# ---- design 1 ----
Design 1, local utilization:
(3 px per um) The die is cut into 12 by 13 equal tiles; dark blue is low, red is high, 0 to 100% covered.
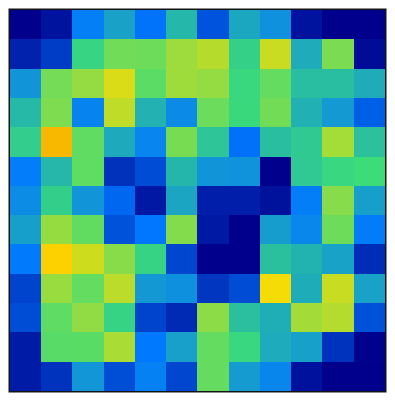
Design 1, I/O nets highlighted:
(2 px per um)
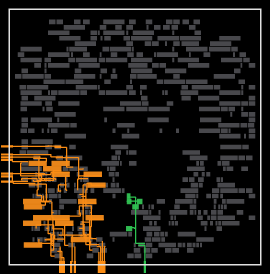
<file path="src/rtl/pipe_stage_buffer.sv">
// -----------------------------------------------------------------------------
// pipe_stage_buffer
//   Elastic in-order buffer that sits between two pipeline stages in place of a
//   fixed stage latch. Carries an opaque DATA_W-bit payload through DEPTH
//   entries with a valid/ready handshake, and adds stall, flush and bubble
//   insertion. Occupancy and saturating drop/bubble counters are exported for
//   the hazard unit and performance monitoring.
//
// Ports
//   clk         in   rising-edge clock
//   rst_n       in   asynchronous active-low reset
//   in_valid    in   upstream presents in_data
//   in_ready    out  buffer accepts in_data this cycle
//   in_data     in   upstream payload
//   out_valid   out  out_data holds a real entry
//   out_ready   in   downstream consumes this cycle
//   out_data    out  head entry, or BUBBLE_VAL when empty
//   stall       in   freeze the stage (no push, no pop)
//   flush       in   discard all entries at the next edge
//   occupancy   out  number of valid entries
//   drop_cnt    out  entries discarded by flush (saturating)
//   bubble_cnt  out  cycles with out_ready=1 and out_valid=0 (saturating)
// -----------------------------------------------------------------------------
module pipe_stage_buffer #(
    parameter int unsigned       DATA_W     = 32,
    parameter int unsigned       DEPTH      = 2,
    parameter logic [DATA_W-1:0] BUBBLE_VAL = {DATA_W{1'b0}},
    parameter int unsigned       CNT_W      = 16
) (
    input  logic                       clk,
    input  logic                       rst_n,
    input  logic                       in_valid,
    output logic                       in_ready,
    input  logic [DATA_W-1:0]          in_data,
    output logic                       out_valid,
    input  logic                       out_ready,
    output logic [DATA_W-1:0]          out_data,
    input  logic                       stall,
    input  logic                       flush,
    output logic [$clog2(DEPTH+1)-1:0] occupancy,
    output logic [CNT_W-1:0]           drop_cnt,
    output logic [CNT_W-1:0]           bubble_cnt
);

    localparam int unsigned OCC_W = $clog2(DEPTH + 1);
    localparam int unsigned PTR_W = (DEPTH > 1) ? $clog2(DEPTH) : 1;
    localparam int unsigned SUM_W = CNT_W + OCC_W + 1;
    localparam logic [PTR_W-1:0] PTR_LAST = PTR_W'(DEPTH - 1);
    localparam logic [OCC_W-1:0] OCC_FULL = OCC_W'(DEPTH);

    // Pointer increment with explicit wrap so non-power-of-2 depths work.
    function automatic logic [PTR_W-1:0] ptr_next(input logic [PTR_W-1:0] p);
        logic [PTR_W-1:0] n;
        if (p == PTR_LAST) begin
            n = {PTR_W{1'b0}};
        end else begin
            n = p + PTR_W'(1);
        end
        return n;
    endfunction

    // Saturating add of a small increment onto a statistics counter.
    function automatic logic [CNT_W-1:0] sat_add(input logic [CNT_W-1:0] a,
                                                 input logic [OCC_W-1:0] b);
        logic [SUM_W-1:0] sum;
        logic [CNT_W-1:0] res;
        sum = SUM_W'(a) + SUM_W'(b);
        if (sum > SUM_W'({CNT_W{1'b1}})) begin
            res = {CNT_W{1'b1}};
        end else begin
            res = sum[CNT_W-1:0];
        end
        return res;
    endfunction

    logic [DATA_W-1:0] mem_r [DEPTH];
    logic [PTR_W-1:0]  rd_ptr_r;
    logic [PTR_W-1:0]  wr_ptr_r;
    logic [OCC_W-1:0]  occ_r;
    logic [CNT_W-1:0]  drop_cnt_r;
    logic [CNT_W-1:0]  bubble_cnt_r;
    // Holds in_ready low while in reset; rises on the first edge after release.
    logic              alive_r;

    logic              out_valid_s;
    logic              out_fire_s;
    logic              in_ready_s;
    logic              in_fire_s;
    logic [DATA_W-1:0] out_data_s;

    // Handshake decode; in_ready sees out_ready only through out_fire, which
    // matters only when the buffer is full.
    always_comb begin
        out_valid_s = 1'b0;
        out_fire_s  = 1'b0;
        in_ready_s  = 1'b0;
        in_fire_s   = 1'b0;
        out_valid_s = (occ_r != {OCC_W{1'b0}}) & ~stall & ~flush;
        out_fire_s  = out_valid_s & out_ready;
        in_ready_s  = alive_r & ~stall & ~flush & ((occ_r < OCC_FULL) | out_fire_s);
        in_fire_s   = in_valid & in_ready_s;
    end

    // Head selection; empty buffer presents the bubble encoding.
    always_comb begin
        out_data_s = BUBBLE_VAL;
        if (occ_r != {OCC_W{1'b0}}) begin
            out_data_s = mem_r[rd_ptr_r];
        end else begin
            out_data_s = BUBBLE_VAL;
        end
    end

    // Payload storage; contents are don't-care after reset so no reset here.
    always_ff @(posedge clk) begin
        if (in_fire_s) begin
            mem_r[wr_ptr_r] <= in_data;
        end
    end

    // Pointers, occupancy and statistics counters.
    always_ff @(posedge clk or negedge rst_n) begin
        if (!rst_n) begin
            rd_ptr_r     <= {PTR_W{1'b0}};
            wr_ptr_r     <= {PTR_W{1'b0}};
            occ_r        <= {OCC_W{1'b0}};
            drop_cnt_r   <= {CNT_W{1'b0}};
            bubble_cnt_r <= {CNT_W{1'b0}};
            alive_r      <= 1'b0;
        end else begin
            alive_r <= 1'b1;
            if (out_ready && !out_valid_s) begin
                bubble_cnt_r <= sat_add(bubble_cnt_r, OCC_W'(1));
            end
            if (flush) begin
                // A held flush finds occ_r already zero, so it adds nothing.
                rd_ptr_r   <= {PTR_W{1'b0}};
                wr_ptr_r   <= {PTR_W{1'b0}};
                occ_r      <= {OCC_W{1'b0}};
                drop_cnt_r <= sat_add(drop_cnt_r, occ_r);
            end else begin
                if (in_fire_s) begin
                    wr_ptr_r <= ptr_next(wr_ptr_r);
                end
                if (out_fire_s) begin
                    rd_ptr_r <= ptr_next(rd_ptr_r);
                end
                case ({in_fire_s, out_fire_s})
                    2'b10:   occ_r <= occ_r + OCC_W'(1);
                    2'b01:   occ_r <= occ_r - OCC_W'(1);
                    default: occ_r <= occ_r;
                endcase
            end
        end
    end

    assign in_ready   = in_ready_s;
    assign out_valid  = out_valid_s;
    assign out_data   = out_data_s;
    assign occupancy  = occ_r;
    assign drop_cnt   = drop_cnt_r;
    assign bubble_cnt = bubble_cnt_r;

endmodule

</file>
<file path="config.mk">
export PLATFORM = sky130hd
export DESIGN_NAME = pipe_stage_buffer
export DESIGN_NICKNAME = d
export VERILOG_FILES = /design/src/rtl/pipe_stage_buffer.sv
export SDC_FILE = /design/constraint.sdc
export NUM_CORES = 1
export LEC_CHECK = 0
export CAP_MARGIN = 20
export CORE_AREA = 2 2 123 125
export CTS_BUF_LIST = sky130_fd_sc_hd__clkbuf_8 sky130_fd_sc_hd__clkbuf_16
export DETAILED_ROUTE_END_ITERATION = 10
export DIE_AREA = 0 0 125 127
export GPL_TIMING_DRIVEN = 0
export PLACE_DENSITY = 0.52
export SETUP_SLACK_MARGIN = 0.4
export SYNTH_ARGS = -nofsm -noshare
export SYNTH_HDL_FRONTEND = slang
export SYNTH_SLANG_ARGS = --single-unit
</file>
<file path="constraint.sdc">
create_clock -name clk -period 3.55 [get_ports clk]
set_input_delay 0.71 -clock clk [delete_from_list [all_inputs] [get_ports clk]]
set_output_delay 0.71 -clock clk [all_outputs]
set_load 0.01 [all_outputs]
</file>
==> flow_summary_export.csv <==
group,metric,value,unit
outcome,outcome,"finished, final reports clean",
placed_design,gp_congestion,0.789,
final_timing,finalSetupTns,0,ns
worst_setup_path,slowest_delay,0.59,ns
placed_design,hpwl,6780,um
final_timing,fin_ws,0.456,ns
pwr,peakVddDrop,213,uV
worst_setup_path,crit_chain,"clkdlybuf4s50_1 -> buf_2 -> nor3_1 -> clkdlybuf4s50_1",
routing,first_iter_violations,114,
final_timing,rsz0062_at_grt,"no",
grt,busiest_layer,"met2",
yosys,avgSynthCellArea,13.1,um^2
final_timing,final_max_slew_viol_count,0,
yosys,async_flop_share,36.6,%
yosys,synth.cellmix.compoundShare,6.23,%
clock_network,post_cts_buffers,0,
floorplan,rows,44,
yosys,top_area_cell,"edfxtp_1",
routing,dr.pass1.iters,4,
worst_setup_path,path_max_fanout,10,
clock_network,cts.clk_slew.worst_paths,0.06,ns
placed_design,dp.cells,620,
layout,final_core_util,41.3,%
yosys,synth_area,4300,um^2
yosys,ys_sh_adder,1.63,%
layout,nets,490,
yosys,simple_gate_share,13.6,%
worst_setup_path,cp-end-kind,"output pin",
floorplan,fp_util,29.8,%
worst_setup_path,slowest_stage,"clkdlybuf4s50_1",
clock_network,clock_path_buffers,2,
yosys,synth_dominant_cell_count,"edfxtp_1",
final_timing,fin_worst_skew,0.00792,ns
grt,grt_util_met3,2.85,%
clock_network,clock_sinks,101,
job,tool_warnings,29,
routing,via_per_inst,4.74,
worst_setup_path,start_kind,"input port",
About 'local utilization' of design 1:
densest ninth of the die = top middle
mean over tiles = 36%
tiles over 75% full = 1.3%

About 'I/O nets highlighted' of design 1:
stall -> green  # bits 1, direction input, edge bottom, end cells 5, buffers 1, wire 53.6 um
drop_cnt -> orange  # bits 16, direction output, edge 9 bottom, 7 left, end cells 16, buffers 16, wire 730 um

## per-layer routing
layer	up-vias	share of wire, %
met5	-	0
met4	0	2.1
met3	13	4.5
met2	75	50
met1	1482	43
li1	1445	-
## area by class of cell
class	instances	area share (%)
clock inverters	6	1.05
well taps	184	3.87
multi-input cells	210	23.3
clock buffers	10	4.02
plain buffers	11	0.967
repair buffers	107	18.5
inverters	7	0.442
flip-flops and latches	101	47.9
## flip-flops by register name, summed over array words and instances (netlist names)
register	count
mem_r	64
bubble_cnt	16
drop_cnt	16
occupancy	2
alive_r	1
rd_ptr_r	1
wr_ptr_r	1
## final timing paths
kind	from	end	slack, ns	cells after the start
worst max-delay path	flush	out_valid	0.46	4
worst min-delay path	rst_n	drop_cnt[13]	0.48	1
worst max register to register	occupancy[1]	mem_r[0][22]	1.12	5
worst min register to register	drop_cnt[0]	drop_cnt[0]	0.54	1
max in group asynchronous	rst_n	bubble_cnt[14]	2.52	1
min in group clk	drop_cnt[0]	drop_cnt[0]	0.54	1
## report_power, final
part           switching (mW)  internal, mW
Combinational           0.226         0.287
Clock                   0.419         0.564
Sequential              0.112          1.34

# ---- design 2 ----
Design 2, routed clock nets over the placement:
(3 px per um)
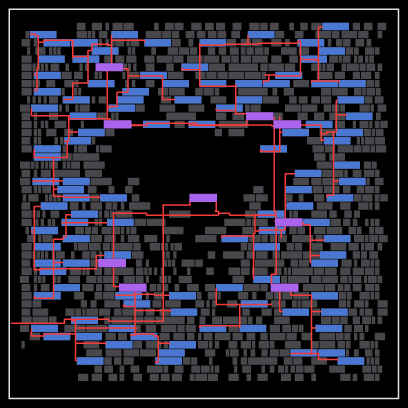
Design 2, I/O nets highlighted:
(2 px per um)
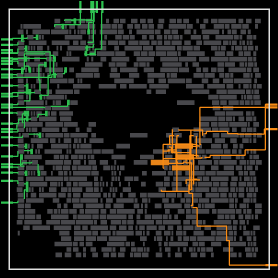
Design 2, track usage over the die:
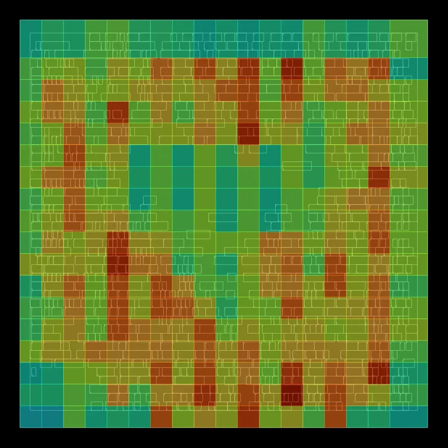
$ cat src/rtl/mem_rmw_ctrl.sv
// mem_rmw_ctrl: MEM-stage data-memory controller with read-modify-write for sub-word stores
module mem_rmw_ctrl (
  input  logic        clk,
  input  logic        rstn,
  input  logic        in_valid,
  output logic        in_ready,
  input  logic [31:0] in_addr,
  input  logic [3:0]  in_access,
  input  logic [31:0] in_wdata,
  output logic [31:0] out_addr,
  output logic [3:0]  out_access,
  output logic [31:0] out_wdata,
  output logic [31:0] mem_word,
  input  logic [31:0] slu_wd,
  output logic        done,
  output logic        ale,
  output logic        dm_en,
  output logic        dm_we,
  output logic [31:0] dm_addr,
  output logic [31:0] dm_wdata,
  input  logic [31:0] dm_rdata
);
  localparam logic [3:0] ST_W = 4'b1001, LD_W = 4'b0110, LD_BU = 4'b0001, LD_B = 4'b0010;
  localparam logic [3:0] ST_B = 4'b0011, LD_HU = 4'b0100, LD_H = 4'b1000, ST_H = 4'b1100;
  typedef enum logic [2:0] {IDLE, RD, RDW, WR, DONE} state_t;
  state_t      state_q;
  logic [31:0] addr_q, wdata_q, word_q;
  logic [3:0]  acc_q;
  logic        done_q, ale_q, en_q, we_q;
  logic        half, word, legal, mis, sub_st;
  assign half   = (in_access == LD_HU) || (in_access == LD_H) || (in_access == ST_H);
  assign word   = (in_access == ST_W) || (in_access == LD_W);
  assign legal  = half || word || (in_access == LD_BU) || (in_access == LD_B) || (in_access == ST_B);
  assign mis    = (half && in_addr[0]) || (word && (in_addr[1:0] != 2'b00));
  assign sub_st = (acc_q == ST_B) || (acc_q == ST_H);
  assign in_ready   = (state_q == IDLE);
  assign out_addr   = addr_q;
  assign out_access = acc_q;
  assign out_wdata  = wdata_q;
  assign mem_word   = word_q;
  assign done       = done_q;
  assign ale        = ale_q;
  assign dm_en      = en_q;
  assign dm_we      = we_q;
  assign dm_addr    = {addr_q[31:2], 2'b00};
  // sub-word stores write the merge the load/store unit builds from mem_word
  assign dm_wdata   = (state_q == WR) ? ((acc_q == ST_W) ? wdata_q : slu_wd) : '0;
  always_ff @(posedge clk or negedge rstn) begin
    if (!rstn) begin
      state_q <= IDLE;
      addr_q  <= '0;
      wdata_q <= '0;
      word_q  <= '0;
      acc_q   <= '0;
      done_q  <= 1'b0;
      ale_q   <= 1'b0;
      en_q    <= 1'b0;
      we_q    <= 1'b0;
    end else begin
      case (state_q)
        IDLE: if (in_valid) begin
          addr_q  <= in_addr;
          acc_q   <= in_access;
          wdata_q <= in_wdata;
          if (!legal || mis) begin
            state_q <= DONE;
            done_q  <= 1'b1;
            ale_q   <= mis;
          end else if (in_access == ST_W) begin
            state_q <= WR;
            en_q    <= 1'b1;
            we_q    <= 1'b1;
          end else begin
            state_q <= RD;
            en_q    <= 1'b1;
          end
        end
        RD: begin
          state_q <= RDW;
          en_q    <= 1'b0;
        end
        RDW: begin
          word_q  <= dm_rdata;
          state_q <= sub_st ? WR : DONE;
          en_q    <= sub_st;
          we_q    <= sub_st;
          done_q  <= !sub_st;
        end
        WR: begin
          state_q <= DONE;
          en_q    <= 1'b0;
          we_q    <= 1'b0;
          done_q  <= 1'b1;
        end
        DONE: begin
          state_q <= IDLE;
          done_q  <= 1'b0;
          ale_q   <= 1'b0;
        end
        default: state_q <= IDLE;
      endcase
    end
  end
endmodule

$ cat config.mk
export PLATFORM = sky130hd
export DESIGN_NAME = mem_rmw_ctrl
export DESIGN_NICKNAME = d
export VERILOG_FILES = /design/src/rtl/mem_rmw_ctrl.sv
export SDC_FILE = /design/constraint.sdc
export NUM_CORES = 1
export LEC_CHECK = 0
export ABC_AREA = 1
export CORE_MARGIN = 3
export CORE_UTILIZATION = 34
export CTS_BUF_LIST = sky130_fd_sc_hd__clkbuf_16
export CTS_CLUSTER_SIZE = 20
export DETAILED_ROUTE_END_ITERATION = 16
export PLACE_DENSITY = 0.77
export SLEW_MARGIN = 40
export SYNTH_ARGS = -nofsm -noshare
export SYNTH_HDL_FRONTEND = slang
export SYNTH_SLANG_ARGS = --single-unit
$ cat constraint.sdc
create_clock -name clk -period 1.35 [get_ports clk]
set_input_delay 0.27 -clock clk [delete_from_list [all_inputs] [get_ports clk]]
set_output_delay 0.27 -clock clk [all_outputs]
set_load 0.005 [all_outputs]
==> flow_summary_export.csv <==
group,metric,value,unit
outcome,outcome,"complete, but fails checks",
outcome,violations,"setup timing",
clock_network,cts_buffers,9,
worst_setup_path,startpoint,"out_access[2]",
placed_design,gp_congestion,0.825,
layout,final_cells,1100,
pwr,swShare,34.4,%
grt,grt-ovfl-total,0,
worst_setup_path,r2r-start,"state_q[1]",
final_timing,setup_viol,109,
pwr,p_switching,7.30,mW
routing,wl_met2,9870,um
pwr,peakVddDrop,1050,uV
pwr,pwr-share-comb,60.8,%
worst_setup_path,worstRegToRegCells,9,
final_timing,final_max_slew_viol_count,0,
clock_network,clock_sinks,107,
yosys,logic_family,"multiplexers",
yosys,yosysCellCount,506,
final_timing,finalSetupTns,-41.07,ns
grt,grt_usage,21.5,%
pwr,p_seq_share,27.4,%
clock_network,htree_levels,3,
yosys,xor_area_share,0,%
grt,grt_max_degree,49,
routing,first_iter_violations,108,
final_timing,fin_ws,-0.582,ns
routing,antenna_left,0,
job,tool_warnings,29,
worst_setup_path,start_kind,"register",
worst_setup_path,crit_chain,"inv_1 -> nand4_1 -> inv_2 -> buf_12 -> buf_12 -> buf_12 -> nand2_1 -> a21oi_1 -> buf_2",
worst_setup_path,cp-end-kind,"output pin",
pwr,pwr-share-clk,11.8,%
worst_setup_path,slowest_stage,"dfrtp_1",
Notes on 'routed clock nets over the placement' of design 2 above:
flip-flops -> blue  # count 107
cells driving clock nets -> purple  # count 9
clock wires -> red  # length 1,350 um
flops lie = all over the die

Notes on 'I/O nets highlighted' of design 2 above:
out_access -> orange  # bits 4, direction output, edge right, end cells 4, buffers 9, wire 495 um
dm_rdata -> green  # bits 32, direction input, edge 27 left, 5 top, end cells 32, buffers 32, wire 485 um

Notes on 'track usage over the die' of design 2 above:
met3 Track Usage GR: 6.43%
wire per inst: 17.0 um
met2 usage: 39.5%
Util after Layout: 66.7%
Global Route met1 Usage: 24.4%

-- power groups by stage --
stage	sequential [mW]	clock, mW	combinational (mW)
2_1_floorplan	6.10	0	4.72
3_3_place_gp	5.98	0	10.6
3_5_place_dp	6.00	0	10.7
4_1_cts	5.76	2.56	12.5
5_1_grt	6.02	2.69	13.9
6_report	5.81	2.51	12.9
-- synthesized netlist by cell type --
cell type	number	area, um^2
a21boi_0	1	7.51
a21oi_1	36	180
buf_1	3	11.3
buf_2	6	30.0
buf_4	32	240
buf_6	7	78.8
clkbuf_1	6	22.5
conb_1	1	3.75
dfrtp_1	107	2680
inv_1	17	63.8
inv_2	1	3.75
inv_4	1	6.26
mux2_2	2	22.5
mux2_4	62	931
nand2_1	190	713
nand2_2	1	6.26
nand2_4	1	11.3
nand3_1	8	40.0
nand4_1	3	18.8
nor2_1	13	48.8
nor2_2	1	6.26
nor2_4	1	11.3
o21ai_0	6	30.0
-- final cells by class --
class	count	area, um^2	share of cell area, %
clock inverter	7	52.6	0.536
multi-input combinational	328	2400	24.5
sequential	107	2680	27.3
clock buffer	9	225	2.30
timing repair buffer	446	4120	42.1
inverter	19	86.3	0.881
tap	184	230	2.35

# ---- design 3 ----
Design 3, routed clock nets over the placement:
(4 px per um)
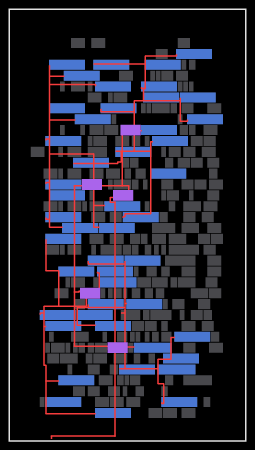
===== src/rtl/uart_rx_8n1_pkg.sv =====
// Shared constants and types for the 8N1 UART receiver.
// Frame levels and the baud setting match the TX side of the serial path.
package uart_rx_8n1_pkg;

    localparam int UART_DATA_BITS      = 8;
    localparam int UART_STABLE_COUNT   = 16;
    localparam int UART_TX_BAUD_PERIOD = 1024;

    localparam logic UART_IDLE_LEVEL  = 1'b1;
    localparam logic UART_START_LEVEL = 1'b0;
    localparam logic UART_STOP_LEVEL  = 1'b1;

    localparam int S_IDLE_IDX      = 0;
    localparam int S_START_IDX     = 1;
    localparam int S_DATA_IDX      = 2;
    localparam int S_STOP_IDX      = 3;
    localparam int S_WAIT_HIGH_IDX = 4;

    typedef enum logic [4:0] {
        S_IDLE      = 5'(1 << S_IDLE_IDX),
        S_START     = 5'(1 << S_START_IDX),
        S_DATA      = 5'(1 << S_DATA_IDX),
        S_STOP      = 5'(1 << S_STOP_IDX),
        S_WAIT_HIGH = 5'(1 << S_WAIT_HIGH_IDX)
    } rx_state_e;

endpackage


===== src/rtl/uart_rx_8n1_if.sv =====
// Host-side status/acknowledge bundle of the UART receiver.
// The receiver uses the master view; the host register file uses the slave view.
interface uart_rx_8n1_if;
    import uart_rx_8n1_pkg::*;

    logic                      rx_clear;
    logic [UART_DATA_BITS-1:0] SBUF_out;
    logic                      rx_valid;
    logic                      rx_pending;
    logic                      framing_error;
    logic                      overrun_error;
    logic                      rx_active;

    modport master (
        input  rx_clear,
        output SBUF_out, rx_valid, rx_pending, framing_error, overrun_error, rx_active
    );

    modport slave (
        output rx_clear,
        input  SBUF_out, rx_valid, rx_pending, framing_error, overrun_error, rx_active
    );

endinterface


===== src/rtl/uart_rx_8n1_sync.sv =====
// Two-flop synchronizer for the asynchronous RXD line.
// Resets to the idle (high) level so a reset never looks like a start bit.
module uart_rx_8n1_sync
    import uart_rx_8n1_pkg::*;
(
    input  logic clk,
    input  logic reset_n,
    input  logic sync_reset,
    input  logic rxd_i,
    output logic rxd_s_o
);

    logic [1:0] sync_q;

    always_ff @(posedge clk or negedge reset_n) begin
        if (!reset_n) begin
            sync_q <= {2{UART_IDLE_LEVEL}};
        end else if (sync_reset) begin
            sync_q <= {2{UART_IDLE_LEVEL}};
        end else begin
            sync_q <= {sync_q[0], rxd_i};
        end
    end

    assign rxd_s_o = sync_q[1];

endmodule


===== src/rtl/uart_rx_8n1.sv =====
// 8N1 UART receiver: mid-bit sampling of synchronized RXD, byte delivery to the
// host with valid/pending/framing-error/overrun status.
module uart_rx_8n1
    import uart_rx_8n1_pkg::*;
#(
    parameter int STABLE_TIME      = UART_STABLE_COUNT,
    parameter int BAUD_PERIOD_BITS = $clog2(UART_TX_BAUD_PERIOD)
) (
    input  logic                        clk,
    input  logic                        reset_n,
    input  logic                        sync_reset,
    input  logic [BAUD_PERIOD_BITS-1:0] baud_rate_period_m1,
    input  logic                        RXD,
    uart_rx_8n1_if.master               host
);

    localparam int SCW = $clog2(STABLE_TIME + 1);
    localparam logic [3:0] LAST_BIT = 4'(UART_DATA_BITS - 1);

    logic                        rxd_s;
    logic [SCW-1:0]              stable_cnt_q;
    logic                        line_ready_q;
    logic [BAUD_PERIOD_BITS-1:0] bit_timer_q;
    logic [3:0]                  bit_cnt_q;
    logic [UART_DATA_BITS-1:0]   shift_q;
    rx_state_e                   state_q, state_d;
    logic [UART_DATA_BITS-1:0]   sbuf_q, sbuf_d;
    logic                        valid_q, valid_d;
    logic                        pending_q, pending_d;
    logic                        ferr_q, ferr_d;
    logic                        ovr_q, ovr_d;
    logic                        at_half, at_end;

    uart_rx_8n1_sync u_sync (
        .clk        (clk),
        .reset_n    (reset_n),
        .sync_reset (sync_reset),
        .rxd_i      (RXD),
        .rxd_s_o    (rxd_s)
    );

    assign at_half = (bit_timer_q == (baud_rate_period_m1 >> 1));
    assign at_end  = (bit_timer_q == baud_rate_period_m1);

    always_ff @(posedge clk or negedge reset_n) begin
        if (!reset_n) begin
            state_q <= S_IDLE;
        end else if (sync_reset) begin
            state_q <= S_IDLE;
        end else begin
            state_q <= state_d;
        end
    end

    // NOTE: every variable gets a default before the case so no latch is inferred.
    always_comb begin
        state_d = state_q;
        unique case (state_q)
            S_IDLE:      if (line_ready_q && rxd_s == UART_START_LEVEL) state_d = S_START;
            S_START:     if (at_half) state_d = (rxd_s == UART_START_LEVEL) ? S_DATA : S_IDLE;
            S_DATA:      if (at_end && bit_cnt_q == LAST_BIT) state_d = S_STOP;
            S_STOP:      if (at_end) state_d = (rxd_s == UART_STOP_LEVEL) ? S_IDLE : S_WAIT_HIGH;
            S_WAIT_HIGH: if (rxd_s == UART_IDLE_LEVEL) state_d = S_IDLE;
            default:     state_d = S_IDLE;
        endcase
    end

    // A good stop bit sets pending in the same cycle a host clear would drop it; set wins.
    always_comb begin
        sbuf_d    = sbuf_q;
        valid_d   = 1'b0;
        ferr_d    = 1'b0;
        ovr_d     = 1'b0;
        pending_d = pending_q & ~host.rx_clear;
        if (state_q == S_STOP && at_end) begin
            if (rxd_s == UART_STOP_LEVEL) begin
                sbuf_d    = shift_q;
                valid_d   = 1'b1;
                ovr_d     = pending_q;
                pending_d = 1'b1;
            end else begin
                ferr_d = 1'b1;
            end
        end
    end

    always_ff @(posedge clk or negedge reset_n) begin
        if (!reset_n) begin
            stable_cnt_q <= '0;
            line_ready_q <= 1'b0;
            bit_timer_q  <= '0;
            bit_cnt_q    <= '0;
            shift_q      <= '0;
            sbuf_q       <= '0;
            valid_q      <= 1'b0;
            pending_q    <= 1'b0;
            ferr_q       <= 1'b0;
            ovr_q        <= 1'b0;
        end else if (sync_reset) begin
            stable_cnt_q <= '0;
            line_ready_q <= 1'b0;
            bit_timer_q  <= '0;
            bit_cnt_q    <= '0;
            shift_q      <= '0;
            sbuf_q       <= '0;
            valid_q      <= 1'b0;
            pending_q    <= 1'b0;
            ferr_q       <= 1'b0;
            ovr_q        <= 1'b0;
        end else begin
            if (rxd_s != UART_IDLE_LEVEL) begin
                stable_cnt_q <= '0;
            end else if (stable_cnt_q != SCW'(STABLE_TIME)) begin
                stable_cnt_q <= stable_cnt_q + SCW'(1);
            end
            if (stable_cnt_q == SCW'(STABLE_TIME)) line_ready_q <= 1'b1;

            if (state_d != state_q || at_end) begin
                bit_timer_q <= '0;
            end else begin
                bit_timer_q <= bit_timer_q + BAUD_PERIOD_BITS'(1);
            end

            if (state_q == S_START) begin
                bit_cnt_q <= '0;
            end else if (state_q == S_DATA && at_end) begin
                bit_cnt_q <= bit_cnt_q + 4'd1;
                shift_q   <= {rxd_s, shift_q[UART_DATA_BITS-1:1]};
            end

            sbuf_q    <= sbuf_d;
            valid_q   <= valid_d;
            pending_q <= pending_d;
            ferr_q    <= ferr_d;
            ovr_q     <= ovr_d;
        end
    end

    assign host.SBUF_out      = sbuf_q;
    assign host.rx_valid      = valid_q;
    assign host.rx_pending    = pending_q;
    assign host.framing_error = ferr_q;
    assign host.overrun_error = ovr_q;
    assign host.rx_active     = (state_q != S_IDLE);

endmodule

===== src/flat_wrapper.sv =====
// flat-port wrapper written by rule: the top's interface ports become plain ports
module uart_rx_8n1_flat import uart_rx_8n1_pkg::*;
#(
    parameter int STABLE_TIME      = UART_STABLE_COUNT,
    parameter int BAUD_PERIOD_BITS = $clog2(UART_TX_BAUD_PERIOD)
)
  (clk, reset_n, sync_reset, baud_rate_period_m1, RXD, host_rx_clear, host_SBUF_out, host_rx_valid, host_rx_pending, host_framing_error, host_overrun_error, host_rx_active);
  uart_rx_8n1_if host_i ();
  input  logic clk;
  input  logic reset_n;
  input  logic sync_reset;
  input  logic [BAUD_PERIOD_BITS-1:0] baud_rate_period_m1;
  input  logic RXD;
  input wire logic [$bits(host_i.rx_clear)-1:0] host_rx_clear;
  output wire logic [$bits(host_i.SBUF_out)-1:0] host_SBUF_out;
  output wire logic [$bits(host_i.rx_valid)-1:0] host_rx_valid;
  output wire logic [$bits(host_i.rx_pending)-1:0] host_rx_pending;
  output wire logic [$bits(host_i.framing_error)-1:0] host_framing_error;
  output wire logic [$bits(host_i.overrun_error)-1:0] host_overrun_error;
  output wire logic [$bits(host_i.rx_active)-1:0] host_rx_active;
  assign host_i.rx_clear = host_rx_clear;
  assign host_SBUF_out = host_i.SBUF_out;
  assign host_rx_valid = host_i.rx_valid;
  assign host_rx_pending = host_i.rx_pending;
  assign host_framing_error = host_i.framing_error;
  assign host_overrun_error = host_i.overrun_error;
  assign host_rx_active = host_i.rx_active;
  uart_rx_8n1 #(.STABLE_TIME(STABLE_TIME), .BAUD_PERIOD_BITS(BAUD_PERIOD_BITS)) u_core (.clk(clk), .reset_n(reset_n), .sync_reset(sync_reset), .baud_rate_period_m1(baud_rate_period_m1), .RXD(RXD), .host(host_i));
endmodule

===== config.mk =====
export PLATFORM = sky130hd
export DESIGN_NAME = uart_rx_8n1_flat
export DESIGN_NICKNAME = d
export VERILOG_FILES = /design/src/rtl/uart_rx_8n1_pkg.sv /design/src/rtl/uart_rx_8n1_if.sv /design/src/rtl/uart_rx_8n1_sync.sv /design/src/rtl/uart_rx_8n1.sv /design/src/flat_wrapper.sv
export SDC_FILE = /design/constraint.sdc
export NUM_CORES = 1
export LEC_CHECK = 0
export CAP_MARGIN = 30
export CORE_ASPECT_RATIO = 2
export CORE_MARGIN = 5
export CORE_UTILIZATION = 52
export DETAILED_ROUTE_END_ITERATION = 10
export HOLD_SLACK_MARGIN = 0.1
export PLACE_DENSITY = 0.83
export SYNTH_ARGS = -nofsm -noshare
export SYNTH_HDL_FRONTEND = slang
export SYNTH_SLANG_ARGS = --single-unit

===== constraint.sdc =====
create_clock -name clk -period 4.7 [get_ports clk]
set_input_delay 0.705 -clock clk [delete_from_list [all_inputs] [get_ports clk]]
set_output_delay 0.705 -clock clk [all_outputs]
set_load 0.01 [all_outputs]

==> flow_summary_export.csv <==
group,metric,value,unit
final_timing,setup_viol,0,
final_timing,tightestPinTransition,1.00,ns
yosys,yosysWarnings,0,
clock_network,cts_tree,"done",
worst_setup_path,worstSetupPathDepth,6,
worst_setup_path,cp.required,4.93,ns
yosys,synth_cell_type_count,42,
clock_network,post_cts_buffers,0,
final_timing,finalSetupTns,0,ns
routing,routed_wl,5300,um
placed_design,place_ws,1.75,ns
clock_network,clock_path_buffers,2,
grt,grt_pass1_wl,8790,um
worst_hold_path,min_path_type,"input port to async pin",
final_timing,fin_worst_skew,0.00969,ns
yosys,netlist.area_leader.share,44.5,%
clock_network,clock_sinks,47,
final_timing,period_minus_slack,2.64,ns
clock_network,post_cts_resized,0,
grt,grt_usage,18.4,%
final_timing,final_max_slew_viol_count,0,
layout,drive_above_1_share,10.4,%
floorplan,core_area,4600,um^2
outcome,outcome,"finished, final reports clean",
layout,antennaDiodeCount,0,
worst_setup_path,r2r-start,"u_core.bit_timer_q[3]",
final_timing,max-slew-margin-rel,33.1,%
floorplan,rows,35,
About 'routed clock nets over the placement' of design 3:
flip-flops -> blue  # count 47
cells driving clock nets -> purple  # count 5
clock wires -> red  # length 575 um
routed clock nets = 6

## flip-flops by register name, indices dropped and copies added, names as in the netlist
register / count
u_core.bit_cnt_q: 4
u_core.bit_timer_q: 10
u_core.host.SBUF_out: 8
u_core.host.framing_error: 1
u_core.host.overrun_error: 1
u_core.host.rx_pending: 1
u_core.host.rx_valid: 1
u_core.line_ready_q: 1
u_core.shift_q: 8
u_core.stable_cnt_q: 5
u_core.state_q: 5
u_core.u_sync.sync_q: 2
## layout make-up
class | instances | area share [%]
tap | 55 | 2.40
inverter | 8 | 1.05
clock buffer | 7 | 3.36
clock inverter | 1 | 0.262
timing repair buffer | 28 | 9.94
sequential | 47 | 41.1
multi-input combinational | 168 | 41.9
## cell families after synthesis
group	Yosys count	synth area share, %
buf+inv	21	3.74
mux	19	7.69
flops	47	47.7
fa+ha+maj	4	2.02
compound gates	20	5.61
xor+xnor	32	11.3
simple gates	93	21.9
## metrics by stage
step	cells	total power [mW]	util [%]	hold WS, ns
global route	314	0.780	62.4	0.242
global placement	305	0.484	59.7	0.499
CTS	314	0.757	62.4	0.239
detailed placement	306	0.488	60.1	0.519
finish	314	0.745	62.4	0.238
floorplan	236	0.455	-	0.409

# ---- design 4 ----
Design 4, signal wires on met3:
(6 px per um)
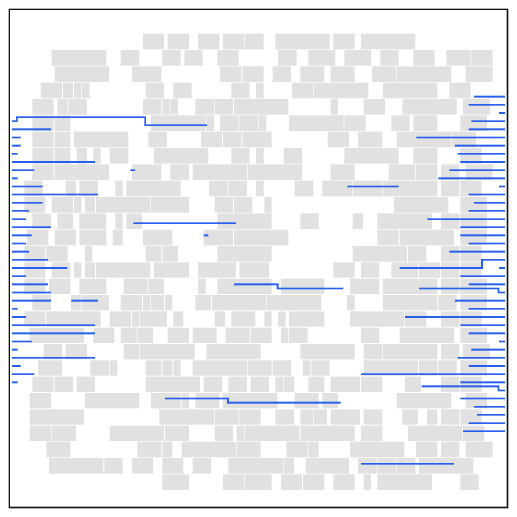
Design 4, track usage over the die:
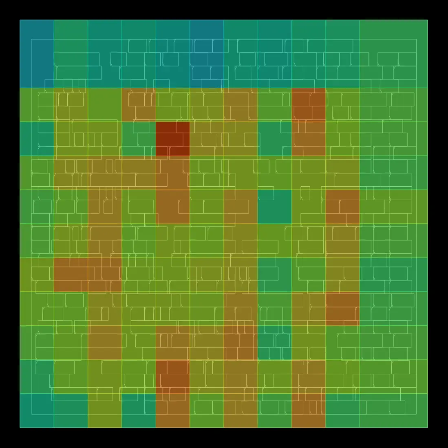
**config.mk**
```make
export PLATFORM = sky130hd
export DESIGN_NAME = alu_exec_stage
export DESIGN_NICKNAME = d
export VERILOG_FILES = /design/src/rtl/alu_exec_stage.sv
export SDC_FILE = /design/constraint.sdc
export NUM_CORES = 1
export LEC_CHECK = 0
export CAP_MARGIN = 40
export CORE_MARGIN = 2
export CORE_UTILIZATION = 41
export DETAILED_ROUTE_END_ITERATION = 8
export PLACE_DENSITY = 0.86
export SETUP_SLACK_MARGIN = 0.4
export SLEW_MARGIN = 0
export SYNTH_ARGS = -nofsm -noshare
export SYNTH_HDL_FRONTEND = slang
export SYNTH_SLANG_ARGS = --single-unit
```
**constraint.sdc**
```tcl
create_clock -name clock -period 1.8 [get_ports clock]
set_input_delay 0.18 -clock clock [delete_from_list [all_inputs] [get_ports clock]]
set_output_delay 0.18 -clock clock [all_outputs]
set_load 0.01 [all_outputs]
```
**src/rtl/alu_exec_stage.sv**
```systemverilog
`default_nettype none
// ============================================================================
//  Module      : alu_exec_stage
//  Description : Execute-stage sequencer in front of a combinational ALU.
//                It accepts one decoded op, presents the ALU operands for one
//                cycle, captures the result and flags, and holds them until
//                writeback takes them. Three-state FSM: IDLE, EXEC, DONE.
//                Optional feature macro: ALU_EXEC_OVF_EN enables signed
//                overflow capture on out_ovf (add/sub/addi). Without it,
//                out_ovf is tied low.
//  Revision    : 1.0 - initial release
// ============================================================================
module alu_exec_stage #(
    parameter int IMM_W = 8
) (
    input  logic              clock,
    input  logic              reset_n,
    input  logic              in_valid,
    output logic              in_ready,
    input  logic [3:0]        op,
    input  logic [15:0]       reg_a,
    input  logic [15:0]       reg_b,
    input  logic [IMM_W-1:0]  imm,
    output logic [15:0]       alu_in1,
    output logic [15:0]       alu_in2,
    output logic [2:0]        alu_control,
    input  logic [15:0]       alu_result,
    input  logic              alu_zero,
    output logic              out_valid,
    input  logic              out_ready,
    output logic [15:0]       out_result,
    output logic              out_zero,
    output logic              out_branch,
    output logic              out_illegal,
    output logic              out_ovf
);

    typedef enum logic [1:0] {
        IDLE = 2'd0,
        EXEC = 2'd1,
        DONE = 2'd2
    } state_t;

    state_t      state_q, state_d;
    logic [3:0]  op_q, op_d;
    logic [15:0] reg_a_q, reg_a_d;
    logic [15:0] alu_in2_q, alu_in2_d;
    logic [2:0]  alu_ctl_q, alu_ctl_d;
    logic [15:0] out_result_q, out_result_d;
    logic        out_zero_q, out_zero_d;
    logic        out_branch_q, out_branch_d;
    logic        out_illegal_q, out_illegal_d;

    logic [15:0] imm_sext;
    logic [15:0] imm_zext;
    logic [15:0] dec_in2;
    logic [2:0]  dec_ctl;

    assign imm_sext = {{(16-IMM_W){imm[IMM_W-1]}}, imm};
    assign imm_zext = {{(16-IMM_W){1'b0}}, imm};

    // Decode the incoming op into ALU control and second operand at issue time,
    // so the ALU sees registered, glitch-free operands for the whole EXEC cycle.
    always_comb begin
        dec_ctl = 3'd0;
        dec_in2 = 16'd0;
        case (op)
            4'd0, 4'd1, 4'd2, 4'd3,
            4'd4, 4'd5, 4'd6, 4'd7: begin
                dec_ctl = op[2:0];
                dec_in2 = reg_b;
            end
            4'd8: begin
                dec_ctl = 3'd2;
                dec_in2 = imm_sext;
            end
            4'd9: begin
                dec_ctl = 3'd0;
                dec_in2 = imm_zext;
            end
            4'd10: begin
                dec_ctl = 3'd1;
                dec_in2 = imm_zext;
            end
            4'd11: begin
                dec_ctl = 3'd4;
                dec_in2 = {12'd0, imm[3:0]};
            end
            4'd12, 4'd13: begin
                dec_ctl = 3'd3;
                dec_in2 = reg_b;
            end
            default: begin
                // Illegal ops park the ALU on AND with a zero operand.
                dec_ctl = 3'd0;
                dec_in2 = 16'd0;
            end
        endcase
    end

`ifdef ALU_EXEC_OVF_EN
    logic out_ovf_q, out_ovf_d;
    logic ovf_calc;

    // Signed overflow: add overflows when like-signed operands give an
    // opposite-signed sum; sub overflows when unlike-signed operands give a
    // result whose sign differs from the minuend.
    always_comb begin
        ovf_calc = 1'b0;
        case (op_q)
            4'd2, 4'd8: ovf_calc = (reg_a_q[15] == alu_in2_q[15]) &&
                                   (alu_result[15] != reg_a_q[15]);
            4'd3:       ovf_calc = (reg_a_q[15] != alu_in2_q[15]) &&
                                   (alu_result[15] != reg_a_q[15]);
            default:    ovf_calc = 1'b0;
        endcase
    end
`endif

    // Next-state and capture logic; every register holds unless its state acts.
    always_comb begin
        state_d       = state_q;
        op_d          = op_q;
        reg_a_d       = reg_a_q;
        alu_in2_d     = alu_in2_q;
        alu_ctl_d     = alu_ctl_q;
        out_result_d  = out_result_q;
        out_zero_d    = out_zero_q;
        out_branch_d  = out_branch_q;
        out_illegal_d = out_illegal_q;
`ifdef ALU_EXEC_OVF_EN
        out_ovf_d     = out_ovf_q;
`endif
        case (state_q)
            IDLE: begin
                if (in_valid) begin
                    op_d      = op;
                    reg_a_d   = reg_a;
                    alu_in2_d = dec_in2;
                    alu_ctl_d = dec_ctl;
                    state_d   = EXEC;
                end
            end
            EXEC: begin
                out_result_d  = (op_q < 4'd12) ? alu_result : 16'd0;
                out_zero_d    = alu_zero;
                out_branch_d  = (op_q == 4'd12) ? alu_zero :
                                (op_q == 4'd13) ? ~alu_zero : 1'b0;
                out_illegal_d = (op_q[3:1] == 3'b111);
`ifdef ALU_EXEC_OVF_EN
                out_ovf_d     = ovf_calc;
`endif
                state_d       = DONE;
            end
            DONE: begin
                if (out_ready) begin
                    state_d = IDLE;
                end
            end
            default: begin
                state_d = IDLE;
            end
        endcase
    end

    // State and datapath registers; reset discards any in-flight op.
    always_ff @(posedge clock or negedge reset_n) begin
        if (!reset_n) begin
            state_q       <= IDLE;
            op_q          <= 4'd0;
            reg_a_q       <= 16'd0;
            alu_in2_q     <= 16'd0;
            alu_ctl_q     <= 3'd0;
            out_result_q  <= 16'd0;
            out_zero_q    <= 1'b0;
            out_branch_q  <= 1'b0;
            out_illegal_q <= 1'b0;
        end else begin
            state_q       <= state_d;
            op_q          <= op_d;
            reg_a_q       <= reg_a_d;
            alu_in2_q     <= alu_in2_d;
            alu_ctl_q     <= alu_ctl_d;
            out_result_q  <= out_result_d;
            out_zero_q    <= out_zero_d;
            out_branch_q  <= out_branch_d;
            out_illegal_q <= out_illegal_d;
        end
    end

`ifdef ALU_EXEC_OVF_EN
    // Overflow flag register, present only when the feature is built in.
    always_ff @(posedge clock or negedge reset_n) begin
        if (!reset_n) begin
            out_ovf_q <= 1'b0;
        end else begin
            out_ovf_q <= out_ovf_d;
        end
    end

    assign out_ovf = out_ovf_q;
`else
    assign out_ovf = 1'b0;
`endif

    // Handshakes decode straight from the state register. out_valid rises
    // after the edge following accept, so writeback samples it two edges on.
    assign in_ready    = (state_q == IDLE);
    assign out_valid   = (state_q == DONE);

    assign alu_in1     = reg_a_q;
    assign alu_in2     = alu_in2_q;
    assign alu_control = alu_ctl_q;

    assign out_result  = out_result_q;
    assign out_zero    = out_zero_q;
    assign out_branch  = out_branch_q;
    assign out_illegal = out_illegal_q;

endmodule
`default_nettype wire

```
==> flow_summary_export.csv <==
group,metric,value,unit
worst_setup_path,worstRegToRegCells,3,
yosys,avgSynthCellArea,13.2,um^2
final_timing,fin_ws,0.468,ns
pwr,pg_clk,1.10,mW
layout,area_growth,59.6,%
worst_setup_path,arrival,1.53,ns
outcome,outcome,"finished, final reports clean",
final_timing,fin_worst_skew,0.0116,ns
layout,nFlopsAndLatches,60,
yosys,mux_share,9.24,%
layout,num-nonclk-buffers,133,
yosys,synth_area,2540,um^2
yosys,ys_sh_adder,0,%
worst_setup_path,cp-end-kind,"register",
worst_hold_path,hold_path_end,"state_q[1]",
routing,first_iter_violations,76,
final_timing,setup_viol,0,
floorplan,taps,75,
yosys,async_flop_share,100,%
pwr,pwr.group.sequential,2.33,mW
layout,nets,391,
worst_hold_path,min_path_type,"input port to register",
worst_setup_path,r2r-end,"out_result[6]",
worst_setup_path,crit_buf_inv,1,
pwr,swShare,33.5,%
layout,clk_share,4.47,%
worst_setup_path,start_kind,"register",
worst_setup_path,r2r-start,"state_q[1]",
yosys,synth.cellmix.compoundShare,20.9,%
yosys,xor_area_share,0.344,%
grt,grt_max_degree,32,
layout,largest_class,"registers",
layout,comb_share,23.9,%
yosys,simple_gate_share,6.00,%
routing,routedWlPerCell,15.5,um
pwr,p_leak,2.03,nW
yosys,synth_cells,193,
worst_hold_path,min_path_cells,2,
layout,lay_top_count,"clkdlybuf4s50_1",
grt,grt_pass1_vias,1984,
final_timing,final_hold_viol_count,0,
routing,antenna_left,0,
final_timing,fin_crit_sh,74.0,%
clock_network,clock_path_buffers,2,
Notes on 'signal wires on met3' of design 4 above:
nets with wire on the layer = 79
longest straight run = 23.7 um

Notes on 'track usage over the die' of design 4 above:
GRT busiest layer: met2
total track usage: 18.1%
Global Route met1 Usage: 22.1%
met3 Track Usage GR: 6.93%
Util after Layout: 68.2%

-- worst max-delay path by stage --
stage,end,depth (start not counted)
after floorplan,alu_in1[10],4
after global placement,alu_in2[8],5
after detailed placement,alu_in2[10],5
after CTS,out_valid,3
after global routing,out_result[6],3
final,out_result[6],3
-- Yosys cell counts, types with 3 or more instances --
cell type   n  area, um^2
o21ai_0     4        20.0
a22oi_2     4        50.1
nor2_1      3        11.3
o21ai_2     9        78.8
nand2_1    22        82.6
dfrtp_1    60        1500
a21oi_2     8        70.1
buf_2       4        20.0
a22oi_1     4        30.0
mux2_2     20         225
o21ai_1     8        40.0
a22o_1     17         149
buf_4       4        30.0
-- per-layer routing --
metal	vias to the layer above	global-route usage, %	routed length [um]
li1	962	-	-
met1	950	22.1	2630
met2	89	29.9	3020
met3	4	6.93	604
met4	0	5.41	27
met5	-	0	0
-- through the flow --
stage	hold slack, ns	std cells	area, um^2	total power [mW]	util, %
after floorplan	-0.116	193	2540	3.69	-
after global placement	0.217	385	3810	5.20	64.0
after detailed placement	0.234	385	3810	5.28	64.0
after CTS	0.403	403	3970	6.14	66.7
after global routing	0.413	406	4060	6.50	68.2
final	0.423	406	4060	6.09	68.2

# ---- design 5 ----
Design 5, track usage over the die:
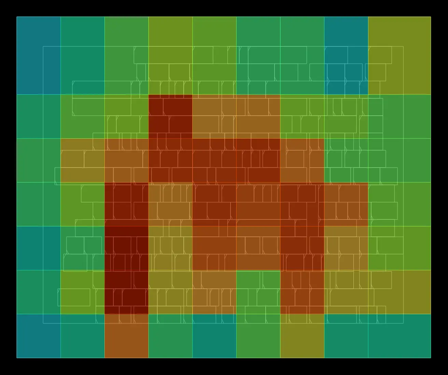
`src/rtl/multicycle_ctrl_if.sv`:
```
// ============================================================================
// multicycle_ctrl_if : unified memory port handshake (shared fetch/data port)
// Revision: 1.0
// ============================================================================
`default_nettype none

interface multicycle_ctrl_if;
  logic mem_req;
  logic mem_we;
  logic mem_sel;
  logic mem_ready;

  modport master (
    output mem_req,
    output mem_we,
    output mem_sel,
    input  mem_ready
  );

  modport slave (
    input  mem_req,
    input  mem_we,
    input  mem_sel,
    output mem_ready
  );
endinterface

`default_nettype wire

```
`src/rtl/multicycle_ctrl.sv`:
```
// ============================================================================
// multicycle_ctrl : FETCH/DECODE/EXEC/MEM/WB sequencer for a multi-cycle RV32I
//                   datapath. Optional perf counters: MULTICYCLE_CTRL_PERF_EN.
// Revision: 1.0
// ============================================================================
`default_nettype none

module multicycle_ctrl #(
  parameter int TIMEOUT_CYCLES = 255,
  parameter int TO_W           = 8
) (
  input  wire logic        clk,
  input  wire logic        rst_n,
  multicycle_ctrl_if.master mem,
  input  wire logic [6:0]  opcode,
  input  wire logic        branch_taken,
  output logic             ir_write,
  output logic             pc_write,
  output logic [1:0]       pc_src,
  output logic             reg_write,
  output logic [1:0]       wb_sel,
  output logic             alu_src,
  output logic [2:0]       alu_op,
`ifdef MULTICYCLE_CTRL_PERF_EN
  output logic [31:0]      instret,
  output logic [31:0]      mem_wait,
`endif
  output logic [2:0]       state,
  output logic             illegal,
  output logic             timeout
);

  localparam logic [2:0] ST_FETCH  = 3'd0;
  localparam logic [2:0] ST_DECODE = 3'd1;
  localparam logic [2:0] ST_EXEC   = 3'd2;
  localparam logic [2:0] ST_MEM    = 3'd3;
  localparam logic [2:0] ST_WB     = 3'd4;
  localparam logic [2:0] ST_TRAP   = 3'd7;

  localparam logic [3:0] CL_R     = 4'd0;
  localparam logic [3:0] CL_I     = 4'd1;
  localparam logic [3:0] CL_LW    = 4'd2;
  localparam logic [3:0] CL_SW    = 4'd3;
  localparam logic [3:0] CL_BR    = 4'd4;
  localparam logic [3:0] CL_JAL   = 4'd5;
  localparam logic [3:0] CL_JALR  = 4'd6;
  localparam logic [3:0] CL_LUI   = 4'd7;
  localparam logic [3:0] CL_AUIPC = 4'd8;

  localparam logic [TO_W-1:0] C_TIMEOUT = TO_W'(TIMEOUT_CYCLES);

  logic [2:0]      state_q, state_d;
  logic [3:0]      class_q, class_d;
  logic [TO_W-1:0] wd_q, wd_d;
  logic            illegal_q, illegal_d;
  logic            timeout_q, timeout_d;

  logic            w_req, w_we, w_sel, w_irw;
  logic            w_legal;
  logic [3:0]      w_dec_class;
  logic            w_wd_expired;

  assign w_wd_expired = (TIMEOUT_CYCLES != 0) && (wd_q == C_TIMEOUT);

  always_comb begin
    w_legal     = 1'b1;
    w_dec_class = CL_R;
    case (opcode)
      7'b0110011: w_dec_class = CL_R;
      7'b0010011: w_dec_class = CL_I;
      7'b0000011: w_dec_class = CL_LW;
      7'b0100011: w_dec_class = CL_SW;
      7'b1100011: w_dec_class = CL_BR;
      7'b1101111: w_dec_class = CL_JAL;
      7'b1100111: w_dec_class = CL_JALR;
      7'b0110111: w_dec_class = CL_LUI;
      7'b0010111: w_dec_class = CL_AUIPC;
      default:    w_legal     = 1'b0;
    endcase
  end

  always_comb begin
    state_d   = state_q;
    class_d   = class_q;
    wd_d      = wd_q;
    illegal_d = illegal_q;
    timeout_d = timeout_q;
    w_req     = 1'b0;
    w_we      = 1'b0;
    w_sel     = 1'b0;
    w_irw     = 1'b0;
    pc_write  = 1'b0;
    pc_src    = 2'b00;
    reg_write = 1'b0;
    wb_sel    = 2'b00;
    alu_src   = 1'b0;
    alu_op    = 3'b000;

    case (state_q)
      ST_FETCH: begin
        w_req = 1'b1;
        w_irw = mem.mem_ready;
        if (mem.mem_ready) begin
          state_d = ST_DECODE;
        end else if (w_wd_expired) begin
          state_d   = ST_TRAP;
          timeout_d = 1'b1;
        end
      end
      ST_DECODE: begin
        if (w_legal) begin
          class_d = w_dec_class;
          state_d = ST_EXEC;
        end else begin
          state_d   = ST_TRAP;
          illegal_d = 1'b1;
        end
      end
      ST_EXEC: begin
        case (class_q)
          CL_R:     begin alu_op = 3'b010; state_d = ST_WB; end
          CL_I:     begin alu_op = 3'b010; alu_src = 1'b1; state_d = ST_WB; end
          CL_LW,
          CL_SW:    begin alu_op = 3'b000; alu_src = 1'b1; state_d = ST_MEM; end
          CL_BR: begin
            alu_op   = 3'b001;
            pc_write = 1'b1;
            pc_src   = branch_taken ? 2'b01 : 2'b00;
            state_d  = ST_FETCH;
          end
          CL_JAL: begin
            alu_op    = 3'b100;
            pc_write  = 1'b1;
            pc_src    = 2'b01;
            reg_write = 1'b1;
            wb_sel    = 2'b10;
            state_d   = ST_FETCH;
          end
          CL_JALR: begin
            alu_op    = 3'b101;
            alu_src   = 1'b1;
            pc_write  = 1'b1;
            pc_src    = 2'b10;
            reg_write = 1'b1;
            wb_sel    = 2'b10;
            state_d   = ST_FETCH;
          end
          CL_LUI:   begin alu_op = 3'b110; alu_src = 1'b1; state_d = ST_WB; end
          CL_AUIPC: begin alu_op = 3'b111; alu_src = 1'b1; state_d = ST_WB; end
          default:  state_d = ST_FETCH;
        endcase
      end
      ST_MEM: begin
        w_req = 1'b1;
        w_sel = 1'b1;
        w_we  = (class_q == CL_SW);
        if (mem.mem_ready) begin
          if (class_q == CL_SW) begin
            pc_write = 1'b1;
            state_d  = ST_FETCH;
          end else begin
            state_d  = ST_WB;
          end
        end else if (w_wd_expired) begin
          state_d   = ST_TRAP;
          timeout_d = 1'b1;
        end
      end
      ST_WB: begin
        reg_write = 1'b1;
        wb_sel    = (class_q == CL_LW) ? 2'b01 : 2'b00;
        pc_write  = 1'b1;
        state_d   = ST_FETCH;
      end
      ST_TRAP: state_d = ST_TRAP;
      default: state_d = ST_FETCH;
    endcase

    // Every fresh memory request starts its wait budget from zero.
    if ((state_d != state_q) && ((state_d == ST_FETCH) || (state_d == ST_MEM))) begin
      wd_d = '0;
    end else if (w_req && !mem.mem_ready) begin
      wd_d = wd_q + TO_W'(1);
    end
  end

  always_ff @(posedge clk or negedge rst_n) begin
    if (!rst_n) begin
      state_q   <= ST_FETCH;
      class_q   <= CL_R;
      wd_q      <= '0;
      illegal_q <= 1'b0;
      timeout_q <= 1'b0;
    end else begin
      state_q   <= state_d;
      class_q   <= class_d;
      wd_q      <= wd_d;
      illegal_q <= illegal_d;
      timeout_q <= timeout_d;
    end
  end

  // Reset state is FETCH, so the request is masked while rst_n is low.
  assign mem.mem_req = w_req & rst_n;
  assign mem.mem_we  = w_we;
  assign mem.mem_sel = w_sel;
  assign ir_write    = w_irw & rst_n;
  assign state       = state_q;
  assign illegal     = illegal_q;
  assign timeout     = timeout_q;

`ifdef MULTICYCLE_CTRL_PERF_EN
  logic [31:0] instret_q, instret_d;
  logic [31:0] mem_wait_q, mem_wait_d;

  always_comb begin
    instret_d  = instret_q;
    mem_wait_d = mem_wait_q;
    if ((state_d == ST_FETCH) &&
        ((state_q == ST_EXEC) || (state_q == ST_MEM) || (state_q == ST_WB))) begin
      instret_d = instret_q + 32'd1;
    end
    if (w_req && !mem.mem_ready) begin
      mem_wait_d = mem_wait_q + 32'd1;
    end
  end

  always_ff @(posedge clk or negedge rst_n) begin
    if (!rst_n) begin
      instret_q  <= '0;
      mem_wait_q <= '0;
    end else begin
      instret_q  <= instret_d;
      mem_wait_q <= mem_wait_d;
    end
  end

  assign instret  = instret_q;
  assign mem_wait = mem_wait_q;
`endif

endmodule

`default_nettype wire

```
`src/flat_wrapper.sv`:
```
// flat-port wrapper written by rule: the top's interface ports become plain ports
module multicycle_ctrl_flat 
#(
  parameter int TIMEOUT_CYCLES = 255,
  parameter int TO_W           = 8
)
  (clk, rst_n, opcode, branch_taken, ir_write, pc_write, pc_src, reg_write, wb_sel, alu_src, alu_op, state, illegal, timeout, mem_mem_req, mem_mem_we, mem_mem_sel, mem_mem_ready);
  multicycle_ctrl_if mem_i ();
  input  wire logic clk;
  input  wire logic rst_n;
  input  wire logic [6:0] opcode;
  input  wire logic branch_taken;
  output logic ir_write;
  output logic pc_write;
  output logic [1:0] pc_src;
  output logic reg_write;
  output logic [1:0] wb_sel;
  output logic alu_src;
  output logic [2:0] alu_op;
  output logic [2:0] state;
  output logic illegal;
  output logic timeout;
  output wire logic [$bits(mem_i.mem_req)-1:0] mem_mem_req;
  output wire logic [$bits(mem_i.mem_we)-1:0] mem_mem_we;
  output wire logic [$bits(mem_i.mem_sel)-1:0] mem_mem_sel;
  input wire logic [$bits(mem_i.mem_ready)-1:0] mem_mem_ready;
  assign mem_mem_req = mem_i.mem_req;
  assign mem_mem_we = mem_i.mem_we;
  assign mem_mem_sel = mem_i.mem_sel;
  assign mem_i.mem_ready = mem_mem_ready;
  multicycle_ctrl #(.TIMEOUT_CYCLES(TIMEOUT_CYCLES), .TO_W(TO_W)) u_core (.clk(clk), .rst_n(rst_n), .mem(mem_i), .opcode(opcode), .branch_taken(branch_taken), .ir_write(ir_write), .pc_write(pc_write), .pc_src(pc_src), .reg_write(reg_write), .wb_sel(wb_sel), .alu_src(alu_src), .alu_op(alu_op), .state(state), .illegal(illegal), .timeout(timeout));
endmodule
```
`config.mk`:
```
export PLATFORM = sky130hd
export DESIGN_NAME = multicycle_ctrl_flat
export DESIGN_NICKNAME = d
export VERILOG_FILES = /design/src/rtl/multicycle_ctrl_if.sv /design/src/rtl/multicycle_ctrl.sv /design/src/flat_wrapper.sv
export SDC_FILE = /design/constraint.sdc
export NUM_CORES = 1
export LEC_CHECK = 0
export CAP_MARGIN = 20
export CORE_ASPECT_RATIO = 0.8
export CORE_MARGIN = 4
export CORE_UTILIZATION = 49
export CTS_CLUSTER_DIAMETER = 60
export CTS_CLUSTER_SIZE = 24
export DETAILED_ROUTE_END_ITERATION = 7
export PLACE_DENSITY = 0.9
export SLEW_MARGIN = 20
export SYNTH_ARGS = -nofsm -noshare
export SYNTH_HDL_FRONTEND = slang
export SYNTH_SLANG_ARGS = --single-unit
export TNS_END_PERCENT = 20
```
`constraint.sdc`:
```
create_clock -name clk -period 2.05 [get_ports clk]
set_input_delay 0.41 -clock clk [delete_from_list [all_inputs] [get_ports clk]]
set_output_delay 0.41 -clock clk [all_outputs]
set_load 0.02 [all_outputs]
```
==> flow_summary_export.csv <==
group,metric,value,unit
final_timing,final_hold_viol_count,0,
clock_network,cts.clk_slew.worst_paths,0.10,ns
yosys,netlist.area_leader.share,33.4,%
worst_setup_path,crit_chain,"or3b_1 -> or2_4 -> buf_6 -> nor3b_4 -> buf_6",
yosys,xor_area_share,6.87,%
placed_design,portBuffers,29,
routing,first_iter_violations,42,
grt,grt_usage,24.4,%
pwr,p_int,1.07,mW
pwr,pwr-share-clk,9.2,%
yosys,synth.area.top_cells,"dfrtp_1 33%, nor2_1 5.9%, xor2_1 5.5%",
routing,dr.max_layer_used,"met4",
floorplan,fp.dieW,65.0,um
final_timing,fin_ws,-0.185,ns
yosys,synth_cells,148,
yosys,logic_family,"simple AND/OR/NAND/NOR gates",
final_timing,setup_viol,3,
pwr,powerDensity,1030,nW/um^2
final_timing,final_max_slew_viol_count,0,
pwr,pwr-share-comb,67.7,%
clock_network,cts_buffers,3,
worst_setup_path,start_kind,"register",
worst_setup_path,startpoint,"u_core.state[0]",
clock_network,post_cts_resized,50,
outcome,outcome,"complete, but fails checks",
routing,drc_errors,0,
yosys,async_flop_share,100,%
worst_setup_path,worstRegToRegCells,8,
outcome,violations,"setup timing",
yosys,ys_area,1270,um^2
worst_setup_path,cpLargestDelayFamily,"simple AND/OR/NAND/NOR gates",
grt,grt_max_degree,18,
worst_setup_path,r2r-start,"u_core.state[0]",
grt,grt-ovfl-total,0,
yosys,synth_area,1270,um^2
final_timing,fin_worst_skew,0.00268,ns
About 'track usage over the die' of design 5:
met3 Track Usage GR: 4.38%
GRT busiest layer: met2
met2 usage: 45.7%
Global Route met1 Usage: 27.6%

state kept, by name, indices dropped and copies added, names as in the netlist:
| name | flops |
|---|---|
| u_core.wd_q | 8 |
| u_core.class_q | 4 |
| u_core.state | 3 |
| u_core.illegal | 1 |
| u_core.timeout | 1 |
layout make-up:
cell class / instances / area share (%)
sequential: 17 / 22.2
clock buffer: 4 / 1.37
tap: 36 / 2.35
inverter: 1 / 0.196
multi-input combinational: 123 / 46.4
timing repair buffer: 63 / 27.5
cell usage in the layout (no fill, tap or decap), types with 3 or more instances in the layout:
master | Yosys | final
buf_6 | 0 | 6
xor2_1 | 8 | 6
nand4_1 | 3 | 3
nor2b_1 | 6 | 6
clkbuf_4 | 0 | 3
buf_4 | 1 | 35
a21oi_1 | 5 | 3
nor2_1 | 20 | 19
o31ai_1 | 3 | 3
nor3_1 | 5 | 4
a21oi_2 | 3 | 5
dfrtp_1 | 17 | 16
nand2_1 | 14 | 13
o21ai_0 | 6 | 4
nand3_1 | 5 | 5
dlygate4sd2_1 | 0 | 3
and3_1 | 4 | 4
clkdlybuf4s50_1 | 0 | 15

# ---- design 6 ----
Design 6, signal wires on met3:
(3 px per um)
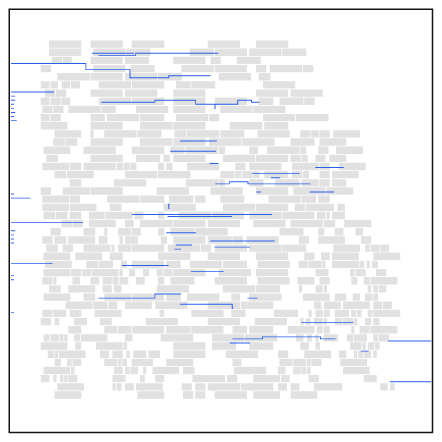
Design 6, routed clock nets over the placement:
(3 px per um)
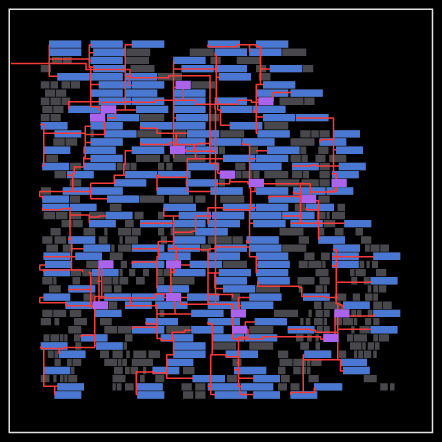
<file path="config.mk">
export PLATFORM = sky130hd
export DESIGN_NAME = trng_uart_collector
export DESIGN_NICKNAME = d
export VERILOG_FILES = /design/src/rtl/trng_uart_collector.sv
export SDC_FILE = /design/constraint.sdc
export NUM_CORES = 1
export LEC_CHECK = 0
export CORE_MARGIN = 10
export CORE_UTILIZATION = 55
export CTS_BUF_LIST = sky130_fd_sc_hd__clkbuf_8
export DETAILED_ROUTE_END_ITERATION = 6
export MAX_ROUTING_LAYER = met4
export PLACE_DENSITY_LB_ADDON = 0.15
export SLEW_MARGIN = 20
export SYNTH_ARGS = -nofsm -noshare
export SYNTH_HDL_FRONTEND = slang
export SYNTH_SLANG_ARGS = --single-unit
</file>
<file path="constraint.sdc">
create_clock -name clk -period 6.9 [get_ports clk]
set_clock_uncertainty 0.05 [all_clocks]
set_input_delay 1.38 -clock clk [delete_from_list [all_inputs] [get_ports clk]]
set_output_delay 1.38 -clock clk [all_outputs]
set_load 0.01 [all_outputs]
</file>
<file path="src/rtl/trng_uart_collector.sv">
// TRNG consumer: decimates trnd_byte, folds to one bit, packs bytes, buffers them in a FIFO and ships them over 8N1 UART.
// Define TRNG_VN_EN to insert a von Neumann corrector between the fold and the byte assembler.
`timescale 1ns/1ps

module trng_uart_collector #(
    parameter int SAMPLE_DIV = 64,
    parameter int BAUD_DIV   = 434,
    parameter int FIFO_AW    = 4
) (
    input  logic               clk,
    input  logic               rst_n_buf,
    input  logic [7:0]         trnd_byte,
    input  logic               en,
    output logic [7:0]         rnd_data,
    output logic               rnd_valid,
    output logic [FIFO_AW:0]   fifo_level,
    output logic               overflow,
    output logic               uart_tx,
    output logic               tx_busy
);

    localparam int SCNT_W = $clog2(SAMPLE_DIV);
    localparam int BAUD_W = $clog2(BAUD_DIV);
    localparam int DEPTH  = 2 ** FIFO_AW;
    localparam logic [SCNT_W-1:0]  SCNT_LAST = SCNT_W'(SAMPLE_DIV - 1);
    localparam logic [BAUD_W-1:0]  BAUD_LAST = BAUD_W'(BAUD_DIV - 1);
    localparam logic [FIFO_AW:0]   LVL_FULL  = (FIFO_AW + 1)'(DEPTH);
    localparam logic [FIFO_AW:0]   LVL_ONE   = (FIFO_AW + 1)'(1);
    localparam logic [FIFO_AW-1:0] PTR_ONE   = FIFO_AW'(1);

    typedef enum logic [1:0] {S_IDLE, S_START, S_DATA, S_STOP} state_t;

    logic [SCNT_W-1:0] r_scnt;
    logic              w_tick;
    logic              w_bit;
    logic              w_acc_vld;
    logic              w_acc_bit;

    assign w_tick = en && (r_scnt == SCNT_LAST);
    assign w_bit  = ^trnd_byte;

    always_ff @(posedge clk or negedge rst_n_buf) begin
        if (!rst_n_buf)
            r_scnt <= '0;
        else if (!en || w_tick)
            r_scnt <= '0;
        else
            r_scnt <= r_scnt + SCNT_W'(1);
    end

`ifdef TRNG_VN_EN
    logic r_have_first;
    logic r_first;

    always_ff @(posedge clk or negedge rst_n_buf) begin
        if (!rst_n_buf) begin
            r_have_first <= 1'b0;
            r_first      <= 1'b0;
        end else if (w_tick) begin
            if (!r_have_first)
                r_first <= w_bit;
            r_have_first <= !r_have_first;
        end
    end

    assign w_acc_vld = w_tick && r_have_first && (w_bit != r_first);
    assign w_acc_bit = r_first;
`else
    assign w_acc_vld = w_tick;
    assign w_acc_bit = w_bit;
`endif

    // Only the upper seven shift-register bits survive the next shift, so sr[0] is never stored.
    logic [6:0] r_sr;
    logic [2:0] r_bcnt;
    logic [7:0] r_data;
    logic       r_valid;
    logic [7:0] w_sr_nxt;
    logic       w_push;

    assign w_sr_nxt = {w_acc_bit, r_sr};
    assign w_push   = w_acc_vld && (r_bcnt == 3'd7);

    always_ff @(posedge clk or negedge rst_n_buf) begin
        if (!rst_n_buf) begin
            r_sr    <= '0;
            r_bcnt  <= '0;
            r_data  <= '0;
            r_valid <= 1'b0;
        end else begin
            r_valid <= w_push;
            if (w_acc_vld) begin
                r_sr   <= w_sr_nxt[7:1];
                r_bcnt <= r_bcnt + 3'd1;
            end
            if (w_push)
                r_data <= w_sr_nxt;
        end
    end

    logic [7:0]         r_mem [DEPTH];
    logic [FIFO_AW-1:0] r_wptr;
    logic [FIFO_AW-1:0] r_rptr;
    logic [FIFO_AW:0]   r_level;
    logic               r_ovf;
    logic               w_full;
    logic               w_empty;
    logic               w_pop;
    logic               w_wr;

    assign w_full  = (r_level == LVL_FULL);
    assign w_empty = (r_level == '0);
    // A pop in the same cycle frees a slot, so a push into a full FIFO still lands.
    assign w_wr    = w_push && (!w_full || w_pop);

    always_ff @(posedge clk) begin
        if (w_wr)
            r_mem[r_wptr] <= w_sr_nxt;
    end

    always_ff @(posedge clk or negedge rst_n_buf) begin
        if (!rst_n_buf) begin
            r_wptr  <= '0;
            r_rptr  <= '0;
            r_level <= '0;
            r_ovf   <= 1'b0;
        end else begin
            if (w_wr)
                r_wptr <= r_wptr + PTR_ONE;
            if (w_pop)
                r_rptr <= r_rptr + PTR_ONE;
            if (w_wr && !w_pop)
                r_level <= r_level + LVL_ONE;
            else if (!w_wr && w_pop)
                r_level <= r_level - LVL_ONE;
            if (w_push && !w_wr)
                r_ovf <= 1'b1;
        end
    end

    state_t             r_state;
    state_t             w_state_nxt;
    logic [BAUD_W-1:0]  r_baud;
    logic [BAUD_W-1:0]  w_baud_nxt;
    logic [2:0]         r_bit;
    logic [2:0]         w_bit_nxt;
    logic [7:0]         r_txsh;
    logic [7:0]         w_txsh_nxt;
    logic               r_tx;
    logic               w_tx_nxt;
    logic               w_baud_end;

    assign w_baud_end = (r_baud == BAUD_LAST);

    always_ff @(posedge clk or negedge rst_n_buf) begin
        if (!rst_n_buf) begin
            r_state <= S_IDLE;
            r_baud  <= '0;
            r_bit   <= '0;
            r_txsh  <= '0;
            r_tx    <= 1'b1;
        end else begin
            r_state <= w_state_nxt;
            r_baud  <= w_baud_nxt;
            r_bit   <= w_bit_nxt;
            r_txsh  <= w_txsh_nxt;
            r_tx    <= w_tx_nxt;
        end
    end

    always_comb begin
        w_state_nxt = r_state;
        w_baud_nxt  = r_baud;
        w_bit_nxt   = r_bit;
        w_txsh_nxt  = r_txsh;
        w_pop       = 1'b0;
        w_tx_nxt    = 1'b1;
        case (r_state)
            S_IDLE: begin
                if (!w_empty) begin
                    w_pop       = 1'b1;
                    w_txsh_nxt  = r_mem[r_rptr];
                    w_baud_nxt  = '0;
                    w_state_nxt = S_START;
                end
            end
            S_START: begin
                if (w_baud_end) begin
                    w_baud_nxt  = '0;
                    w_bit_nxt   = '0;
                    w_state_nxt = S_DATA;
                end else begin
                    w_baud_nxt = r_baud + BAUD_W'(1);
                end
            end
            S_DATA: begin
                if (w_baud_end) begin
                    w_baud_nxt = '0;
                    w_txsh_nxt = {1'b0, r_txsh[7:1]};
                    if (r_bit == 3'd7)
                        w_state_nxt = S_STOP;
                    else
                        w_bit_nxt = r_bit + 3'd1;
                end else begin
                    w_baud_nxt = r_baud + BAUD_W'(1);
                end
            end
            S_STOP: begin
                if (w_baud_end) begin
                    w_baud_nxt  = '0;
                    w_state_nxt = S_IDLE;
                end else begin
                    w_baud_nxt = r_baud + BAUD_W'(1);
                end
            end
            default: w_state_nxt = S_IDLE;
        endcase
        // Line level is registered from the next state so the pin never sees decode glitches.
        case (w_state_nxt)
            S_START: w_tx_nxt = 1'b0;
            S_DATA:  w_tx_nxt = w_txsh_nxt[0];
            default: w_tx_nxt = 1'b1;
        endcase
    end

    assign rnd_data   = r_data;
    assign rnd_valid  = r_valid;
    assign fifo_level = r_level;
    assign overflow   = r_ovf;
    assign uart_tx    = r_tx;
    assign tx_busy    = (r_state != S_IDLE);

endmodule

</file>
==> flow_summary_export.csv <==
group,metric,value,unit
outcome,outcome,"finished, final reports clean",
layout,layout_top_cells,"128 x edfxtp_1, 60 x dfrtp_1, 32 x mux4_2",
yosys,synth_area,8000,um^2
layout,nets,523,
final_timing,max-slew-margin-rel,31.9,%
placed_design,dp.cells,660,
pwr,p_leak,3.44,nW
yosys,xor_area_share,2.74,%
final_timing,finalSetupTns,0,ns
final_timing,setup_viol,0,
worst_setup_path,startpoint,"r_state[1]",
floorplan,rows,44,
pwr,powerDensity,225,nW/um^2
grt,grt_max_degree,63,
grt,grt-ovfl-total,0,
## Picture notes: 'signal wires on met3' of design 6
main direction = horizontal
nets with wire on the layer = 39
wire length on this layer = 637 um

## Picture notes: 'routed clock nets over the placement' of design 6
cells driving clock nets -> purple  # count 17
clock wires -> red  # length 1,970 um
flip-flops -> blue  # count 190
routed clock nets = 18

[sequential cells by signal, indices dropped and copies added, names as in the netlist]
signal / flops
r_txsh: 8
fifo_level: 5
r_bcnt: 3
overflow: 1
r_state: 2
r_mem: 128
r_wptr: 4
r_rptr: 4
r_scnt: 6
uart_tx: 1
r_baud: 9
r_sr: 7
rnd_valid: 1
r_bit: 3
rnd_data: 8
[layer usage]
metal / GRT usage [%] / share of wire [%]
met1: 20.8 / 46
met4: 3.75 / 0.88
met3: 4.23 / 4.3
met2: 24.3 / 49
met5: - / 0
[area by class of cell]
cell class	count	area, um^2
clock buffers	17	234
clock inverters	15	174
fillers	1020	5540
inverters	12	45.0
multi-input cells	242	2450
flip-flops and latches	190	5400
well taps	184	230
repair buffers	32	303
[where the power goes]
| group | leakage, nW | internal [mW] | switching, mW |
|---|---|---|---|
| clock | 0.211 | 0.305 | 0.425 |
| combinational | 1.01 | 0.0138 | 0.0253 |
| sequential | 2.22 | 1.22 | 0.00115 |

# ---- design 7 ----
**config.mk**
```make
export PLATFORM = sky130hd
export DESIGN_NAME = hello_scroller_flat
export DESIGN_NICKNAME = d
export VERILOG_FILES = /design/src/rtl/hello_scroller_if.sv /design/src/rtl/hello_scroller.sv /design/src/flat_wrapper.sv
export SDC_FILE = /design/constraint.sdc
export NUM_CORES = 1
export LEC_CHECK = 0
export CAP_MARGIN = 25
export CORE_MARGIN = 2
export CORE_UTILIZATION = 45
export DETAILED_ROUTE_END_ITERATION = 7
export PLACE_DENSITY = 0.69
export SETUP_SLACK_MARGIN = 0.15
export SYNTH_ARGS = -nofsm -noshare
export SYNTH_HDL_FRONTEND = slang
export SYNTH_SLANG_ARGS = --single-unit
```
**constraint.sdc**
```tcl
create_clock -name i_clock -period 3.25 [get_ports i_clock]
set_input_delay 0.65 -clock i_clock [delete_from_list [all_inputs] [get_ports i_clock]]
set_output_delay 0.65 -clock i_clock [all_outputs]
set_load 0.01 [all_outputs]
```
**src/rtl/hello_scroller_if.sv**
```systemverilog
// Bundle between the switch/key front end and the scroller.
// The front end drives the controls; the scroller returns the
// per-display character codes, the advance pulse and the rotation index.
interface hello_scroller_if;
    logic        run;
    logic        step;
    logic        dir;
    logic        clear;
    logic [23:0] codes;
    logic        adv;
    logic [2:0]  ptr;

    modport master (
        output run, step, dir, clear,
        input  codes, adv, ptr
    );

    modport slave (
        input  run, step, dir, clear,
        output codes, adv, ptr
    );
endinterface

```
**src/rtl/hello_scroller.sv**
```systemverilog
// Message scroller for eight character decoders (HEX7..HEX0).
// Rotates "HELLO   " across the displays, either free-running at one
// advance per TICK_DIV clocks or one advance per step pulse while stopped.
// The divider is a down-counter holding the clocks left before the next
// run-mode advance; it freezes while stopped so a resume keeps its phase.
module hello_scroller #(
    parameter int TICK_DIV = 50000000
) (
    input logic             i_clock,
    input logic             i_resetn,
    hello_scroller_if.slave bus
);

    localparam int DIV_W = (TICK_DIV > 2) ? $clog2(TICK_DIV) : 1;
    localparam logic [DIV_W-1:0] DIV_RELOAD = DIV_W'(TICK_DIV - 1);

    localparam logic [2:0] CODE_H     = 3'b000;
    localparam logic [2:0] CODE_E     = 3'b001;
    localparam logic [2:0] CODE_L     = 3'b010;
    localparam logic [2:0] CODE_O     = 3'b011;
    localparam logic [2:0] CODE_BLANK = 3'b111;

    logic [2:0]       r_ptr;
    logic [DIV_W-1:0] r_div_left;
    logic             r_adv;

    logic             w_div_tc;
    logic             w_advance;
    logic [DIV_W-1:0] w_div_left_next;
    logic [2:0]       w_ptr_step;
    logic [23:0]      w_codes;

    // Message ROM: slot index -> character code.
    function automatic logic [2:0] msg_code(input logic [2:0] slot);
        logic [2:0] code;
        case (slot)
            3'd0:    code = CODE_H;
            3'd1:    code = CODE_E;
            3'd2:    code = CODE_L;
            3'd3:    code = CODE_L;
            3'd4:    code = CODE_O;
            default: code = CODE_BLANK;
        endcase
        return code;
    endfunction

    assign w_div_tc   = (r_div_left == '0);
    assign w_ptr_step = bus.dir ? (r_ptr - 3'd1) : (r_ptr + 3'd1);

    // Advance decision and divider next value; clear beats run, run beats step.
    always_comb begin
        w_advance       = 1'b0;
        w_div_left_next = r_div_left;
        if (bus.clear) begin
            w_div_left_next = DIV_RELOAD;
        end else if (bus.run) begin
            if (w_div_tc) begin
                w_div_left_next = DIV_RELOAD;
                w_advance       = 1'b1;
            end else begin
                w_div_left_next = r_div_left - 1'b1;
            end
        end else if (bus.step) begin
            w_advance = 1'b1;
        end
    end

    // State registers: rotation index, divider and the advance pulse.
    always_ff @(posedge i_clock or negedge i_resetn) begin
        if (!i_resetn) begin
            r_ptr      <= 3'd0;
            r_div_left <= DIV_RELOAD;
            r_adv      <= 1'b0;
        end else begin
            r_div_left <= w_div_left_next;
            r_adv      <= w_advance;
            if (bus.clear) begin
                r_ptr <= 3'd0;
            end else if (w_advance) begin
                r_ptr <= w_ptr_step;
            end
        end
    end

    // Display k shows message slot (ptr + 7 - k) mod 8, decoded from ptr only.
    always_comb begin
        w_codes = '0;
        for (int k = 0; k < 8; k++) begin
            w_codes[3*k +: 3] = msg_code(r_ptr + 3'd7 - 3'(k));
        end
    end

    assign bus.codes = w_codes;
    assign bus.adv   = r_adv;
    assign bus.ptr   = r_ptr;

endmodule

```
**src/flat_wrapper.sv**
```systemverilog
// flat-port wrapper written by rule: the top's interface ports become plain ports
module hello_scroller_flat 
#(
    parameter int TICK_DIV = 50000000
)
  (i_clock, i_resetn, bus_run, bus_step, bus_dir, bus_clear, bus_codes, bus_adv, bus_ptr);
  hello_scroller_if bus_i ();
  input logic i_clock;
  input logic i_resetn;
  input wire logic [$bits(bus_i.run)-1:0] bus_run;
  input wire logic [$bits(bus_i.step)-1:0] bus_step;
  input wire logic [$bits(bus_i.dir)-1:0] bus_dir;
  input wire logic [$bits(bus_i.clear)-1:0] bus_clear;
  output wire logic [$bits(bus_i.codes)-1:0] bus_codes;
  output wire logic [$bits(bus_i.adv)-1:0] bus_adv;
  output wire logic [$bits(bus_i.ptr)-1:0] bus_ptr;
  assign bus_i.run = bus_run;
  assign bus_i.step = bus_step;
  assign bus_i.dir = bus_dir;
  assign bus_i.clear = bus_clear;
  assign bus_codes = bus_i.codes;
  assign bus_adv = bus_i.adv;
  assign bus_ptr = bus_i.ptr;
  hello_scroller #(.TICK_DIV(TICK_DIV)) u_core (.i_clock(i_clock), .i_resetn(i_resetn), .bus(bus_i));
endmodule
```
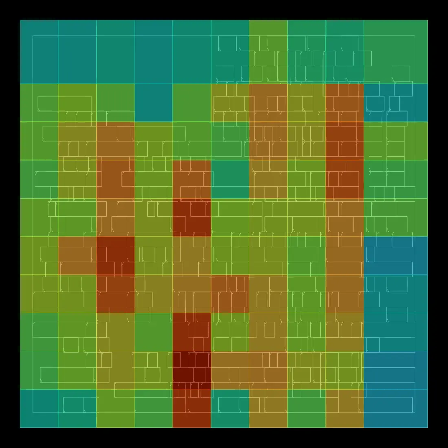
Design 7: track usage over the die
wire per inst: 15.3 um
Global Route met1 Usage: 30.2%
met2 usage: 31.8%

==> flow_summary_export.csv <==
group,metric,value,unit
floorplan,chip_area,5420,um^2
worst_setup_path,worstRegToRegCells,7,
clock_network,clock_path_buffers,2,
pwr,pg_clk,0.315,mW
floorplan,fp_util,46.5,%
routing,met3_length,200,um
worst_hold_path,min_path_cells,2,
routing,antenna_left,0,
clock_network,cts_root_buf,"clkbuf_8",
floorplan,fp.dieW,73.6,um
yosys,syn_nets,269,
clock_network,clock_latency,0.29,ns
outcome,outcome,"finished, final reports clean",
routing,via_per_inst,5.93,
floorplan,ioPinCount,34,
yosys,synthFlopType,"dfstp_2",
pwr,peakVddDrop,229,uV
worst_setup_path,start_kind,"register",
clock_network,post_cts_buffers,1,
clock_network,cts_tree,"done",
placed_design,portBuffers,33,
worst_hold_path,hold_path_end,"u_core.r_div_left[15]",
[synth_stat cells (2+ instances only)]
library cell,instances
a211o_1,4
a211oi_1,5
a21oi_1,14
and4_1,2
clkbuf_1,10
dfrtp_1,12
dfstp_2,18
ha_1,13
inv_1,11
mux2i_1,2
nand2_1,12
nand2b_1,5
nand3_1,15
nand4_1,5
nor2_1,23
nor2b_1,4
nor3_1,9
nor4_1,5
o21a_1,2
o21ai_0,8
o31ai_1,10
or2_2,4
or3_1,10
or3_2,3
or4_1,13
or4_4,2
or4b_2,2
xnor2_1,3
xor2_1,6
[cell type report]
type,count,area (um^2),share of cell area [%]
Clock buffer,7,86.3,3.10
Multi-Input combinational cell,197,1390,50.0
Timing Repair Buffer,48,414,14.9
Sequential cell,30,774,27.8
Tap cell,54,67.6,2.43
Clock inverter,1,5.00,0.180
Inverter,11,43.8,1.57
[logic make-up after synthesis]
group	Yosys count
adders and majority gates	14
DFF	30
xor gates and xnor gates	9
AOI/OAI and AO/OA	50
buffers and inverters	22
muxes	3
and+or+nand+nor	121

# ---- design 8 ----
Design 8, track usage over the die:
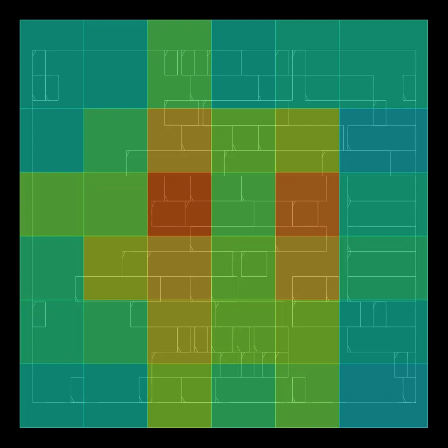
Design 8, routed clock nets over the placement:
(8 px per um)
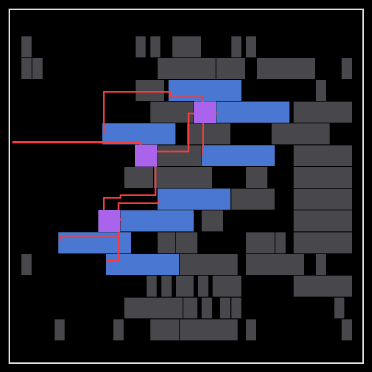
===== src/rtl/dummy_axi_lite_slave.sv =====
// Read-only AXI4-Lite slave stub returning {ID_BASE[31:4], addr}.
// One read outstanding; all outputs registered.
module dummy_axi_lite_slave #(
    parameter logic [31:0] ID_BASE = 32'hC0DE_0000
) (
    input  logic        axi_aclk,
    input  logic        axi_aresetn,
    input  logic [3:0]  axi_araddr,
    input  logic        axi_arvalid,
    input  logic        axi_rready,
    output logic        axi_arready,
    output logic        axi_rvalid,
    output logic [31:0] axi_rdata
);

    typedef enum logic {
        IDLE,
        RESP
    } state_t;

    state_t      state, state_n;
    logic        arready_n;
    logic        rvalid_n;
    logic [31:0] rdata_n;

    // axi_aresetn is active-high despite its name.
    always_ff @(posedge axi_aclk or posedge axi_aresetn) begin
        if (axi_aresetn) begin
            state       <= IDLE;
            axi_arready <= 1'b0;
            axi_rvalid  <= 1'b0;
            axi_rdata   <= 32'h0;
        end else begin
            state       <= state_n;
            axi_arready <= arready_n;
            axi_rvalid  <= rvalid_n;
            axi_rdata   <= rdata_n;
        end
    end

    always_comb begin
        state_n   = state;
        arready_n = axi_arready;
        rvalid_n  = axi_rvalid;
        rdata_n   = axi_rdata;
        unique case (state)
            IDLE: begin
                // arready is 0 for one cycle after reset, blocking a handshake.
                if (axi_arready && axi_arvalid) begin
                    rdata_n   = {ID_BASE[31:4], axi_araddr};
                    rvalid_n  = 1'b1;
                    arready_n = 1'b0;
                    state_n   = RESP;
                end else begin
                    arready_n = 1'b1;
                end
            end
            RESP: begin
                if (axi_rready) begin
                    rvalid_n  = 1'b0;
                    arready_n = 1'b1;
                    state_n   = IDLE;
                end
            end
            default: state_n = IDLE;
        endcase
    end

endmodule


===== config.mk =====
export PLATFORM = sky130hd
export DESIGN_NAME = dummy_axi_lite_slave
export DESIGN_NICKNAME = d
export VERILOG_FILES = /design/src/rtl/dummy_axi_lite_slave.sv
export SDC_FILE = /design/constraint.sdc
export NUM_CORES = 1
export LEC_CHECK = 0
export CAP_MARGIN = 30
export CORE_MARGIN = 1
export CORE_UTILIZATION = 30
export CTS_CLUSTER_DIAMETER = 30
export DETAILED_ROUTE_END_ITERATION = 7
export HOLD_SLACK_MARGIN = 0.06
export PLACE_DENSITY = 0.74
export SLEW_MARGIN = 30
export SYNTH_ARGS = -nofsm -noshare
export SYNTH_HDL_FRONTEND = slang
export SYNTH_SLANG_ARGS = --single-unit

===== constraint.sdc =====
create_clock -name axi_aclk -period 1.43 [get_ports axi_aclk]
set_input_delay 0.2145 -clock axi_aclk [delete_from_list [all_inputs] [get_ports axi_aclk]]
set_output_delay 0.2145 -clock axi_aclk [all_outputs]
set_load 0.05 [all_outputs]

==> flow_summary_export.csv <==
group,metric,value,unit
yosys,synth_cell_type_count,12,
worst_setup_path,path_max_fanout,8,
pwr,powerDensity,1930,nW/um^2
layout,num-nonclk-buffers,22,
worst_hold_path,min_path_type,"input port to async pin",
routing,antenna_left,0,
yosys,avgSynthCellArea,10.8,um^2
yosys,synthFlopType,"dfrtp_1",
clock_network,clock_latency,0.24,ns
routing,via_per_inst,3.82,
clock_network,cts_tree,"done",
final_timing,setup_viol,0,
pwr,peakVddDrop,710,uV
layout,inv_count,2,
floorplan,chip_area,1940,um^2
final_timing,fin_ws,0.202,ns
final_timing,final_hold_viol_count,0,
placed_design,placed_area,777,um^2
worst_setup_path,reg2reg_slack,0.36,ns
yosys,ys_seq_share,37.7,%
yosys,simple_gate_share,7.08,%
outcome,outcome,"finished, final reports clean",
layout,layout_top_cells,"20 x conb_1, 14 x buf_12, 8 x dfrtp_1",
layout,design_area,800,um^2
yosys,ys_area,531,um^2
yosys,synth.cellmix.compoundShare,3.54,%
worst_setup_path,path_class,"register to output pin",
layout,logic_gate_count,31,
clock_network,clock_sinks,8,
## Picture notes: 'track usage over the die' of design 8
Global Route met1 Usage: 9.04%
met3 Track Usage GR: 5.71%
wire per inst: 9.98 um
Util after Layout: 50.7%
total track usage: 9.47%

## Picture notes: 'routed clock nets over the placement' of design 8
flip-flops -> blue  # count 8
cells driving clock nets -> purple  # count 3
clock wires -> red  # length 91.6 um
routed clock nets = 4

==> per-layer routing <==
layer / part of all wire, % / GRT usage, % / up-vias
met3: 9.8 / 5.71 / 0
met5: 0 / 0 / -
met2: 58 / 16.5 / 21
met1: 32 / 9.04 / 149
li1: - / - / 143
met4: 0 / 3.64 / 0
==> worst min-delay path by stage <==
| stage | startpoint | endpoint | slack (ns) | cells past startpoint |
|---|---|---|---|---|
| detailed placement | axi_rdata[17] | axi_rdata[17] | 0.46 | 1 |
| floorplan | axi_aresetn | axi_arready | 0.03 | 1 |
| global placement | axi_rdata[17] | axi_rdata[17] | 0.45 | 1 |
| CTS | axi_aresetn | axi_rdata[1] | 0.21 | 2 |
| global route | axi_aresetn | axi_rdata[17] | 0.24 | 2 |
| finish | axi_aresetn | axi_rdata[1] | 0.21 | 2 |
==> worst max-delay path, cell delays in order (launching register included) <==
cell and delay [ns]:
dfrtp_1 0.34, buf_4 0.25, buf_12 0.17
==> power breakdown <==
part / leakage, nW / internal (mW) / switching (mW) / total (mW)
registers: 0.0889 / 0.319 / 0.113 / 0.432
clock network: 0.0138 / 0.0953 / 0.0666 / 0.162
logic: 0.314 / 0.443 / 0.502 / 0.946
total: 0.416 / 0.858 / 0.682 / 1.54

# ---- design 9 ----
[src/rtl/regfile_scoreboard_if.sv]
// Decode/writeback-side bundle of the register file with scoreboard.
// master drives addresses, writeback, issue and debug select.
interface regfile_scoreboard_if #(
  parameter int XLEN  = 32,
  parameter int NREGS = 32
);
  localparam int AW = $clog2(NREGS);

  logic            ready;
  logic [AW-1:0]   rs1_addr;
  logic [AW-1:0]   rs2_addr;
  logic [XLEN-1:0] rs1_data;
  logic [XLEN-1:0] rs2_data;
  logic            wr_en;
  logic [AW-1:0]   wr_addr;
  logic [XLEN-1:0] wr_data;
  logic            iss_en;
  logic [AW-1:0]   iss_rd;
  logic            rs1_busy;
  logic            rs2_busy;
  logic            stall;
  logic [AW:0]     pend_cnt;
  logic [AW-1:0]   dbg_sel;
  logic [XLEN-1:0] dbg_data;

  modport master (
    input  ready, rs1_data, rs2_data,
    input  rs1_busy, rs2_busy, stall,
    input  pend_cnt, dbg_data,
    output rs1_addr, rs2_addr,
    output wr_en, wr_addr, wr_data,
    output iss_en, iss_rd, dbg_sel
  );

  modport slave (
    output ready, rs1_data, rs2_data,
    output rs1_busy, rs2_busy, stall,
    output pend_cnt, dbg_data,
    input  rs1_addr, rs2_addr,
    input  wr_en, wr_addr, wr_data,
    input  iss_en, iss_rd, dbg_sel
  );
endinterface

[src/rtl/regfile_scoreboard.sv]
// Integer register file: 2R/1W, x0 = 0, optional write bypass,
// pending-write scoreboard with stall, sweep clear after reset.
module regfile_scoreboard #(
  parameter int XLEN   = 32,
  parameter int NREGS  = 32,
  parameter bit BYPASS = 1'b1
) (
  input  logic                 clk,
  input  logic                 rst,
  regfile_scoreboard_if.slave  bus
);
  localparam int AW = $clog2(NREGS);

  typedef enum logic {INIT, RUN} state_t;

  state_t          state;
  logic [AW-1:0]   cnt;
  logic [XLEN-1:0] regs [NREGS];
  logic [NREGS-1:0] pend;
  logic [NREGS-1:0] pend_nxt;
  logic [AW:0]     pcnt;
  logic            rdy;
  logic [XLEN-1:0] dbg;

  logic run;
  logic set_v, clr_v;
  logic inc, dec;
  logic byp1, byp2;
  logic busy1, busy2;

  assign run = (state == RUN);

  always_comb begin
    set_v = run && bus.iss_en
          && (bus.iss_rd != '0);
    clr_v = run && bus.wr_en
          && (bus.wr_addr != '0);
    pend_nxt = pend;
    if (clr_v) pend_nxt[bus.wr_addr] = 1'b0;
    // set wins: the newer producer is outstanding
    if (set_v) pend_nxt[bus.iss_rd] = 1'b1;
    inc = set_v && !pend[bus.iss_rd];
    dec = clr_v && pend[bus.wr_addr]
        && !(set_v
             && bus.iss_rd == bus.wr_addr);
  end

  always_comb begin
    byp1 = BYPASS && bus.wr_en
         && (bus.wr_addr == bus.rs1_addr);
    byp2 = BYPASS && bus.wr_en
         && (bus.wr_addr == bus.rs2_addr);
    bus.rs1_data = '0;
    bus.rs2_data = '0;
    if (run && bus.rs1_addr != '0)
      bus.rs1_data = byp1 ? bus.wr_data
                          : regs[bus.rs1_addr];
    if (run && bus.rs2_addr != '0)
      bus.rs2_data = byp2 ? bus.wr_data
                          : regs[bus.rs2_addr];
    busy1 = run && pend[bus.rs1_addr] && !byp1;
    busy2 = run && pend[bus.rs2_addr] && !byp2;
  end

  assign bus.rs1_busy = busy1;
  assign bus.rs2_busy = busy2;
  assign bus.stall    = busy1 | busy2 | ~rdy;
  assign bus.ready    = rdy;
  assign bus.pend_cnt = pcnt;
  assign bus.dbg_data = dbg;

  always_ff @(posedge clk) begin
    if (rst) begin
      state <= INIT;
      cnt   <= '0;
      pend  <= '0;
      pcnt  <= '0;
      rdy   <= 1'b0;
      dbg   <= '0;
    end else begin
      unique case (state)
        INIT: begin
          cnt <= cnt + 1'b1;
          if (cnt == AW'(NREGS - 1)) begin
            state <= RUN;
            rdy   <= 1'b1;
          end
        end
        RUN: begin
          pend <= pend_nxt;
          if (inc && !dec)
            pcnt <= pcnt + 1'b1;
          else if (dec && !inc)
            pcnt <= pcnt - 1'b1;
          dbg <= (bus.dbg_sel == '0) ? '0
               : regs[bus.dbg_sel];
        end
      endcase
    end
  end

  always_ff @(posedge clk) begin
    if (!rst) begin
      if (state == INIT)
        regs[cnt] <= '0;
      else if (clr_v)
        regs[bus.wr_addr] <= bus.wr_data;
    end
  end
endmodule

[src/flat_wrapper.sv]
// flat-port wrapper written by rule: the top's interface ports become plain ports
module regfile_scoreboard_flat 
#(
  parameter int XLEN   = 32,
  parameter int NREGS  = 32,
  parameter bit BYPASS = 1'b1
)
  (clk, rst, bus_ready, bus_rs1_data, bus_rs2_data, bus_rs1_busy, bus_rs2_busy, bus_stall, bus_pend_cnt, bus_dbg_data, bus_rs1_addr, bus_rs2_addr, bus_wr_en, bus_wr_addr, bus_wr_data, bus_iss_en, bus_iss_rd, bus_dbg_sel);
  regfile_scoreboard_if #(.XLEN(XLEN), .NREGS(NREGS)) bus_i ();
  input  logic clk;
  input  logic rst;
  output wire logic [$bits(bus_i.ready)-1:0] bus_ready;
  output wire logic [$bits(bus_i.rs1_data)-1:0] bus_rs1_data;
  output wire logic [$bits(bus_i.rs2_data)-1:0] bus_rs2_data;
  output wire logic [$bits(bus_i.rs1_busy)-1:0] bus_rs1_busy;
  output wire logic [$bits(bus_i.rs2_busy)-1:0] bus_rs2_busy;
  output wire logic [$bits(bus_i.stall)-1:0] bus_stall;
  output wire logic [$bits(bus_i.pend_cnt)-1:0] bus_pend_cnt;
  output wire logic [$bits(bus_i.dbg_data)-1:0] bus_dbg_data;
  input wire logic [$bits(bus_i.rs1_addr)-1:0] bus_rs1_addr;
  input wire logic [$bits(bus_i.rs2_addr)-1:0] bus_rs2_addr;
  input wire logic [$bits(bus_i.wr_en)-1:0] bus_wr_en;
  input wire logic [$bits(bus_i.wr_addr)-1:0] bus_wr_addr;
  input wire logic [$bits(bus_i.wr_data)-1:0] bus_wr_data;
  input wire logic [$bits(bus_i.iss_en)-1:0] bus_iss_en;
  input wire logic [$bits(bus_i.iss_rd)-1:0] bus_iss_rd;
  input wire logic [$bits(bus_i.dbg_sel)-1:0] bus_dbg_sel;
  assign bus_ready = bus_i.ready;
  assign bus_rs1_data = bus_i.rs1_data;
  assign bus_rs2_data = bus_i.rs2_data;
  assign bus_rs1_busy = bus_i.rs1_busy;
  assign bus_rs2_busy = bus_i.rs2_busy;
  assign bus_stall = bus_i.stall;
  assign bus_pend_cnt = bus_i.pend_cnt;
  assign bus_dbg_data = bus_i.dbg_data;
  assign bus_i.rs1_addr = bus_rs1_addr;
  assign bus_i.rs2_addr = bus_rs2_addr;
  assign bus_i.wr_en = bus_wr_en;
  assign bus_i.wr_addr = bus_wr_addr;
  assign bus_i.wr_data = bus_wr_data;
  assign bus_i.iss_en = bus_iss_en;
  assign bus_i.iss_rd = bus_iss_rd;
  assign bus_i.dbg_sel = bus_dbg_sel;
  regfile_scoreboard #(.XLEN(XLEN), .NREGS(NREGS), .BYPASS(BYPASS)) u_core (.clk(clk), .rst(rst), .bus(bus_i));
endmodule
[config.mk]
export PLATFORM = sky130hd
export DESIGN_NAME = regfile_scoreboard_flat
export DESIGN_NICKNAME = d
export VERILOG_FILES = /design/src/rtl/regfile_scoreboard_if.sv /design/src/rtl/regfile_scoreboard.sv /design/src/flat_wrapper.sv
export SDC_FILE = /design/constraint.sdc
export NUM_CORES = 2
export LEC_CHECK = 0
export CORE_MARGIN = 2
export CORE_UTILIZATION = 37
export CTS_BUF_LIST = sky130_fd_sc_hd__clkbuf_8
export DETAILED_ROUTE_END_ITERATION = 7
export SETUP_SLACK_MARGIN = 0.15
export SLEW_MARGIN = 10
export SYNTH_ARGS = -nofsm -noshare
export SYNTH_HDL_FRONTEND = slang
export SYNTH_SLANG_ARGS = --single-unit
export TNS_END_PERCENT = 1
[constraint.sdc]
create_clock -name clk -period 4.2 [get_ports clk]
set_clock_uncertainty 0.2 [all_clocks]
set_input_delay 0.84 -clock clk [delete_from_list [all_inputs] [get_ports clk]]
set_output_delay 0.84 -clock clk [all_outputs]
set_load 0.01 [all_outputs]
==> flow_summary_export.csv <==
group,metric,value,unit
routing,routed_wl,232000,um
worst_setup_path,cp-end-kind,"output pin",
layout,drive_above_1_share,44.1,%
yosys,synthFlopType,"edfxtp_1",
floorplan,fp.dieW,408,um
clock_network,holdBufCountCts,0,
layout,area_growth,24.2,%
layout,largest_class,"registers",
layout,final_core_util,46.2,%
pwr,pwr.group.sequential,11.9,mW
layout,ff_latch_area,32300,um^2
worst_hold_path,min_path_cells,1,
final_timing,holdWs,0.265,ns
layout,clock_buffers,200,
floorplan,chip_area,167000,um^2
worst_setup_path,cp.required,3.16,ns
yosys,yosysWarnings,0,
pwr,power-top-group,"registers",
worst_setup_path,worstSetupEndpoint,"bus_rs2_data[16]",
outcome,outcome,"finished, final reports clean",
pwr,pwr-share-comb,11.3,%
worst_setup_path,worstRegToRegCells,12,
final_timing,final_hold_viol_count,0,
grt,antenna_found_initial,13,
pwr,pwr-share-clk,39.6,%
clock_network,clock_latency,0.92,ns
yosys,synth_cell_type_count,63,
final_timing,fmax,242,MHz
## cells in the mapped netlist (all sizes together) (6+ instances only)
| library cell | instances |
|---|---|
| a211o | 32 |
| a211oi | 13 |
| a21oi | 91 |
| a221oi | 52 |
| and2 | 32 |
| buf | 148 |
| clkbuf | 165 |
| dfxtp | 77 |
| edfxtp | 1024 |
| ha | 7 |
| inv | 10 |
| mux2i | 318 |
| mux4 | 816 |
| nand2 | 73 |
| nand4 | 6 |
| nor2 | 107 |
| nor2b | 44 |
| nor3 | 11 |
| o21ai | 191 |
| o21bai | 11 |
| o221ai | 38 |
| o22ai | 47 |
| xnor2 | 13 |
| xor2 | 9 |
## routing by layer
| layer | up-vias | GRT usage [%] | part of all wire (%) |
|---|---|---|---|
| li1 | 16200 | - | - |
| met1 | 22100 | 36.8 | 37 |
| met2 | 3139 | 42.8 | 46 |
| met3 | 589 | 6.55 | 12 |
| met4 | 8 | 12.4 | 5.0 |
| met5 | - | 0 | 0.022 |
## timing repair
action / in CTS / in global routing
cloned: 10 / 0
endpoints found under the setup margin: 67 / 67
pin swaps: 31 / 13
buffers inserted: 62 / 12
resized: 278 / 49
hold endpoints to repair: 0 / 0
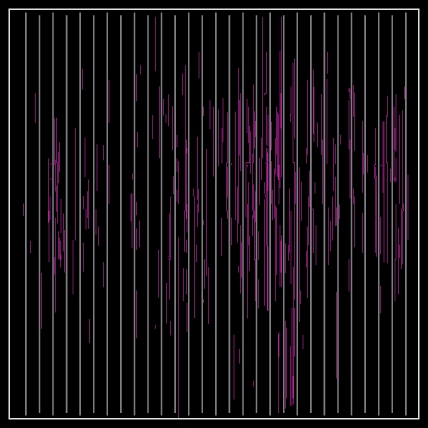
Design 9: metal 4
(1 px per um) Supply wires on this layer in grey.
main direction = vertical
longest straight run = 180 um


# ---- design 10 ----
Design 10, track usage over the die:
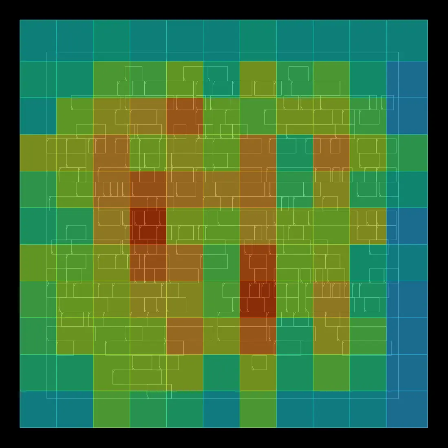
Design 10, signal wires on met3:
(6 px per um)
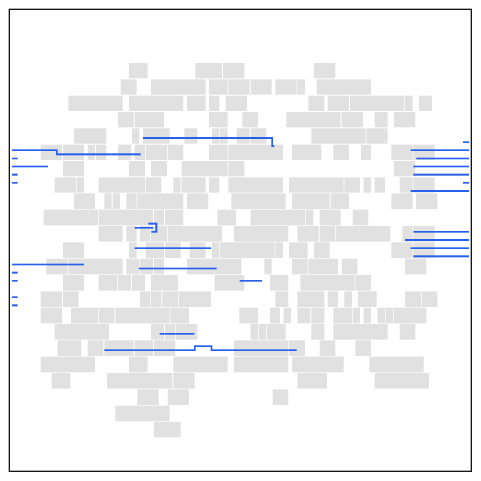
**config.mk**
```make
export PLATFORM = sky130hd
export DESIGN_NAME = axis_mux_arbiter
export DESIGN_NICKNAME = d
export VERILOG_FILES = /design/src/rtl/axis_mux_arbiter.sv
export SDC_FILE = /design/constraint.sdc
export NUM_CORES = 1
export LEC_CHECK = 0
export CAP_MARGIN = 0
export CORE_MARGIN = 5
export CORE_UTILIZATION = 34
export CTS_BUF_LIST = sky130_fd_sc_hd__clkbuf_4 sky130_fd_sc_hd__clkbuf_8
export CTS_CLUSTER_DIAMETER = 30
export DETAILED_ROUTE_END_ITERATION = 6
export SLEW_MARGIN = 20
export SYNTH_ARGS = -nofsm -noshare
export SYNTH_HDL_FRONTEND = slang
export SYNTH_SLANG_ARGS = --single-unit
export TNS_END_PERCENT = 50
```
**constraint.sdc**
```tcl
create_clock -name clk -period 1.9 [get_ports clk]
set_clock_uncertainty 0.2 [all_clocks]
set_input_delay 0.285 -clock clk [delete_from_list [all_inputs] [get_ports clk]]
set_output_delay 0.285 -clock clk [all_outputs]
set_load 0.01 [all_outputs]
```
**src/rtl/axis_mux_arbiter.sv**
```systemverilog
// Packet-atomic round-robin arbiter for a multi-source AXI-Stream mux.
// Holds a one-hot grant until the last beat handshakes on the master port, with a stall watchdog.
module axis_mux_arbiter #(
   parameter int NUM_SOURCES    = 2,
   parameter int TIMEOUT_WIDTH  = 8,
   parameter int TIMEOUT_CYCLES = 200,
   localparam int IDX_W = (NUM_SOURCES > 1) ? $clog2(NUM_SOURCES) : 1
) (
   input  logic                   clk,
   input  logic                   arst,
   input  logic [NUM_SOURCES-1:0] req,
   input  logic [NUM_SOURCES-1:0] suppress,
   input  logic                   m_tvalid,
   input  logic                   m_tready,
   input  logic                   m_tlast,
   output logic [NUM_SOURCES-1:0] grant,
   output logic [IDX_W-1:0]       grant_idx,
   output logic                   grant_valid,
   output logic                   timeout,
   output logic [15:0]            timeout_count
);

   typedef enum logic {
      ST_IDLE = 1'b0,
      ST_BUSY = 1'b1
   } state_t;

   localparam logic [IDX_W-1:0]         LAST_IDX = IDX_W'(NUM_SOURCES - 1);
   localparam logic [IDX_W:0]           NUM_L    = (IDX_W + 1)'(NUM_SOURCES);
   localparam logic [TIMEOUT_WIDTH-1:0] WD_LAST  = TIMEOUT_WIDTH'(TIMEOUT_CYCLES - 1);

   state_t                   r_state, w_state_next;
   logic [NUM_SOURCES-1:0]   r_grant, w_grant_next;
   logic [IDX_W-1:0]         r_grant_idx, w_grant_idx_next;
   logic                     r_grant_valid, w_grant_valid_next;
   logic [IDX_W-1:0]         r_ptr, w_ptr_next;
   logic [TIMEOUT_WIDTH-1:0] r_wd, w_wd_next;
   logic                     r_timeout, w_timeout_next;
   logic [15:0]              r_timeout_count, w_timeout_count_next;

   logic [NUM_SOURCES-1:0]   w_elig;
   logic [NUM_SOURCES-1:0]   w_rot;
   logic [NUM_SOURCES-1:0]   w_onehot;
   logic [2*NUM_SOURCES-1:0] w_dbl;
   logic [IDX_W-1:0]         w_off;
   logic [IDX_W:0]           w_sum;
   logic [IDX_W-1:0]         w_pick_idx;
   logic [IDX_W-1:0]         w_ptr_inc;
   logic                     w_any;
   logic                     w_pkt_end;
   logic                     w_wd_hit;

   assign w_elig = req & ~suppress;
   assign w_any  = |w_elig;

   // Rotate the eligible vector so the round-robin pointer lands on bit 0.
   assign w_dbl = {w_elig, w_elig} >> r_ptr;
   assign w_rot = w_dbl[NUM_SOURCES-1:0];

   always_comb begin
      w_off = '0;
      for (int k = NUM_SOURCES - 1; k >= 0; k--) begin
         if (w_rot[k]) begin
            w_off = IDX_W'(k);
         end
      end
   end

   assign w_sum      = {1'b0, r_ptr} + {1'b0, w_off};
   assign w_pick_idx = (w_sum >= NUM_L) ? IDX_W'(w_sum - NUM_L) : w_sum[IDX_W-1:0];

   generate
      for (genvar gi = 0; gi < NUM_SOURCES; gi++) begin : g_onehot
         assign w_onehot[gi] = (w_pick_idx == IDX_W'(gi));
      end
   endgenerate

   assign w_ptr_inc = (r_grant_idx == LAST_IDX) ? '0 : r_grant_idx + IDX_W'(1);
   assign w_pkt_end = m_tvalid & m_tready & m_tlast;
   assign w_wd_hit  = ~m_tvalid & (r_wd == WD_LAST);

   always_comb begin
      w_state_next         = r_state;
      w_grant_next         = r_grant;
      w_grant_idx_next     = r_grant_idx;
      w_grant_valid_next   = r_grant_valid;
      w_ptr_next           = r_ptr;
      w_wd_next            = r_wd;
      w_timeout_next       = 1'b0;
      w_timeout_count_next = r_timeout_count;
      case (r_state)
         ST_IDLE: begin
            w_wd_next = '0;
            if (w_any) begin
               w_grant_next       = w_onehot;
               w_grant_idx_next   = w_pick_idx;
               w_grant_valid_next = 1'b1;
               w_state_next       = ST_BUSY;
            end
         end
         ST_BUSY: begin
            if (w_pkt_end || w_wd_hit) begin
               w_grant_next       = '0;
               w_grant_valid_next = 1'b0;
               w_ptr_next         = w_ptr_inc;
               w_wd_next          = '0;
               w_state_next       = ST_IDLE;
               // A real packet end on the same cycle as the watchdog expiry is not a stall.
               if (!w_pkt_end) begin
                  w_timeout_next = 1'b1;
                  if (r_timeout_count != 16'hFFFF) begin
                     w_timeout_count_next = r_timeout_count + 16'd1;
                  end
               end
            end else if (m_tvalid) begin
               w_wd_next = '0;
            end else begin
               w_wd_next = r_wd + TIMEOUT_WIDTH'(1);
            end
         end
         default: begin
            w_state_next = ST_IDLE;
         end
      endcase
   end

   always_ff @(posedge clk or posedge arst) begin
      if (arst) begin
         r_state         <= ST_IDLE;
         r_grant         <= '0;
         r_grant_idx     <= '0;
         r_grant_valid   <= 1'b0;
         r_ptr           <= '0;
         r_wd            <= '0;
         r_timeout       <= 1'b0;
         r_timeout_count <= '0;
      end else begin
         r_state         <= w_state_next;
         r_grant         <= w_grant_next;
         r_grant_idx     <= w_grant_idx_next;
         r_grant_valid   <= w_grant_valid_next;
         r_ptr           <= w_ptr_next;
         r_wd            <= w_wd_next;
         r_timeout       <= w_timeout_next;
         r_timeout_count <= w_timeout_count_next;
      end
   end

   assign grant         = r_grant;
   assign grant_idx     = r_grant_idx;
   assign grant_valid   = r_grant_valid;
   assign timeout       = r_timeout;
   assign timeout_count = r_timeout_count;

endmodule

```
==> flow_summary_export.csv <==
group,metric,value,unit
clock_network,post_cts_resized,8,
final_timing,fin_ws,-0.0193,ns
worst_setup_path,path_max_fanout,6,
yosys,synth.cellmix.compoundShare,4.21,%
layout,logic_area,787,um^2
routing,met3_length,224,um
worst_hold_path,min_path_type,"input port to async pin",
grt,grt_util_met3,5.39,%
worst_setup_path,slowest_stage,"dfrtp_1",
floorplan,die_h,76.8,um
layout,area_growth,50.9,%
grt,grt_pass1_wl,6270,um
outcome,violations,"setup timing",
pwr,p_switching,0.434,mW
final_timing,setup_viol,9,
outcome,outcome,"complete, but fails checks",
layout,num-nonclk-buffers,59,
yosys,ys_sh_adder,2.48,%
routing,drc_errors,0,
yosys,synth_cell_type_count,35,
placed_design,placed_area,2060,um^2
floorplan,fp.dieW,76.8,um
## Picture notes: 'track usage over the die' of design 10
total track usage: 13.3%
met2 usage: 21.2%

## Picture notes: 'signal wires on met3' of design 10
share of all routed wire = 6.1%
longest straight run = 21.4 um
nets with wire on the layer = 26

[synthesized netlist by cell type]
master    instances  area [um^2]
nor4_1            5         31.3
and3_1            4         25.0
nor3b_1           1         7.51
a21o_1            1         7.51
a21bo_2           2         20.0
o21a_1            1         7.51
xnor2_1           3         26.3
xor2_1           15          131
nor2_1           12         45.0
and4b_1           1         10.0
and4_1            1         8.76
mux2i_1           2         20.0
nor4b_1           1         8.76
nor3_1            6         30.0
buf_6             1         11.3
nor4_2            1         12.5
nor2b_1           1         6.26
nand3_1          11         55.1
mux2_2            3         33.8
nor4_4            1         21.3
and2_1            1         6.26
nand3_4           1         17.5
nand2b_1          2         12.5
o21ai_0           1         5.00
a31o_2            1         8.76
nor4b_4           1         23.8
nand4_1           4         25.0
nand2_1           7         26.3
dfrtp_1          31          776
ha_1              3         37.5
nand4_2           1         12.5
inv_1             6         22.5
o211a_1           1         10.0
a21oi_1           1         5.00
nand3b_1          1         7.51
[flip-flops by register name, indices dropped and copies added, names as in the netlist]
register	cells
r_state	1
timeout	1
grant_valid	1
grant	2
grant_idx	1
r_wd	8
timeout_count	16
r_ptr	1

# ---- design 11 ----
File: src/rtl/label_ram_arbiter.sv
// label_ram_arbiter
//
// Shares the single-port labels RAM between the display read path and a host
// write path. The display owns the port whenever it asks for it. Host writes
// are queued in a small FIFO and retired in free slots. A clear sequencer can
// fill the whole RAM with CLR_DATA.
//
// Optional feature macro: LABEL_ARB_VBLANK_ONLY_EN
//   defined   : FIFO pops and clear writes are granted only while vblank=1
//   undefined : vblank is ignored, every cycle with vga_req=0 is a write slot
//
// Ports
//   px_clk        pixel clock (only clock)
//   rst           synchronous active-high reset
//   vga_req       display needs the RAM this cycle
//   vga_addr      display read address
//   vga_data      RAM read data for the display (ram_dout passed through)
//   vga_rd_valid  vga_data belongs to the vga_req of the previous cycle
//   wr_valid      host write request
//   wr_ready      write queue can accept
//   wr_addr       host write address
//   wr_data       host write data
//   clr_req       single-cycle pulse starting a full-RAM clear
//   clr_busy      clear sequence in progress
//   vblank        vertical blanking indicator
//   ram_addr      RAM address
//   ram_we        RAM write enable
//   ram_din       RAM write data
//   ram_dout      RAM synchronous read data, 1-cycle latency
//   fifo_level    number of queued host writes

module label_ram_arbiter #(
  parameter int unsigned       ADDR_W     = 8,
  parameter int unsigned       DATA_W     = 8,
  parameter int unsigned       FIFO_DEPTH = 4,
  parameter logic [DATA_W-1:0] CLR_DATA   = 8'h20
) (
  input  logic                          px_clk,
  input  logic                          rst,
  input  logic                          vga_req,
  input  logic [ADDR_W-1:0]             vga_addr,
  output logic [DATA_W-1:0]             vga_data,
  output logic                          vga_rd_valid,
  input  logic                          wr_valid,
  output logic                          wr_ready,
  input  logic [ADDR_W-1:0]             wr_addr,
  input  logic [DATA_W-1:0]             wr_data,
  input  logic                          clr_req,
  output logic                          clr_busy,
  input  logic                          vblank,
  output logic [ADDR_W-1:0]             ram_addr,
  output logic                          ram_we,
  output logic [DATA_W-1:0]             ram_din,
  input  logic [DATA_W-1:0]             ram_dout,
  output logic [$clog2(FIFO_DEPTH):0]   fifo_level
);

  localparam int unsigned       PTR_W    = $clog2(FIFO_DEPTH);
  localparam int unsigned       LVL_W    = PTR_W + 1;
  localparam logic [LVL_W-1:0]  LVL_FULL = LVL_W'(FIFO_DEPTH);
  localparam logic [ADDR_W-1:0] CLR_LAST = {ADDR_W{1'b1}};

  typedef enum logic [0:0] {StIdle, StClear} state_t;

  state_t             state_q;
  logic [ADDR_W-1:0]  clr_cnt_q;
  logic               clr_busy_q;
  logic               rd_valid_q;
  logic [PTR_W-1:0]   wr_ptr_q;
  logic [PTR_W-1:0]   rd_ptr_q;
  logic [LVL_W-1:0]   level_q;

  logic [ADDR_W-1:0]  fifo_addr [FIFO_DEPTH];
  logic [DATA_W-1:0]  fifo_data [FIFO_DEPTH];

  logic slot_ok;
  logic fifo_full;
  logic fifo_empty;
  logic push;
  logic pop;
  logic clr_grant;

  // Write-slot qualifier: either every display-free cycle, or only blanking.
`ifdef LABEL_ARB_VBLANK_ONLY_EN
  assign slot_ok = vblank;
`else
  logic unused_vblank;
  assign unused_vblank = vblank;
  assign slot_ok       = 1'b1;
`endif

  assign fifo_full  = (level_q == LVL_FULL);
  assign fifo_empty = (level_q == '0);

  assign wr_ready = !fifo_full && !rst;
  assign push     = wr_valid && wr_ready;

  // The display request always wins; writes are also suppressed while in
  // reset so an aborted clear leaves the untouched region intact.
  assign clr_grant = !rst && !vga_req && slot_ok && (state_q == StClear);
  assign pop       = !rst && !vga_req && slot_ok && (state_q == StIdle) && !fifo_empty;

  always_comb begin
    ram_addr = vga_addr;
    ram_we   = 1'b0;
    ram_din  = '0;
    if (clr_grant) begin
      ram_addr = clr_cnt_q;
      ram_we   = 1'b1;
      ram_din  = CLR_DATA;
    end else if (pop) begin
      ram_addr = fifo_addr[rd_ptr_q];
      ram_we   = 1'b1;
      ram_din  = fifo_data[rd_ptr_q];
    end
  end

  assign vga_data     = ram_dout;
  assign vga_rd_valid = rd_valid_q;
  assign clr_busy     = clr_busy_q;
  assign fifo_level   = level_q;

  // Control FSM, clear counter, read-valid pipeline and FIFO bookkeeping.
  always_ff @(posedge px_clk) begin
    if (rst) begin
      state_q    <= StIdle;
      clr_cnt_q  <= '0;
      clr_busy_q <= 1'b0;
      rd_valid_q <= 1'b0;
      wr_ptr_q   <= '0;
      rd_ptr_q   <= '0;
      level_q    <= '0;
    end else begin
      rd_valid_q <= vga_req;

      unique case (state_q)
        StIdle: begin
          if (clr_req) begin
            state_q    <= StClear;
            clr_cnt_q  <= '0;
            clr_busy_q <= 1'b1;
          end
        end
        StClear: begin
          // clr_req is deliberately ignored here; the counter only moves on
          // granted slots so stalls never skip an address.
          if (clr_grant) begin
            clr_cnt_q <= clr_cnt_q + 1'b1;
            if (clr_cnt_q == CLR_LAST) begin
              state_q    <= StIdle;
              clr_busy_q <= 1'b0;
            end
          end
        end
        default: begin
          state_q    <= StIdle;
          clr_busy_q <= 1'b0;
        end
      endcase

      if (push) begin
        wr_ptr_q <= wr_ptr_q + 1'b1;
      end
      if (pop) begin
        rd_ptr_q <= rd_ptr_q + 1'b1;
      end
      // push is impossible when full and pop when empty, so the level
      // cannot leave 0..FIFO_DEPTH.
      if (push && !pop) begin
        level_q <= level_q + 1'b1;
      end else if (pop && !push) begin
        level_q <= level_q - 1'b1;
      end
    end
  end

  // Queue storage needs no reset; entries are only read below level_q.
  always_ff @(posedge px_clk) begin
    if (push) begin
      fifo_addr[wr_ptr_q] <= wr_addr;
      fifo_data[wr_ptr_q] <= wr_data;
    end
  end

`ifndef SYNTHESIS
  // A write must never collide with a display fetch.
  a_no_we_on_vga : assert property (@(posedge px_clk) disable iff (rst) !(vga_req && ram_we));
  a_level_bound  : assert property (@(posedge px_clk) disable iff (rst) level_q <= LVL_FULL);
  a_no_clr_pop   : assert property (@(posedge px_clk) disable iff (rst)
                                    !(pop && (state_q == StClear)));
`endif

endmodule

File: config.mk
export PLATFORM = sky130hd
export DESIGN_NAME = label_ram_arbiter
export DESIGN_NICKNAME = d
export VERILOG_FILES = /design/src/rtl/label_ram_arbiter.sv
export SDC_FILE = /design/constraint.sdc
export NUM_CORES = 1
export LEC_CHECK = 0
export CAP_MARGIN = 20
export CORE_ASPECT_RATIO = 1.25
export CORE_MARGIN = 5
export CORE_UTILIZATION = 35
export CTS_CLUSTER_DIAMETER = 200
export DETAILED_ROUTE_END_ITERATION = 10
export PLACE_DENSITY = 0.59
export REMOVE_ABC_BUFFERS = 1
export SKIP_CTS_REPAIR_TIMING = 1
export SKIP_LAST_GASP = 1
export SYNTH_ARGS = -nofsm -noshare
export SYNTH_HDL_FRONTEND = slang
export SYNTH_SLANG_ARGS = --single-unit
File: constraint.sdc
create_clock -name px_clk -period 2.3 [get_ports px_clk]
set_clock_uncertainty 0.05 [all_clocks]
set_input_delay 0.46 -clock px_clk [delete_from_list [all_inputs] [get_ports px_clk]]
set_output_delay 0.46 -clock px_clk [all_outputs]
set_load 0.1 [all_outputs]
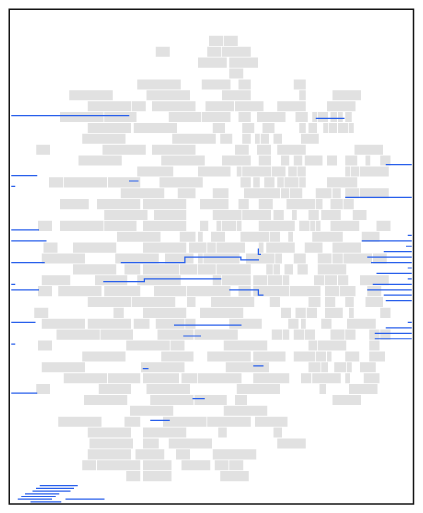
Design 11: signal wires on met3
(4 px per um)
nets with wire on the layer = 44
wire length on this layer = 398 um
main direction = horizontal

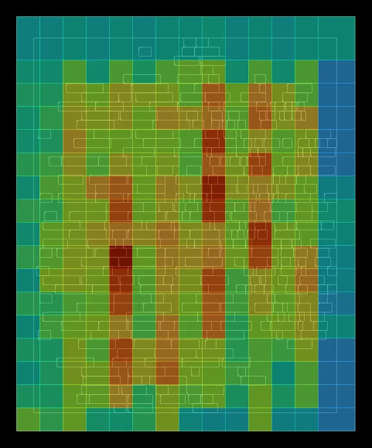
Design 11: track usage over the die
Global Route met1 Usage: 15.9%
met3 Track Usage GR: 3.10%
met2 usage: 23.3%
total track usage: 13.5%

==> registers in the layout (all words and copies together) (netlist names), named ones only <==
name and cells:
clr_busy 1, clr_cnt_q 8, fifo_addr 32, fifo_data 32, fifo_level 3, rd_ptr_q 2, state_q 1, vga_rd_valid 1
wr_ptr_q 2
==> per-layer routing <==
layer	global-route usage [%]	vias up	share of wire, %
met4	6.07	0	1.3
li1	-	1073	-
met1	15.9	1143	42
met3	3.10	8	5.0
met2	23.3	67	52
met5	0	-	0
==> worst max-delay path: cells and delay by family (launching register included) <==
| kind | cells | cell delay, ns |
|---|---|---|
| flops | 1 | 0.38 |
| mux | 1 | 0.52 |
| compound gates | 1 | 0.29 |
| buf+inv | 2 | 0.31 |
==> cell families after synthesis <==
| group | count (synthesis) | synth area share [%] |
|---|---|---|
| mux | 22 | 11.7 |
| fa+ha+maj | 7 | 2.64 |
| compound gates | 33 | 7.03 |
| flops | 84 | 64.6 |
| buf+inv | 24 | 3.58 |
| xor+xnor | 3 | 0.731 |
| simple gates | 62 | 9.71 |
==> where the power goes <==
group | internal [mW] | switching (mW)
combinational | 0.519 | 0.764
clock | 0.844 | 0.582
sequential | 1.72 | 0.0390
total | 3.08 | 1.39
==> flow_summary_export.csv <==
group,metric,value,unit
outcome,outcome,"complete, but fails checks",
outcome,violations,"setup timing",
routing,antenna_left,0,
final_timing,final_hold_viol_count,0,
placed_design,dp.cells,427,
clock_network,cts_tree,"done",
clock_network,cts.clk_slew.worst_paths,0.07,ns
pwr,p_total,4.47,mW
floorplan,taps,129,
routing,routedWlPerCell,17.9,um
layout,final_core_util,51.1,%
layout,largest_class,"registers",
final_timing,fin_ws,-0.0339,ns
final_timing,holdWs,0.420,ns
final_timing,max-slew-margin-rel,78.8,%
placed_design,hpwl,5390,um
layout,final_cells,445,
floorplan,chip_area,12400,um^2
routing,first_iter_violations,80,
layout,inv_count,6,
clock_network,htree_levels,3,
job,tool_warnings,30,
floorplan,core_area,10100,um^2
yosys,edf_count,64,
yosys,synth_area,3600,um^2
final_timing,setup_viol,4,
pwr,powerDensity,869,nW/um^2
layout,lay_top_count,"edfxtp_1",
final_timing,fmax,428,MHz
grt,grt-ovfl-total,0,
clock_network,clock_latency,0.33,ns
clock_network,clock_sinks,84,
worst_setup_path,cp.required,1.79,ns
yosys,synth_cell_type_count,40,
worst_setup_path,path_class,"register to output pin",

# ---- design 12 ----
==> src/rtl/serial_pkg.sv <==
// Constants and receiver state type shared by the serial transmitter/receiver pair.
package serial_pkg;

    typedef enum logic [1:0] {IDLE, DATA, PARITY, STOP} rx_state_t;

    localparam int   FRAME_DATA_W = 8;
    localparam logic LINE_IDLE    = 1'b1;
    localparam logic START_BIT    = 1'b0;

endpackage

==> src/rtl/s2p_receiver_hold_reg.sv <==
// One-entry holding register for received bytes with valid/ready handshake
// and overrun detection.
module rx_hold_reg #(
    parameter int W = 8
) (
    input  logic         clk,
    input  logic         rst,
    input  logic         load,
    input  logic [W-1:0] din,
    input  logic         perr_in,
    input  logic         ready,
    output logic [W-1:0] data_out,
    output logic         data_valid,
    output logic         parity_err,
    output logic         overrun
);

    logic [W-1:0] r_data;
    logic         r_valid;
    logic         r_perr;
    logic         r_overrun;

    always_ff @(posedge clk) begin
        if (rst) begin
            r_data    <= '0;
            r_valid   <= 1'b0;
            r_perr    <= 1'b0;
            r_overrun <= 1'b0;
        end else begin
            // a load accepted in the same cycle as the old byte is not an overrun
            r_overrun <= load && r_valid && !ready;
            if (load) begin
                r_data  <= din;
                r_perr  <= perr_in;
                r_valid <= 1'b1;
            end else if (ready) begin
                r_valid <= 1'b0;
            end
        end
    end

    assign data_out   = r_data;
    assign data_valid = r_valid;
    assign parity_err = r_perr;
    assign overrun    = r_overrun;

endmodule

==> src/rtl/s2p_receiver.sv <==
// Serial frame receiver: start bit, DATA_W data bits LSB first, parity, stop.
// Each rising edge samples one bit of the line.
module s2p_receiver
    import serial_pkg::*;
#(
    parameter int DATA_W     = FRAME_DATA_W,
    parameter bit PARITY_ODD = 1'b0
) (
    input  logic              clk,
    input  logic              start,
    input  logic              sin,
    output logic [DATA_W-1:0] data_out,
    output logic              data_valid,
    input  logic              data_ready,
    output logic              parity_err,
    output logic              frame_err,
    output logic              overrun,
    output logic              busy
);

    localparam int CNT_W = (DATA_W > 1) ? $clog2(DATA_W) : 1;

    rx_state_t         r_state;
    rx_state_t         w_next;
    logic [CNT_W-1:0]  r_cnt;
    logic [DATA_W-1:0] r_shift;
    logic              r_perr;
    logic              r_frame_err;
    logic              w_load;
    logic              w_frame_bad;

    always_ff @(posedge clk) begin
        if (start) r_state <= IDLE;
        else       r_state <= w_next;
    end

    always_comb begin
        w_next      = r_state;
        w_load      = 1'b0;
        w_frame_bad = 1'b0;
        case (r_state)
            IDLE:   if (sin == START_BIT) w_next = DATA;
            DATA:   if (r_cnt == CNT_W'(DATA_W - 1)) w_next = PARITY;
            PARITY: w_next = STOP;
            STOP: begin
                w_next = IDLE;
                if (sin == LINE_IDLE) w_load      = 1'b1;
                else                  w_frame_bad = 1'b1;
            end
            default: w_next = IDLE;
        endcase
    end

    always_ff @(posedge clk) begin
        if (start) begin
            r_cnt       <= '0;
            r_shift     <= '0;
            r_perr      <= 1'b0;
            r_frame_err <= 1'b0;
        end else begin
            r_frame_err <= w_frame_bad;
            case (r_state)
                IDLE: r_cnt <= '0;
                DATA: begin
                    r_shift <= {sin, r_shift[DATA_W-1:1]};
                    r_cnt   <= r_cnt + 1'b1;
                end
                PARITY: r_perr <= ^r_shift ^ sin ^ PARITY_ODD;
                default: ;
            endcase
        end
    end

    rx_hold_reg #(.W(DATA_W)) u_hold (
        .clk        (clk),
        .rst        (start),
        .load       (w_load),
        .din        (r_shift),
        .perr_in    (r_perr),
        .ready      (data_ready),
        .data_out   (data_out),
        .data_valid (data_valid),
        .parity_err (parity_err),
        .overrun    (overrun)
    );

    assign frame_err = r_frame_err;
    assign busy      = (r_state != IDLE);

endmodule

==> config.mk <==
export PLATFORM = sky130hd
export DESIGN_NAME = s2p_receiver
export DESIGN_NICKNAME = d
export VERILOG_FILES = /design/src/rtl/serial_pkg.sv /design/src/rtl/s2p_receiver_hold_reg.sv /design/src/rtl/s2p_receiver.sv
export SDC_FILE = /design/constraint.sdc
export NUM_CORES = 1
export LEC_CHECK = 0
export CAP_MARGIN = 15
export CORE_MARGIN = 2
export CORE_UTILIZATION = 39
export DETAILED_ROUTE_END_ITERATION = 10
export MAX_ROUTING_LAYER = met4
export PLACE_DENSITY = 0.6
export SLEW_MARGIN = 20
export SYNTH_ARGS = -nofsm -noshare
export SYNTH_HDL_FRONTEND = slang
export SYNTH_SLANG_ARGS = --single-unit
==> constraint.sdc <==
create_clock -name clk -period 1.2 [get_ports clk]
set_input_delay 0.36 -clock clk [delete_from_list [all_inputs] [get_ports clk]]
set_output_delay 0.36 -clock clk [all_outputs]
set_load 0.005 [all_outputs]
==> flow_summary_export.csv <==
group,metric,value,unit
worst_setup_path,r2r-end,"r_state[0]",
pwr,peakVddDrop,1570,uV
job,maxCapViolCount,0,
yosys,xor_area_share,6.11,%
outcome,outcome,"complete, but fails checks",
final_timing,setup_viol,14,
clock_network,cts_buffers,3,
final_timing,fin_ws,-0.162,ns
routing,drc_errors,0,
placed_design,dp.cells,179,
yosys,ys.flops,26,
final_timing,tightestPinTransition,0.353,ns
final_timing,finalSetupTns,-0.822,ns
layout,lay_top_count,"nand2_1",
final_timing,fmax,734,MHz
worst_setup_path,crit_chain,"inv_2 -> ha_4 -> inv_2 -> buf_6",
yosys,netlist.area_leader.share,47.9,%
yosys,simple_gate_share,19.2,%
worst_setup_path,worstRegToRegCells,7,
layout,design_area,1560,um^2
yosys,synth_cell_type_count,23,
final_timing,rsz0062_at_grt,"yes",
floorplan,chip_area,3220,um^2
yosys,top_area_cell,"dfxtp_1",
worst_hold_path,hold_path_end,"u_hold.data_out[2]",
clock_network,cts_root_buf,"clkbuf_4",
placed_design,portBuffers,16,
floorplan,fp.dieW,56.8,um
pwr,p_leak,0.647,nW
outcome,violations,"setup timing",
layout,logic_area,652,um^2
layout,n_fill_cell,264,
yosys,ys_area,1090,um^2
layout,ff_latch_area,541,um^2
-- power breakdown --
| part | total (mW) | switching (mW) | internal, mW |
|---|---|---|---|
| clock | 0.421 | 0.236 | 0.185 |
| sequential | 0.986 | 0.0440 | 0.942 |
| combinational | 1.22 | 0.590 | 0.627 |
-- cell families after synthesis --
family | after synthesis
xor gates and xnor gates | 6
adders and majority gates | 6
muxes | 8
AOI/OAI and AO/OA | 16
DFF | 26
buffers and inverters | 12
and+or+nand+nor | 47
-- timing repair --
action,CTS,global route
pin swaps,5,13
resized,85,16
gates cloned,0,1
buffers inserted,3,2
endpoints found under the setup margin,36,25
hold buffers,0,0
-- layer usage --
metal / track usage (%) / share of wire (%)
met3: 4.15 / 4.5
met2: 24.4 / 53
met4: 1.99 / 0.60
met5: - / 0
met1: 16.9 / 42
-- state kept, by name (all words and copies together) (netlist names) --
signal,count
frame_err,1
u_hold.parity_err,1
r_cnt,3
r_state,2
u_hold.data_valid,1
r_perr,1
u_hold.overrun,1
r_shift,8
u_hold.data_out,8
-- cell type report --
class	count	share of cell area, %
multi-input combinational	84	41.8
sequential	26	34.7
timing repair buffer	37	17.5
tap	31	2.49
clock buffer	4	2.33
inverter	5	1.20
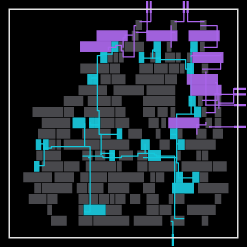
Design 12: I/O nets highlighted
(4 px per um)
start -> cyan  # bits 1, direction input, edge bottom, end cells 27, buffers 4, wire 208 um
data_out -> purple  # bits 8, direction output, edge 4 right, 4 top, end cells 8, buffers 8, wire 144 um

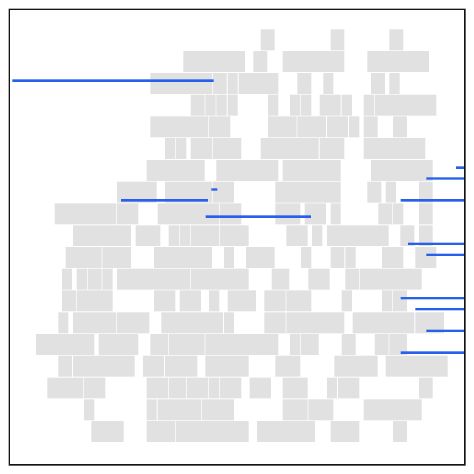
Design 12: signal wires on met3
(8 px per um)
main direction = horizontal
longest straight run = 24.8 um
share of all routed wire = 4.5%



==> screenshots <==
Local utilization.
image #1
(3 px per um) The die is cut into 14 by 14 equal tiles; dark blue is low, red is high, 0 to 100% covered.
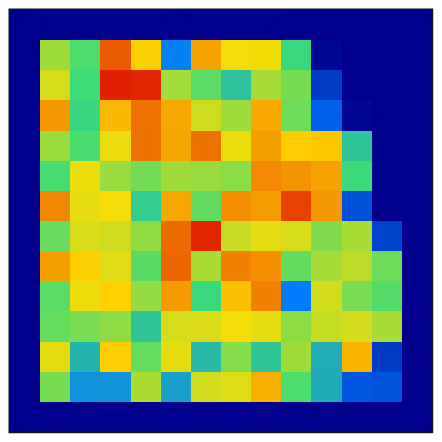
image #2
(6 px per um) The die is cut into 11 by 11 equal tiles; dark blue is low, red is high, 0 to 100% covered.
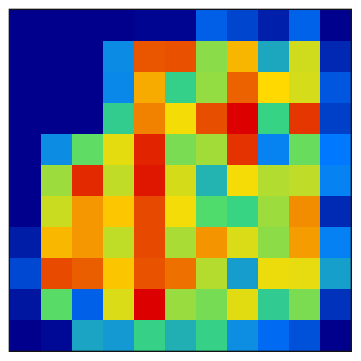
image #3
(4 px per um) The die is cut into 7 by 7 equal tiles; dark blue is low, red is high, 0 to 100% covered.
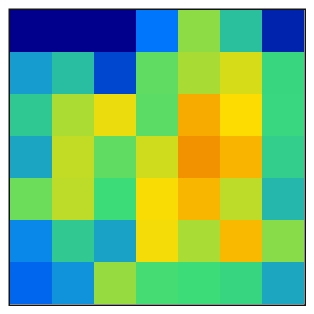
image #4
(3 px per um) The die is cut into 10 by 12 equal tiles; dark blue is low, red is high, 0 to 100% covered.
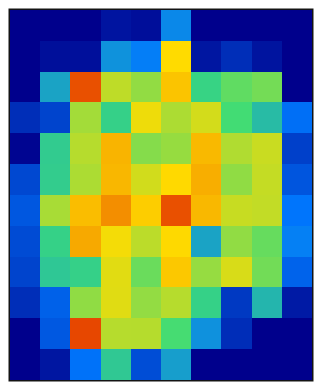
image #5
(8 px per um) The die is cut into 9 by 9 equal tiles; dark blue is low, red is high, 0 to 100% covered.
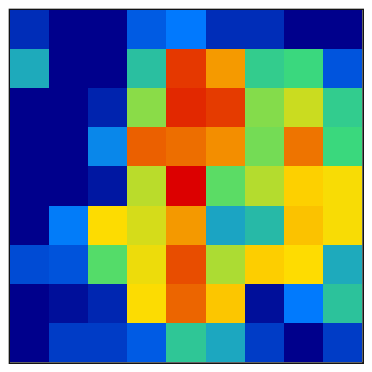
image #6
(4 px per um) The die is cut into 8 by 8 equal tiles; dark blue is low, red is high, 0 to 100% covered.
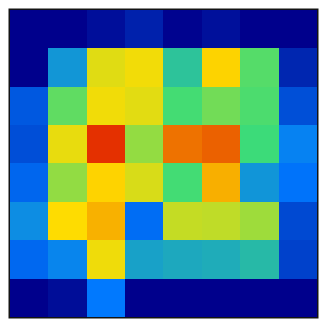
Design 12 is image #2.
Design 7 is image #3.
Design 6 is image #1.
Design 11 is image #4.
Design 8 is image #5.
Design 10 is image #6.

Key to image #3:
mean over tiles = 50%
densest ninth of the die = middle
tiles over 75% full = 10%


==> notes/layouts.md <==
Pictures saved along the way, in no particular order.

Track usage over the die.
picture 1
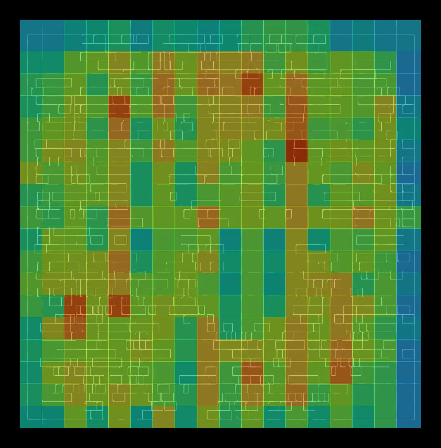
picture 2
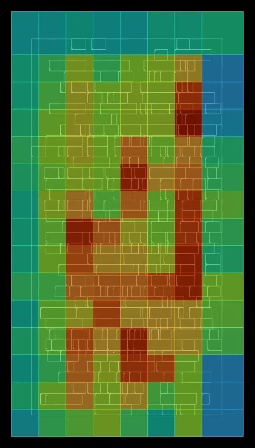
picture 3
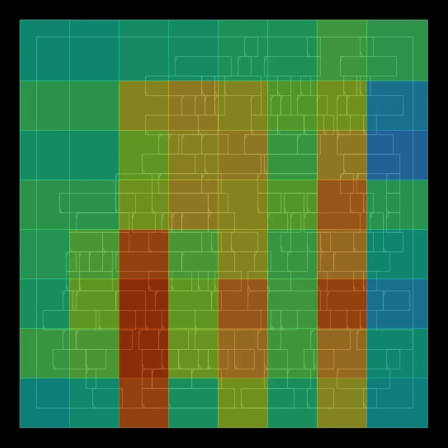
picture 4
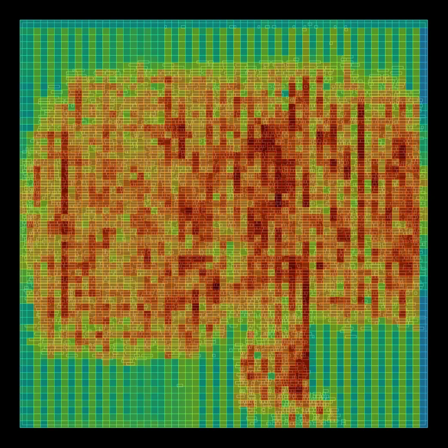
The one with the least wire per cell is picture 3.
The one with the highest track usage is picture 4.
| from | picture |
|---|---|
| design 3 | picture 2 |
| design 1 | picture 1 |
| design 12 | picture 3 |
| design 9 | picture 4 |

Power and IR drop assume default switching activity.
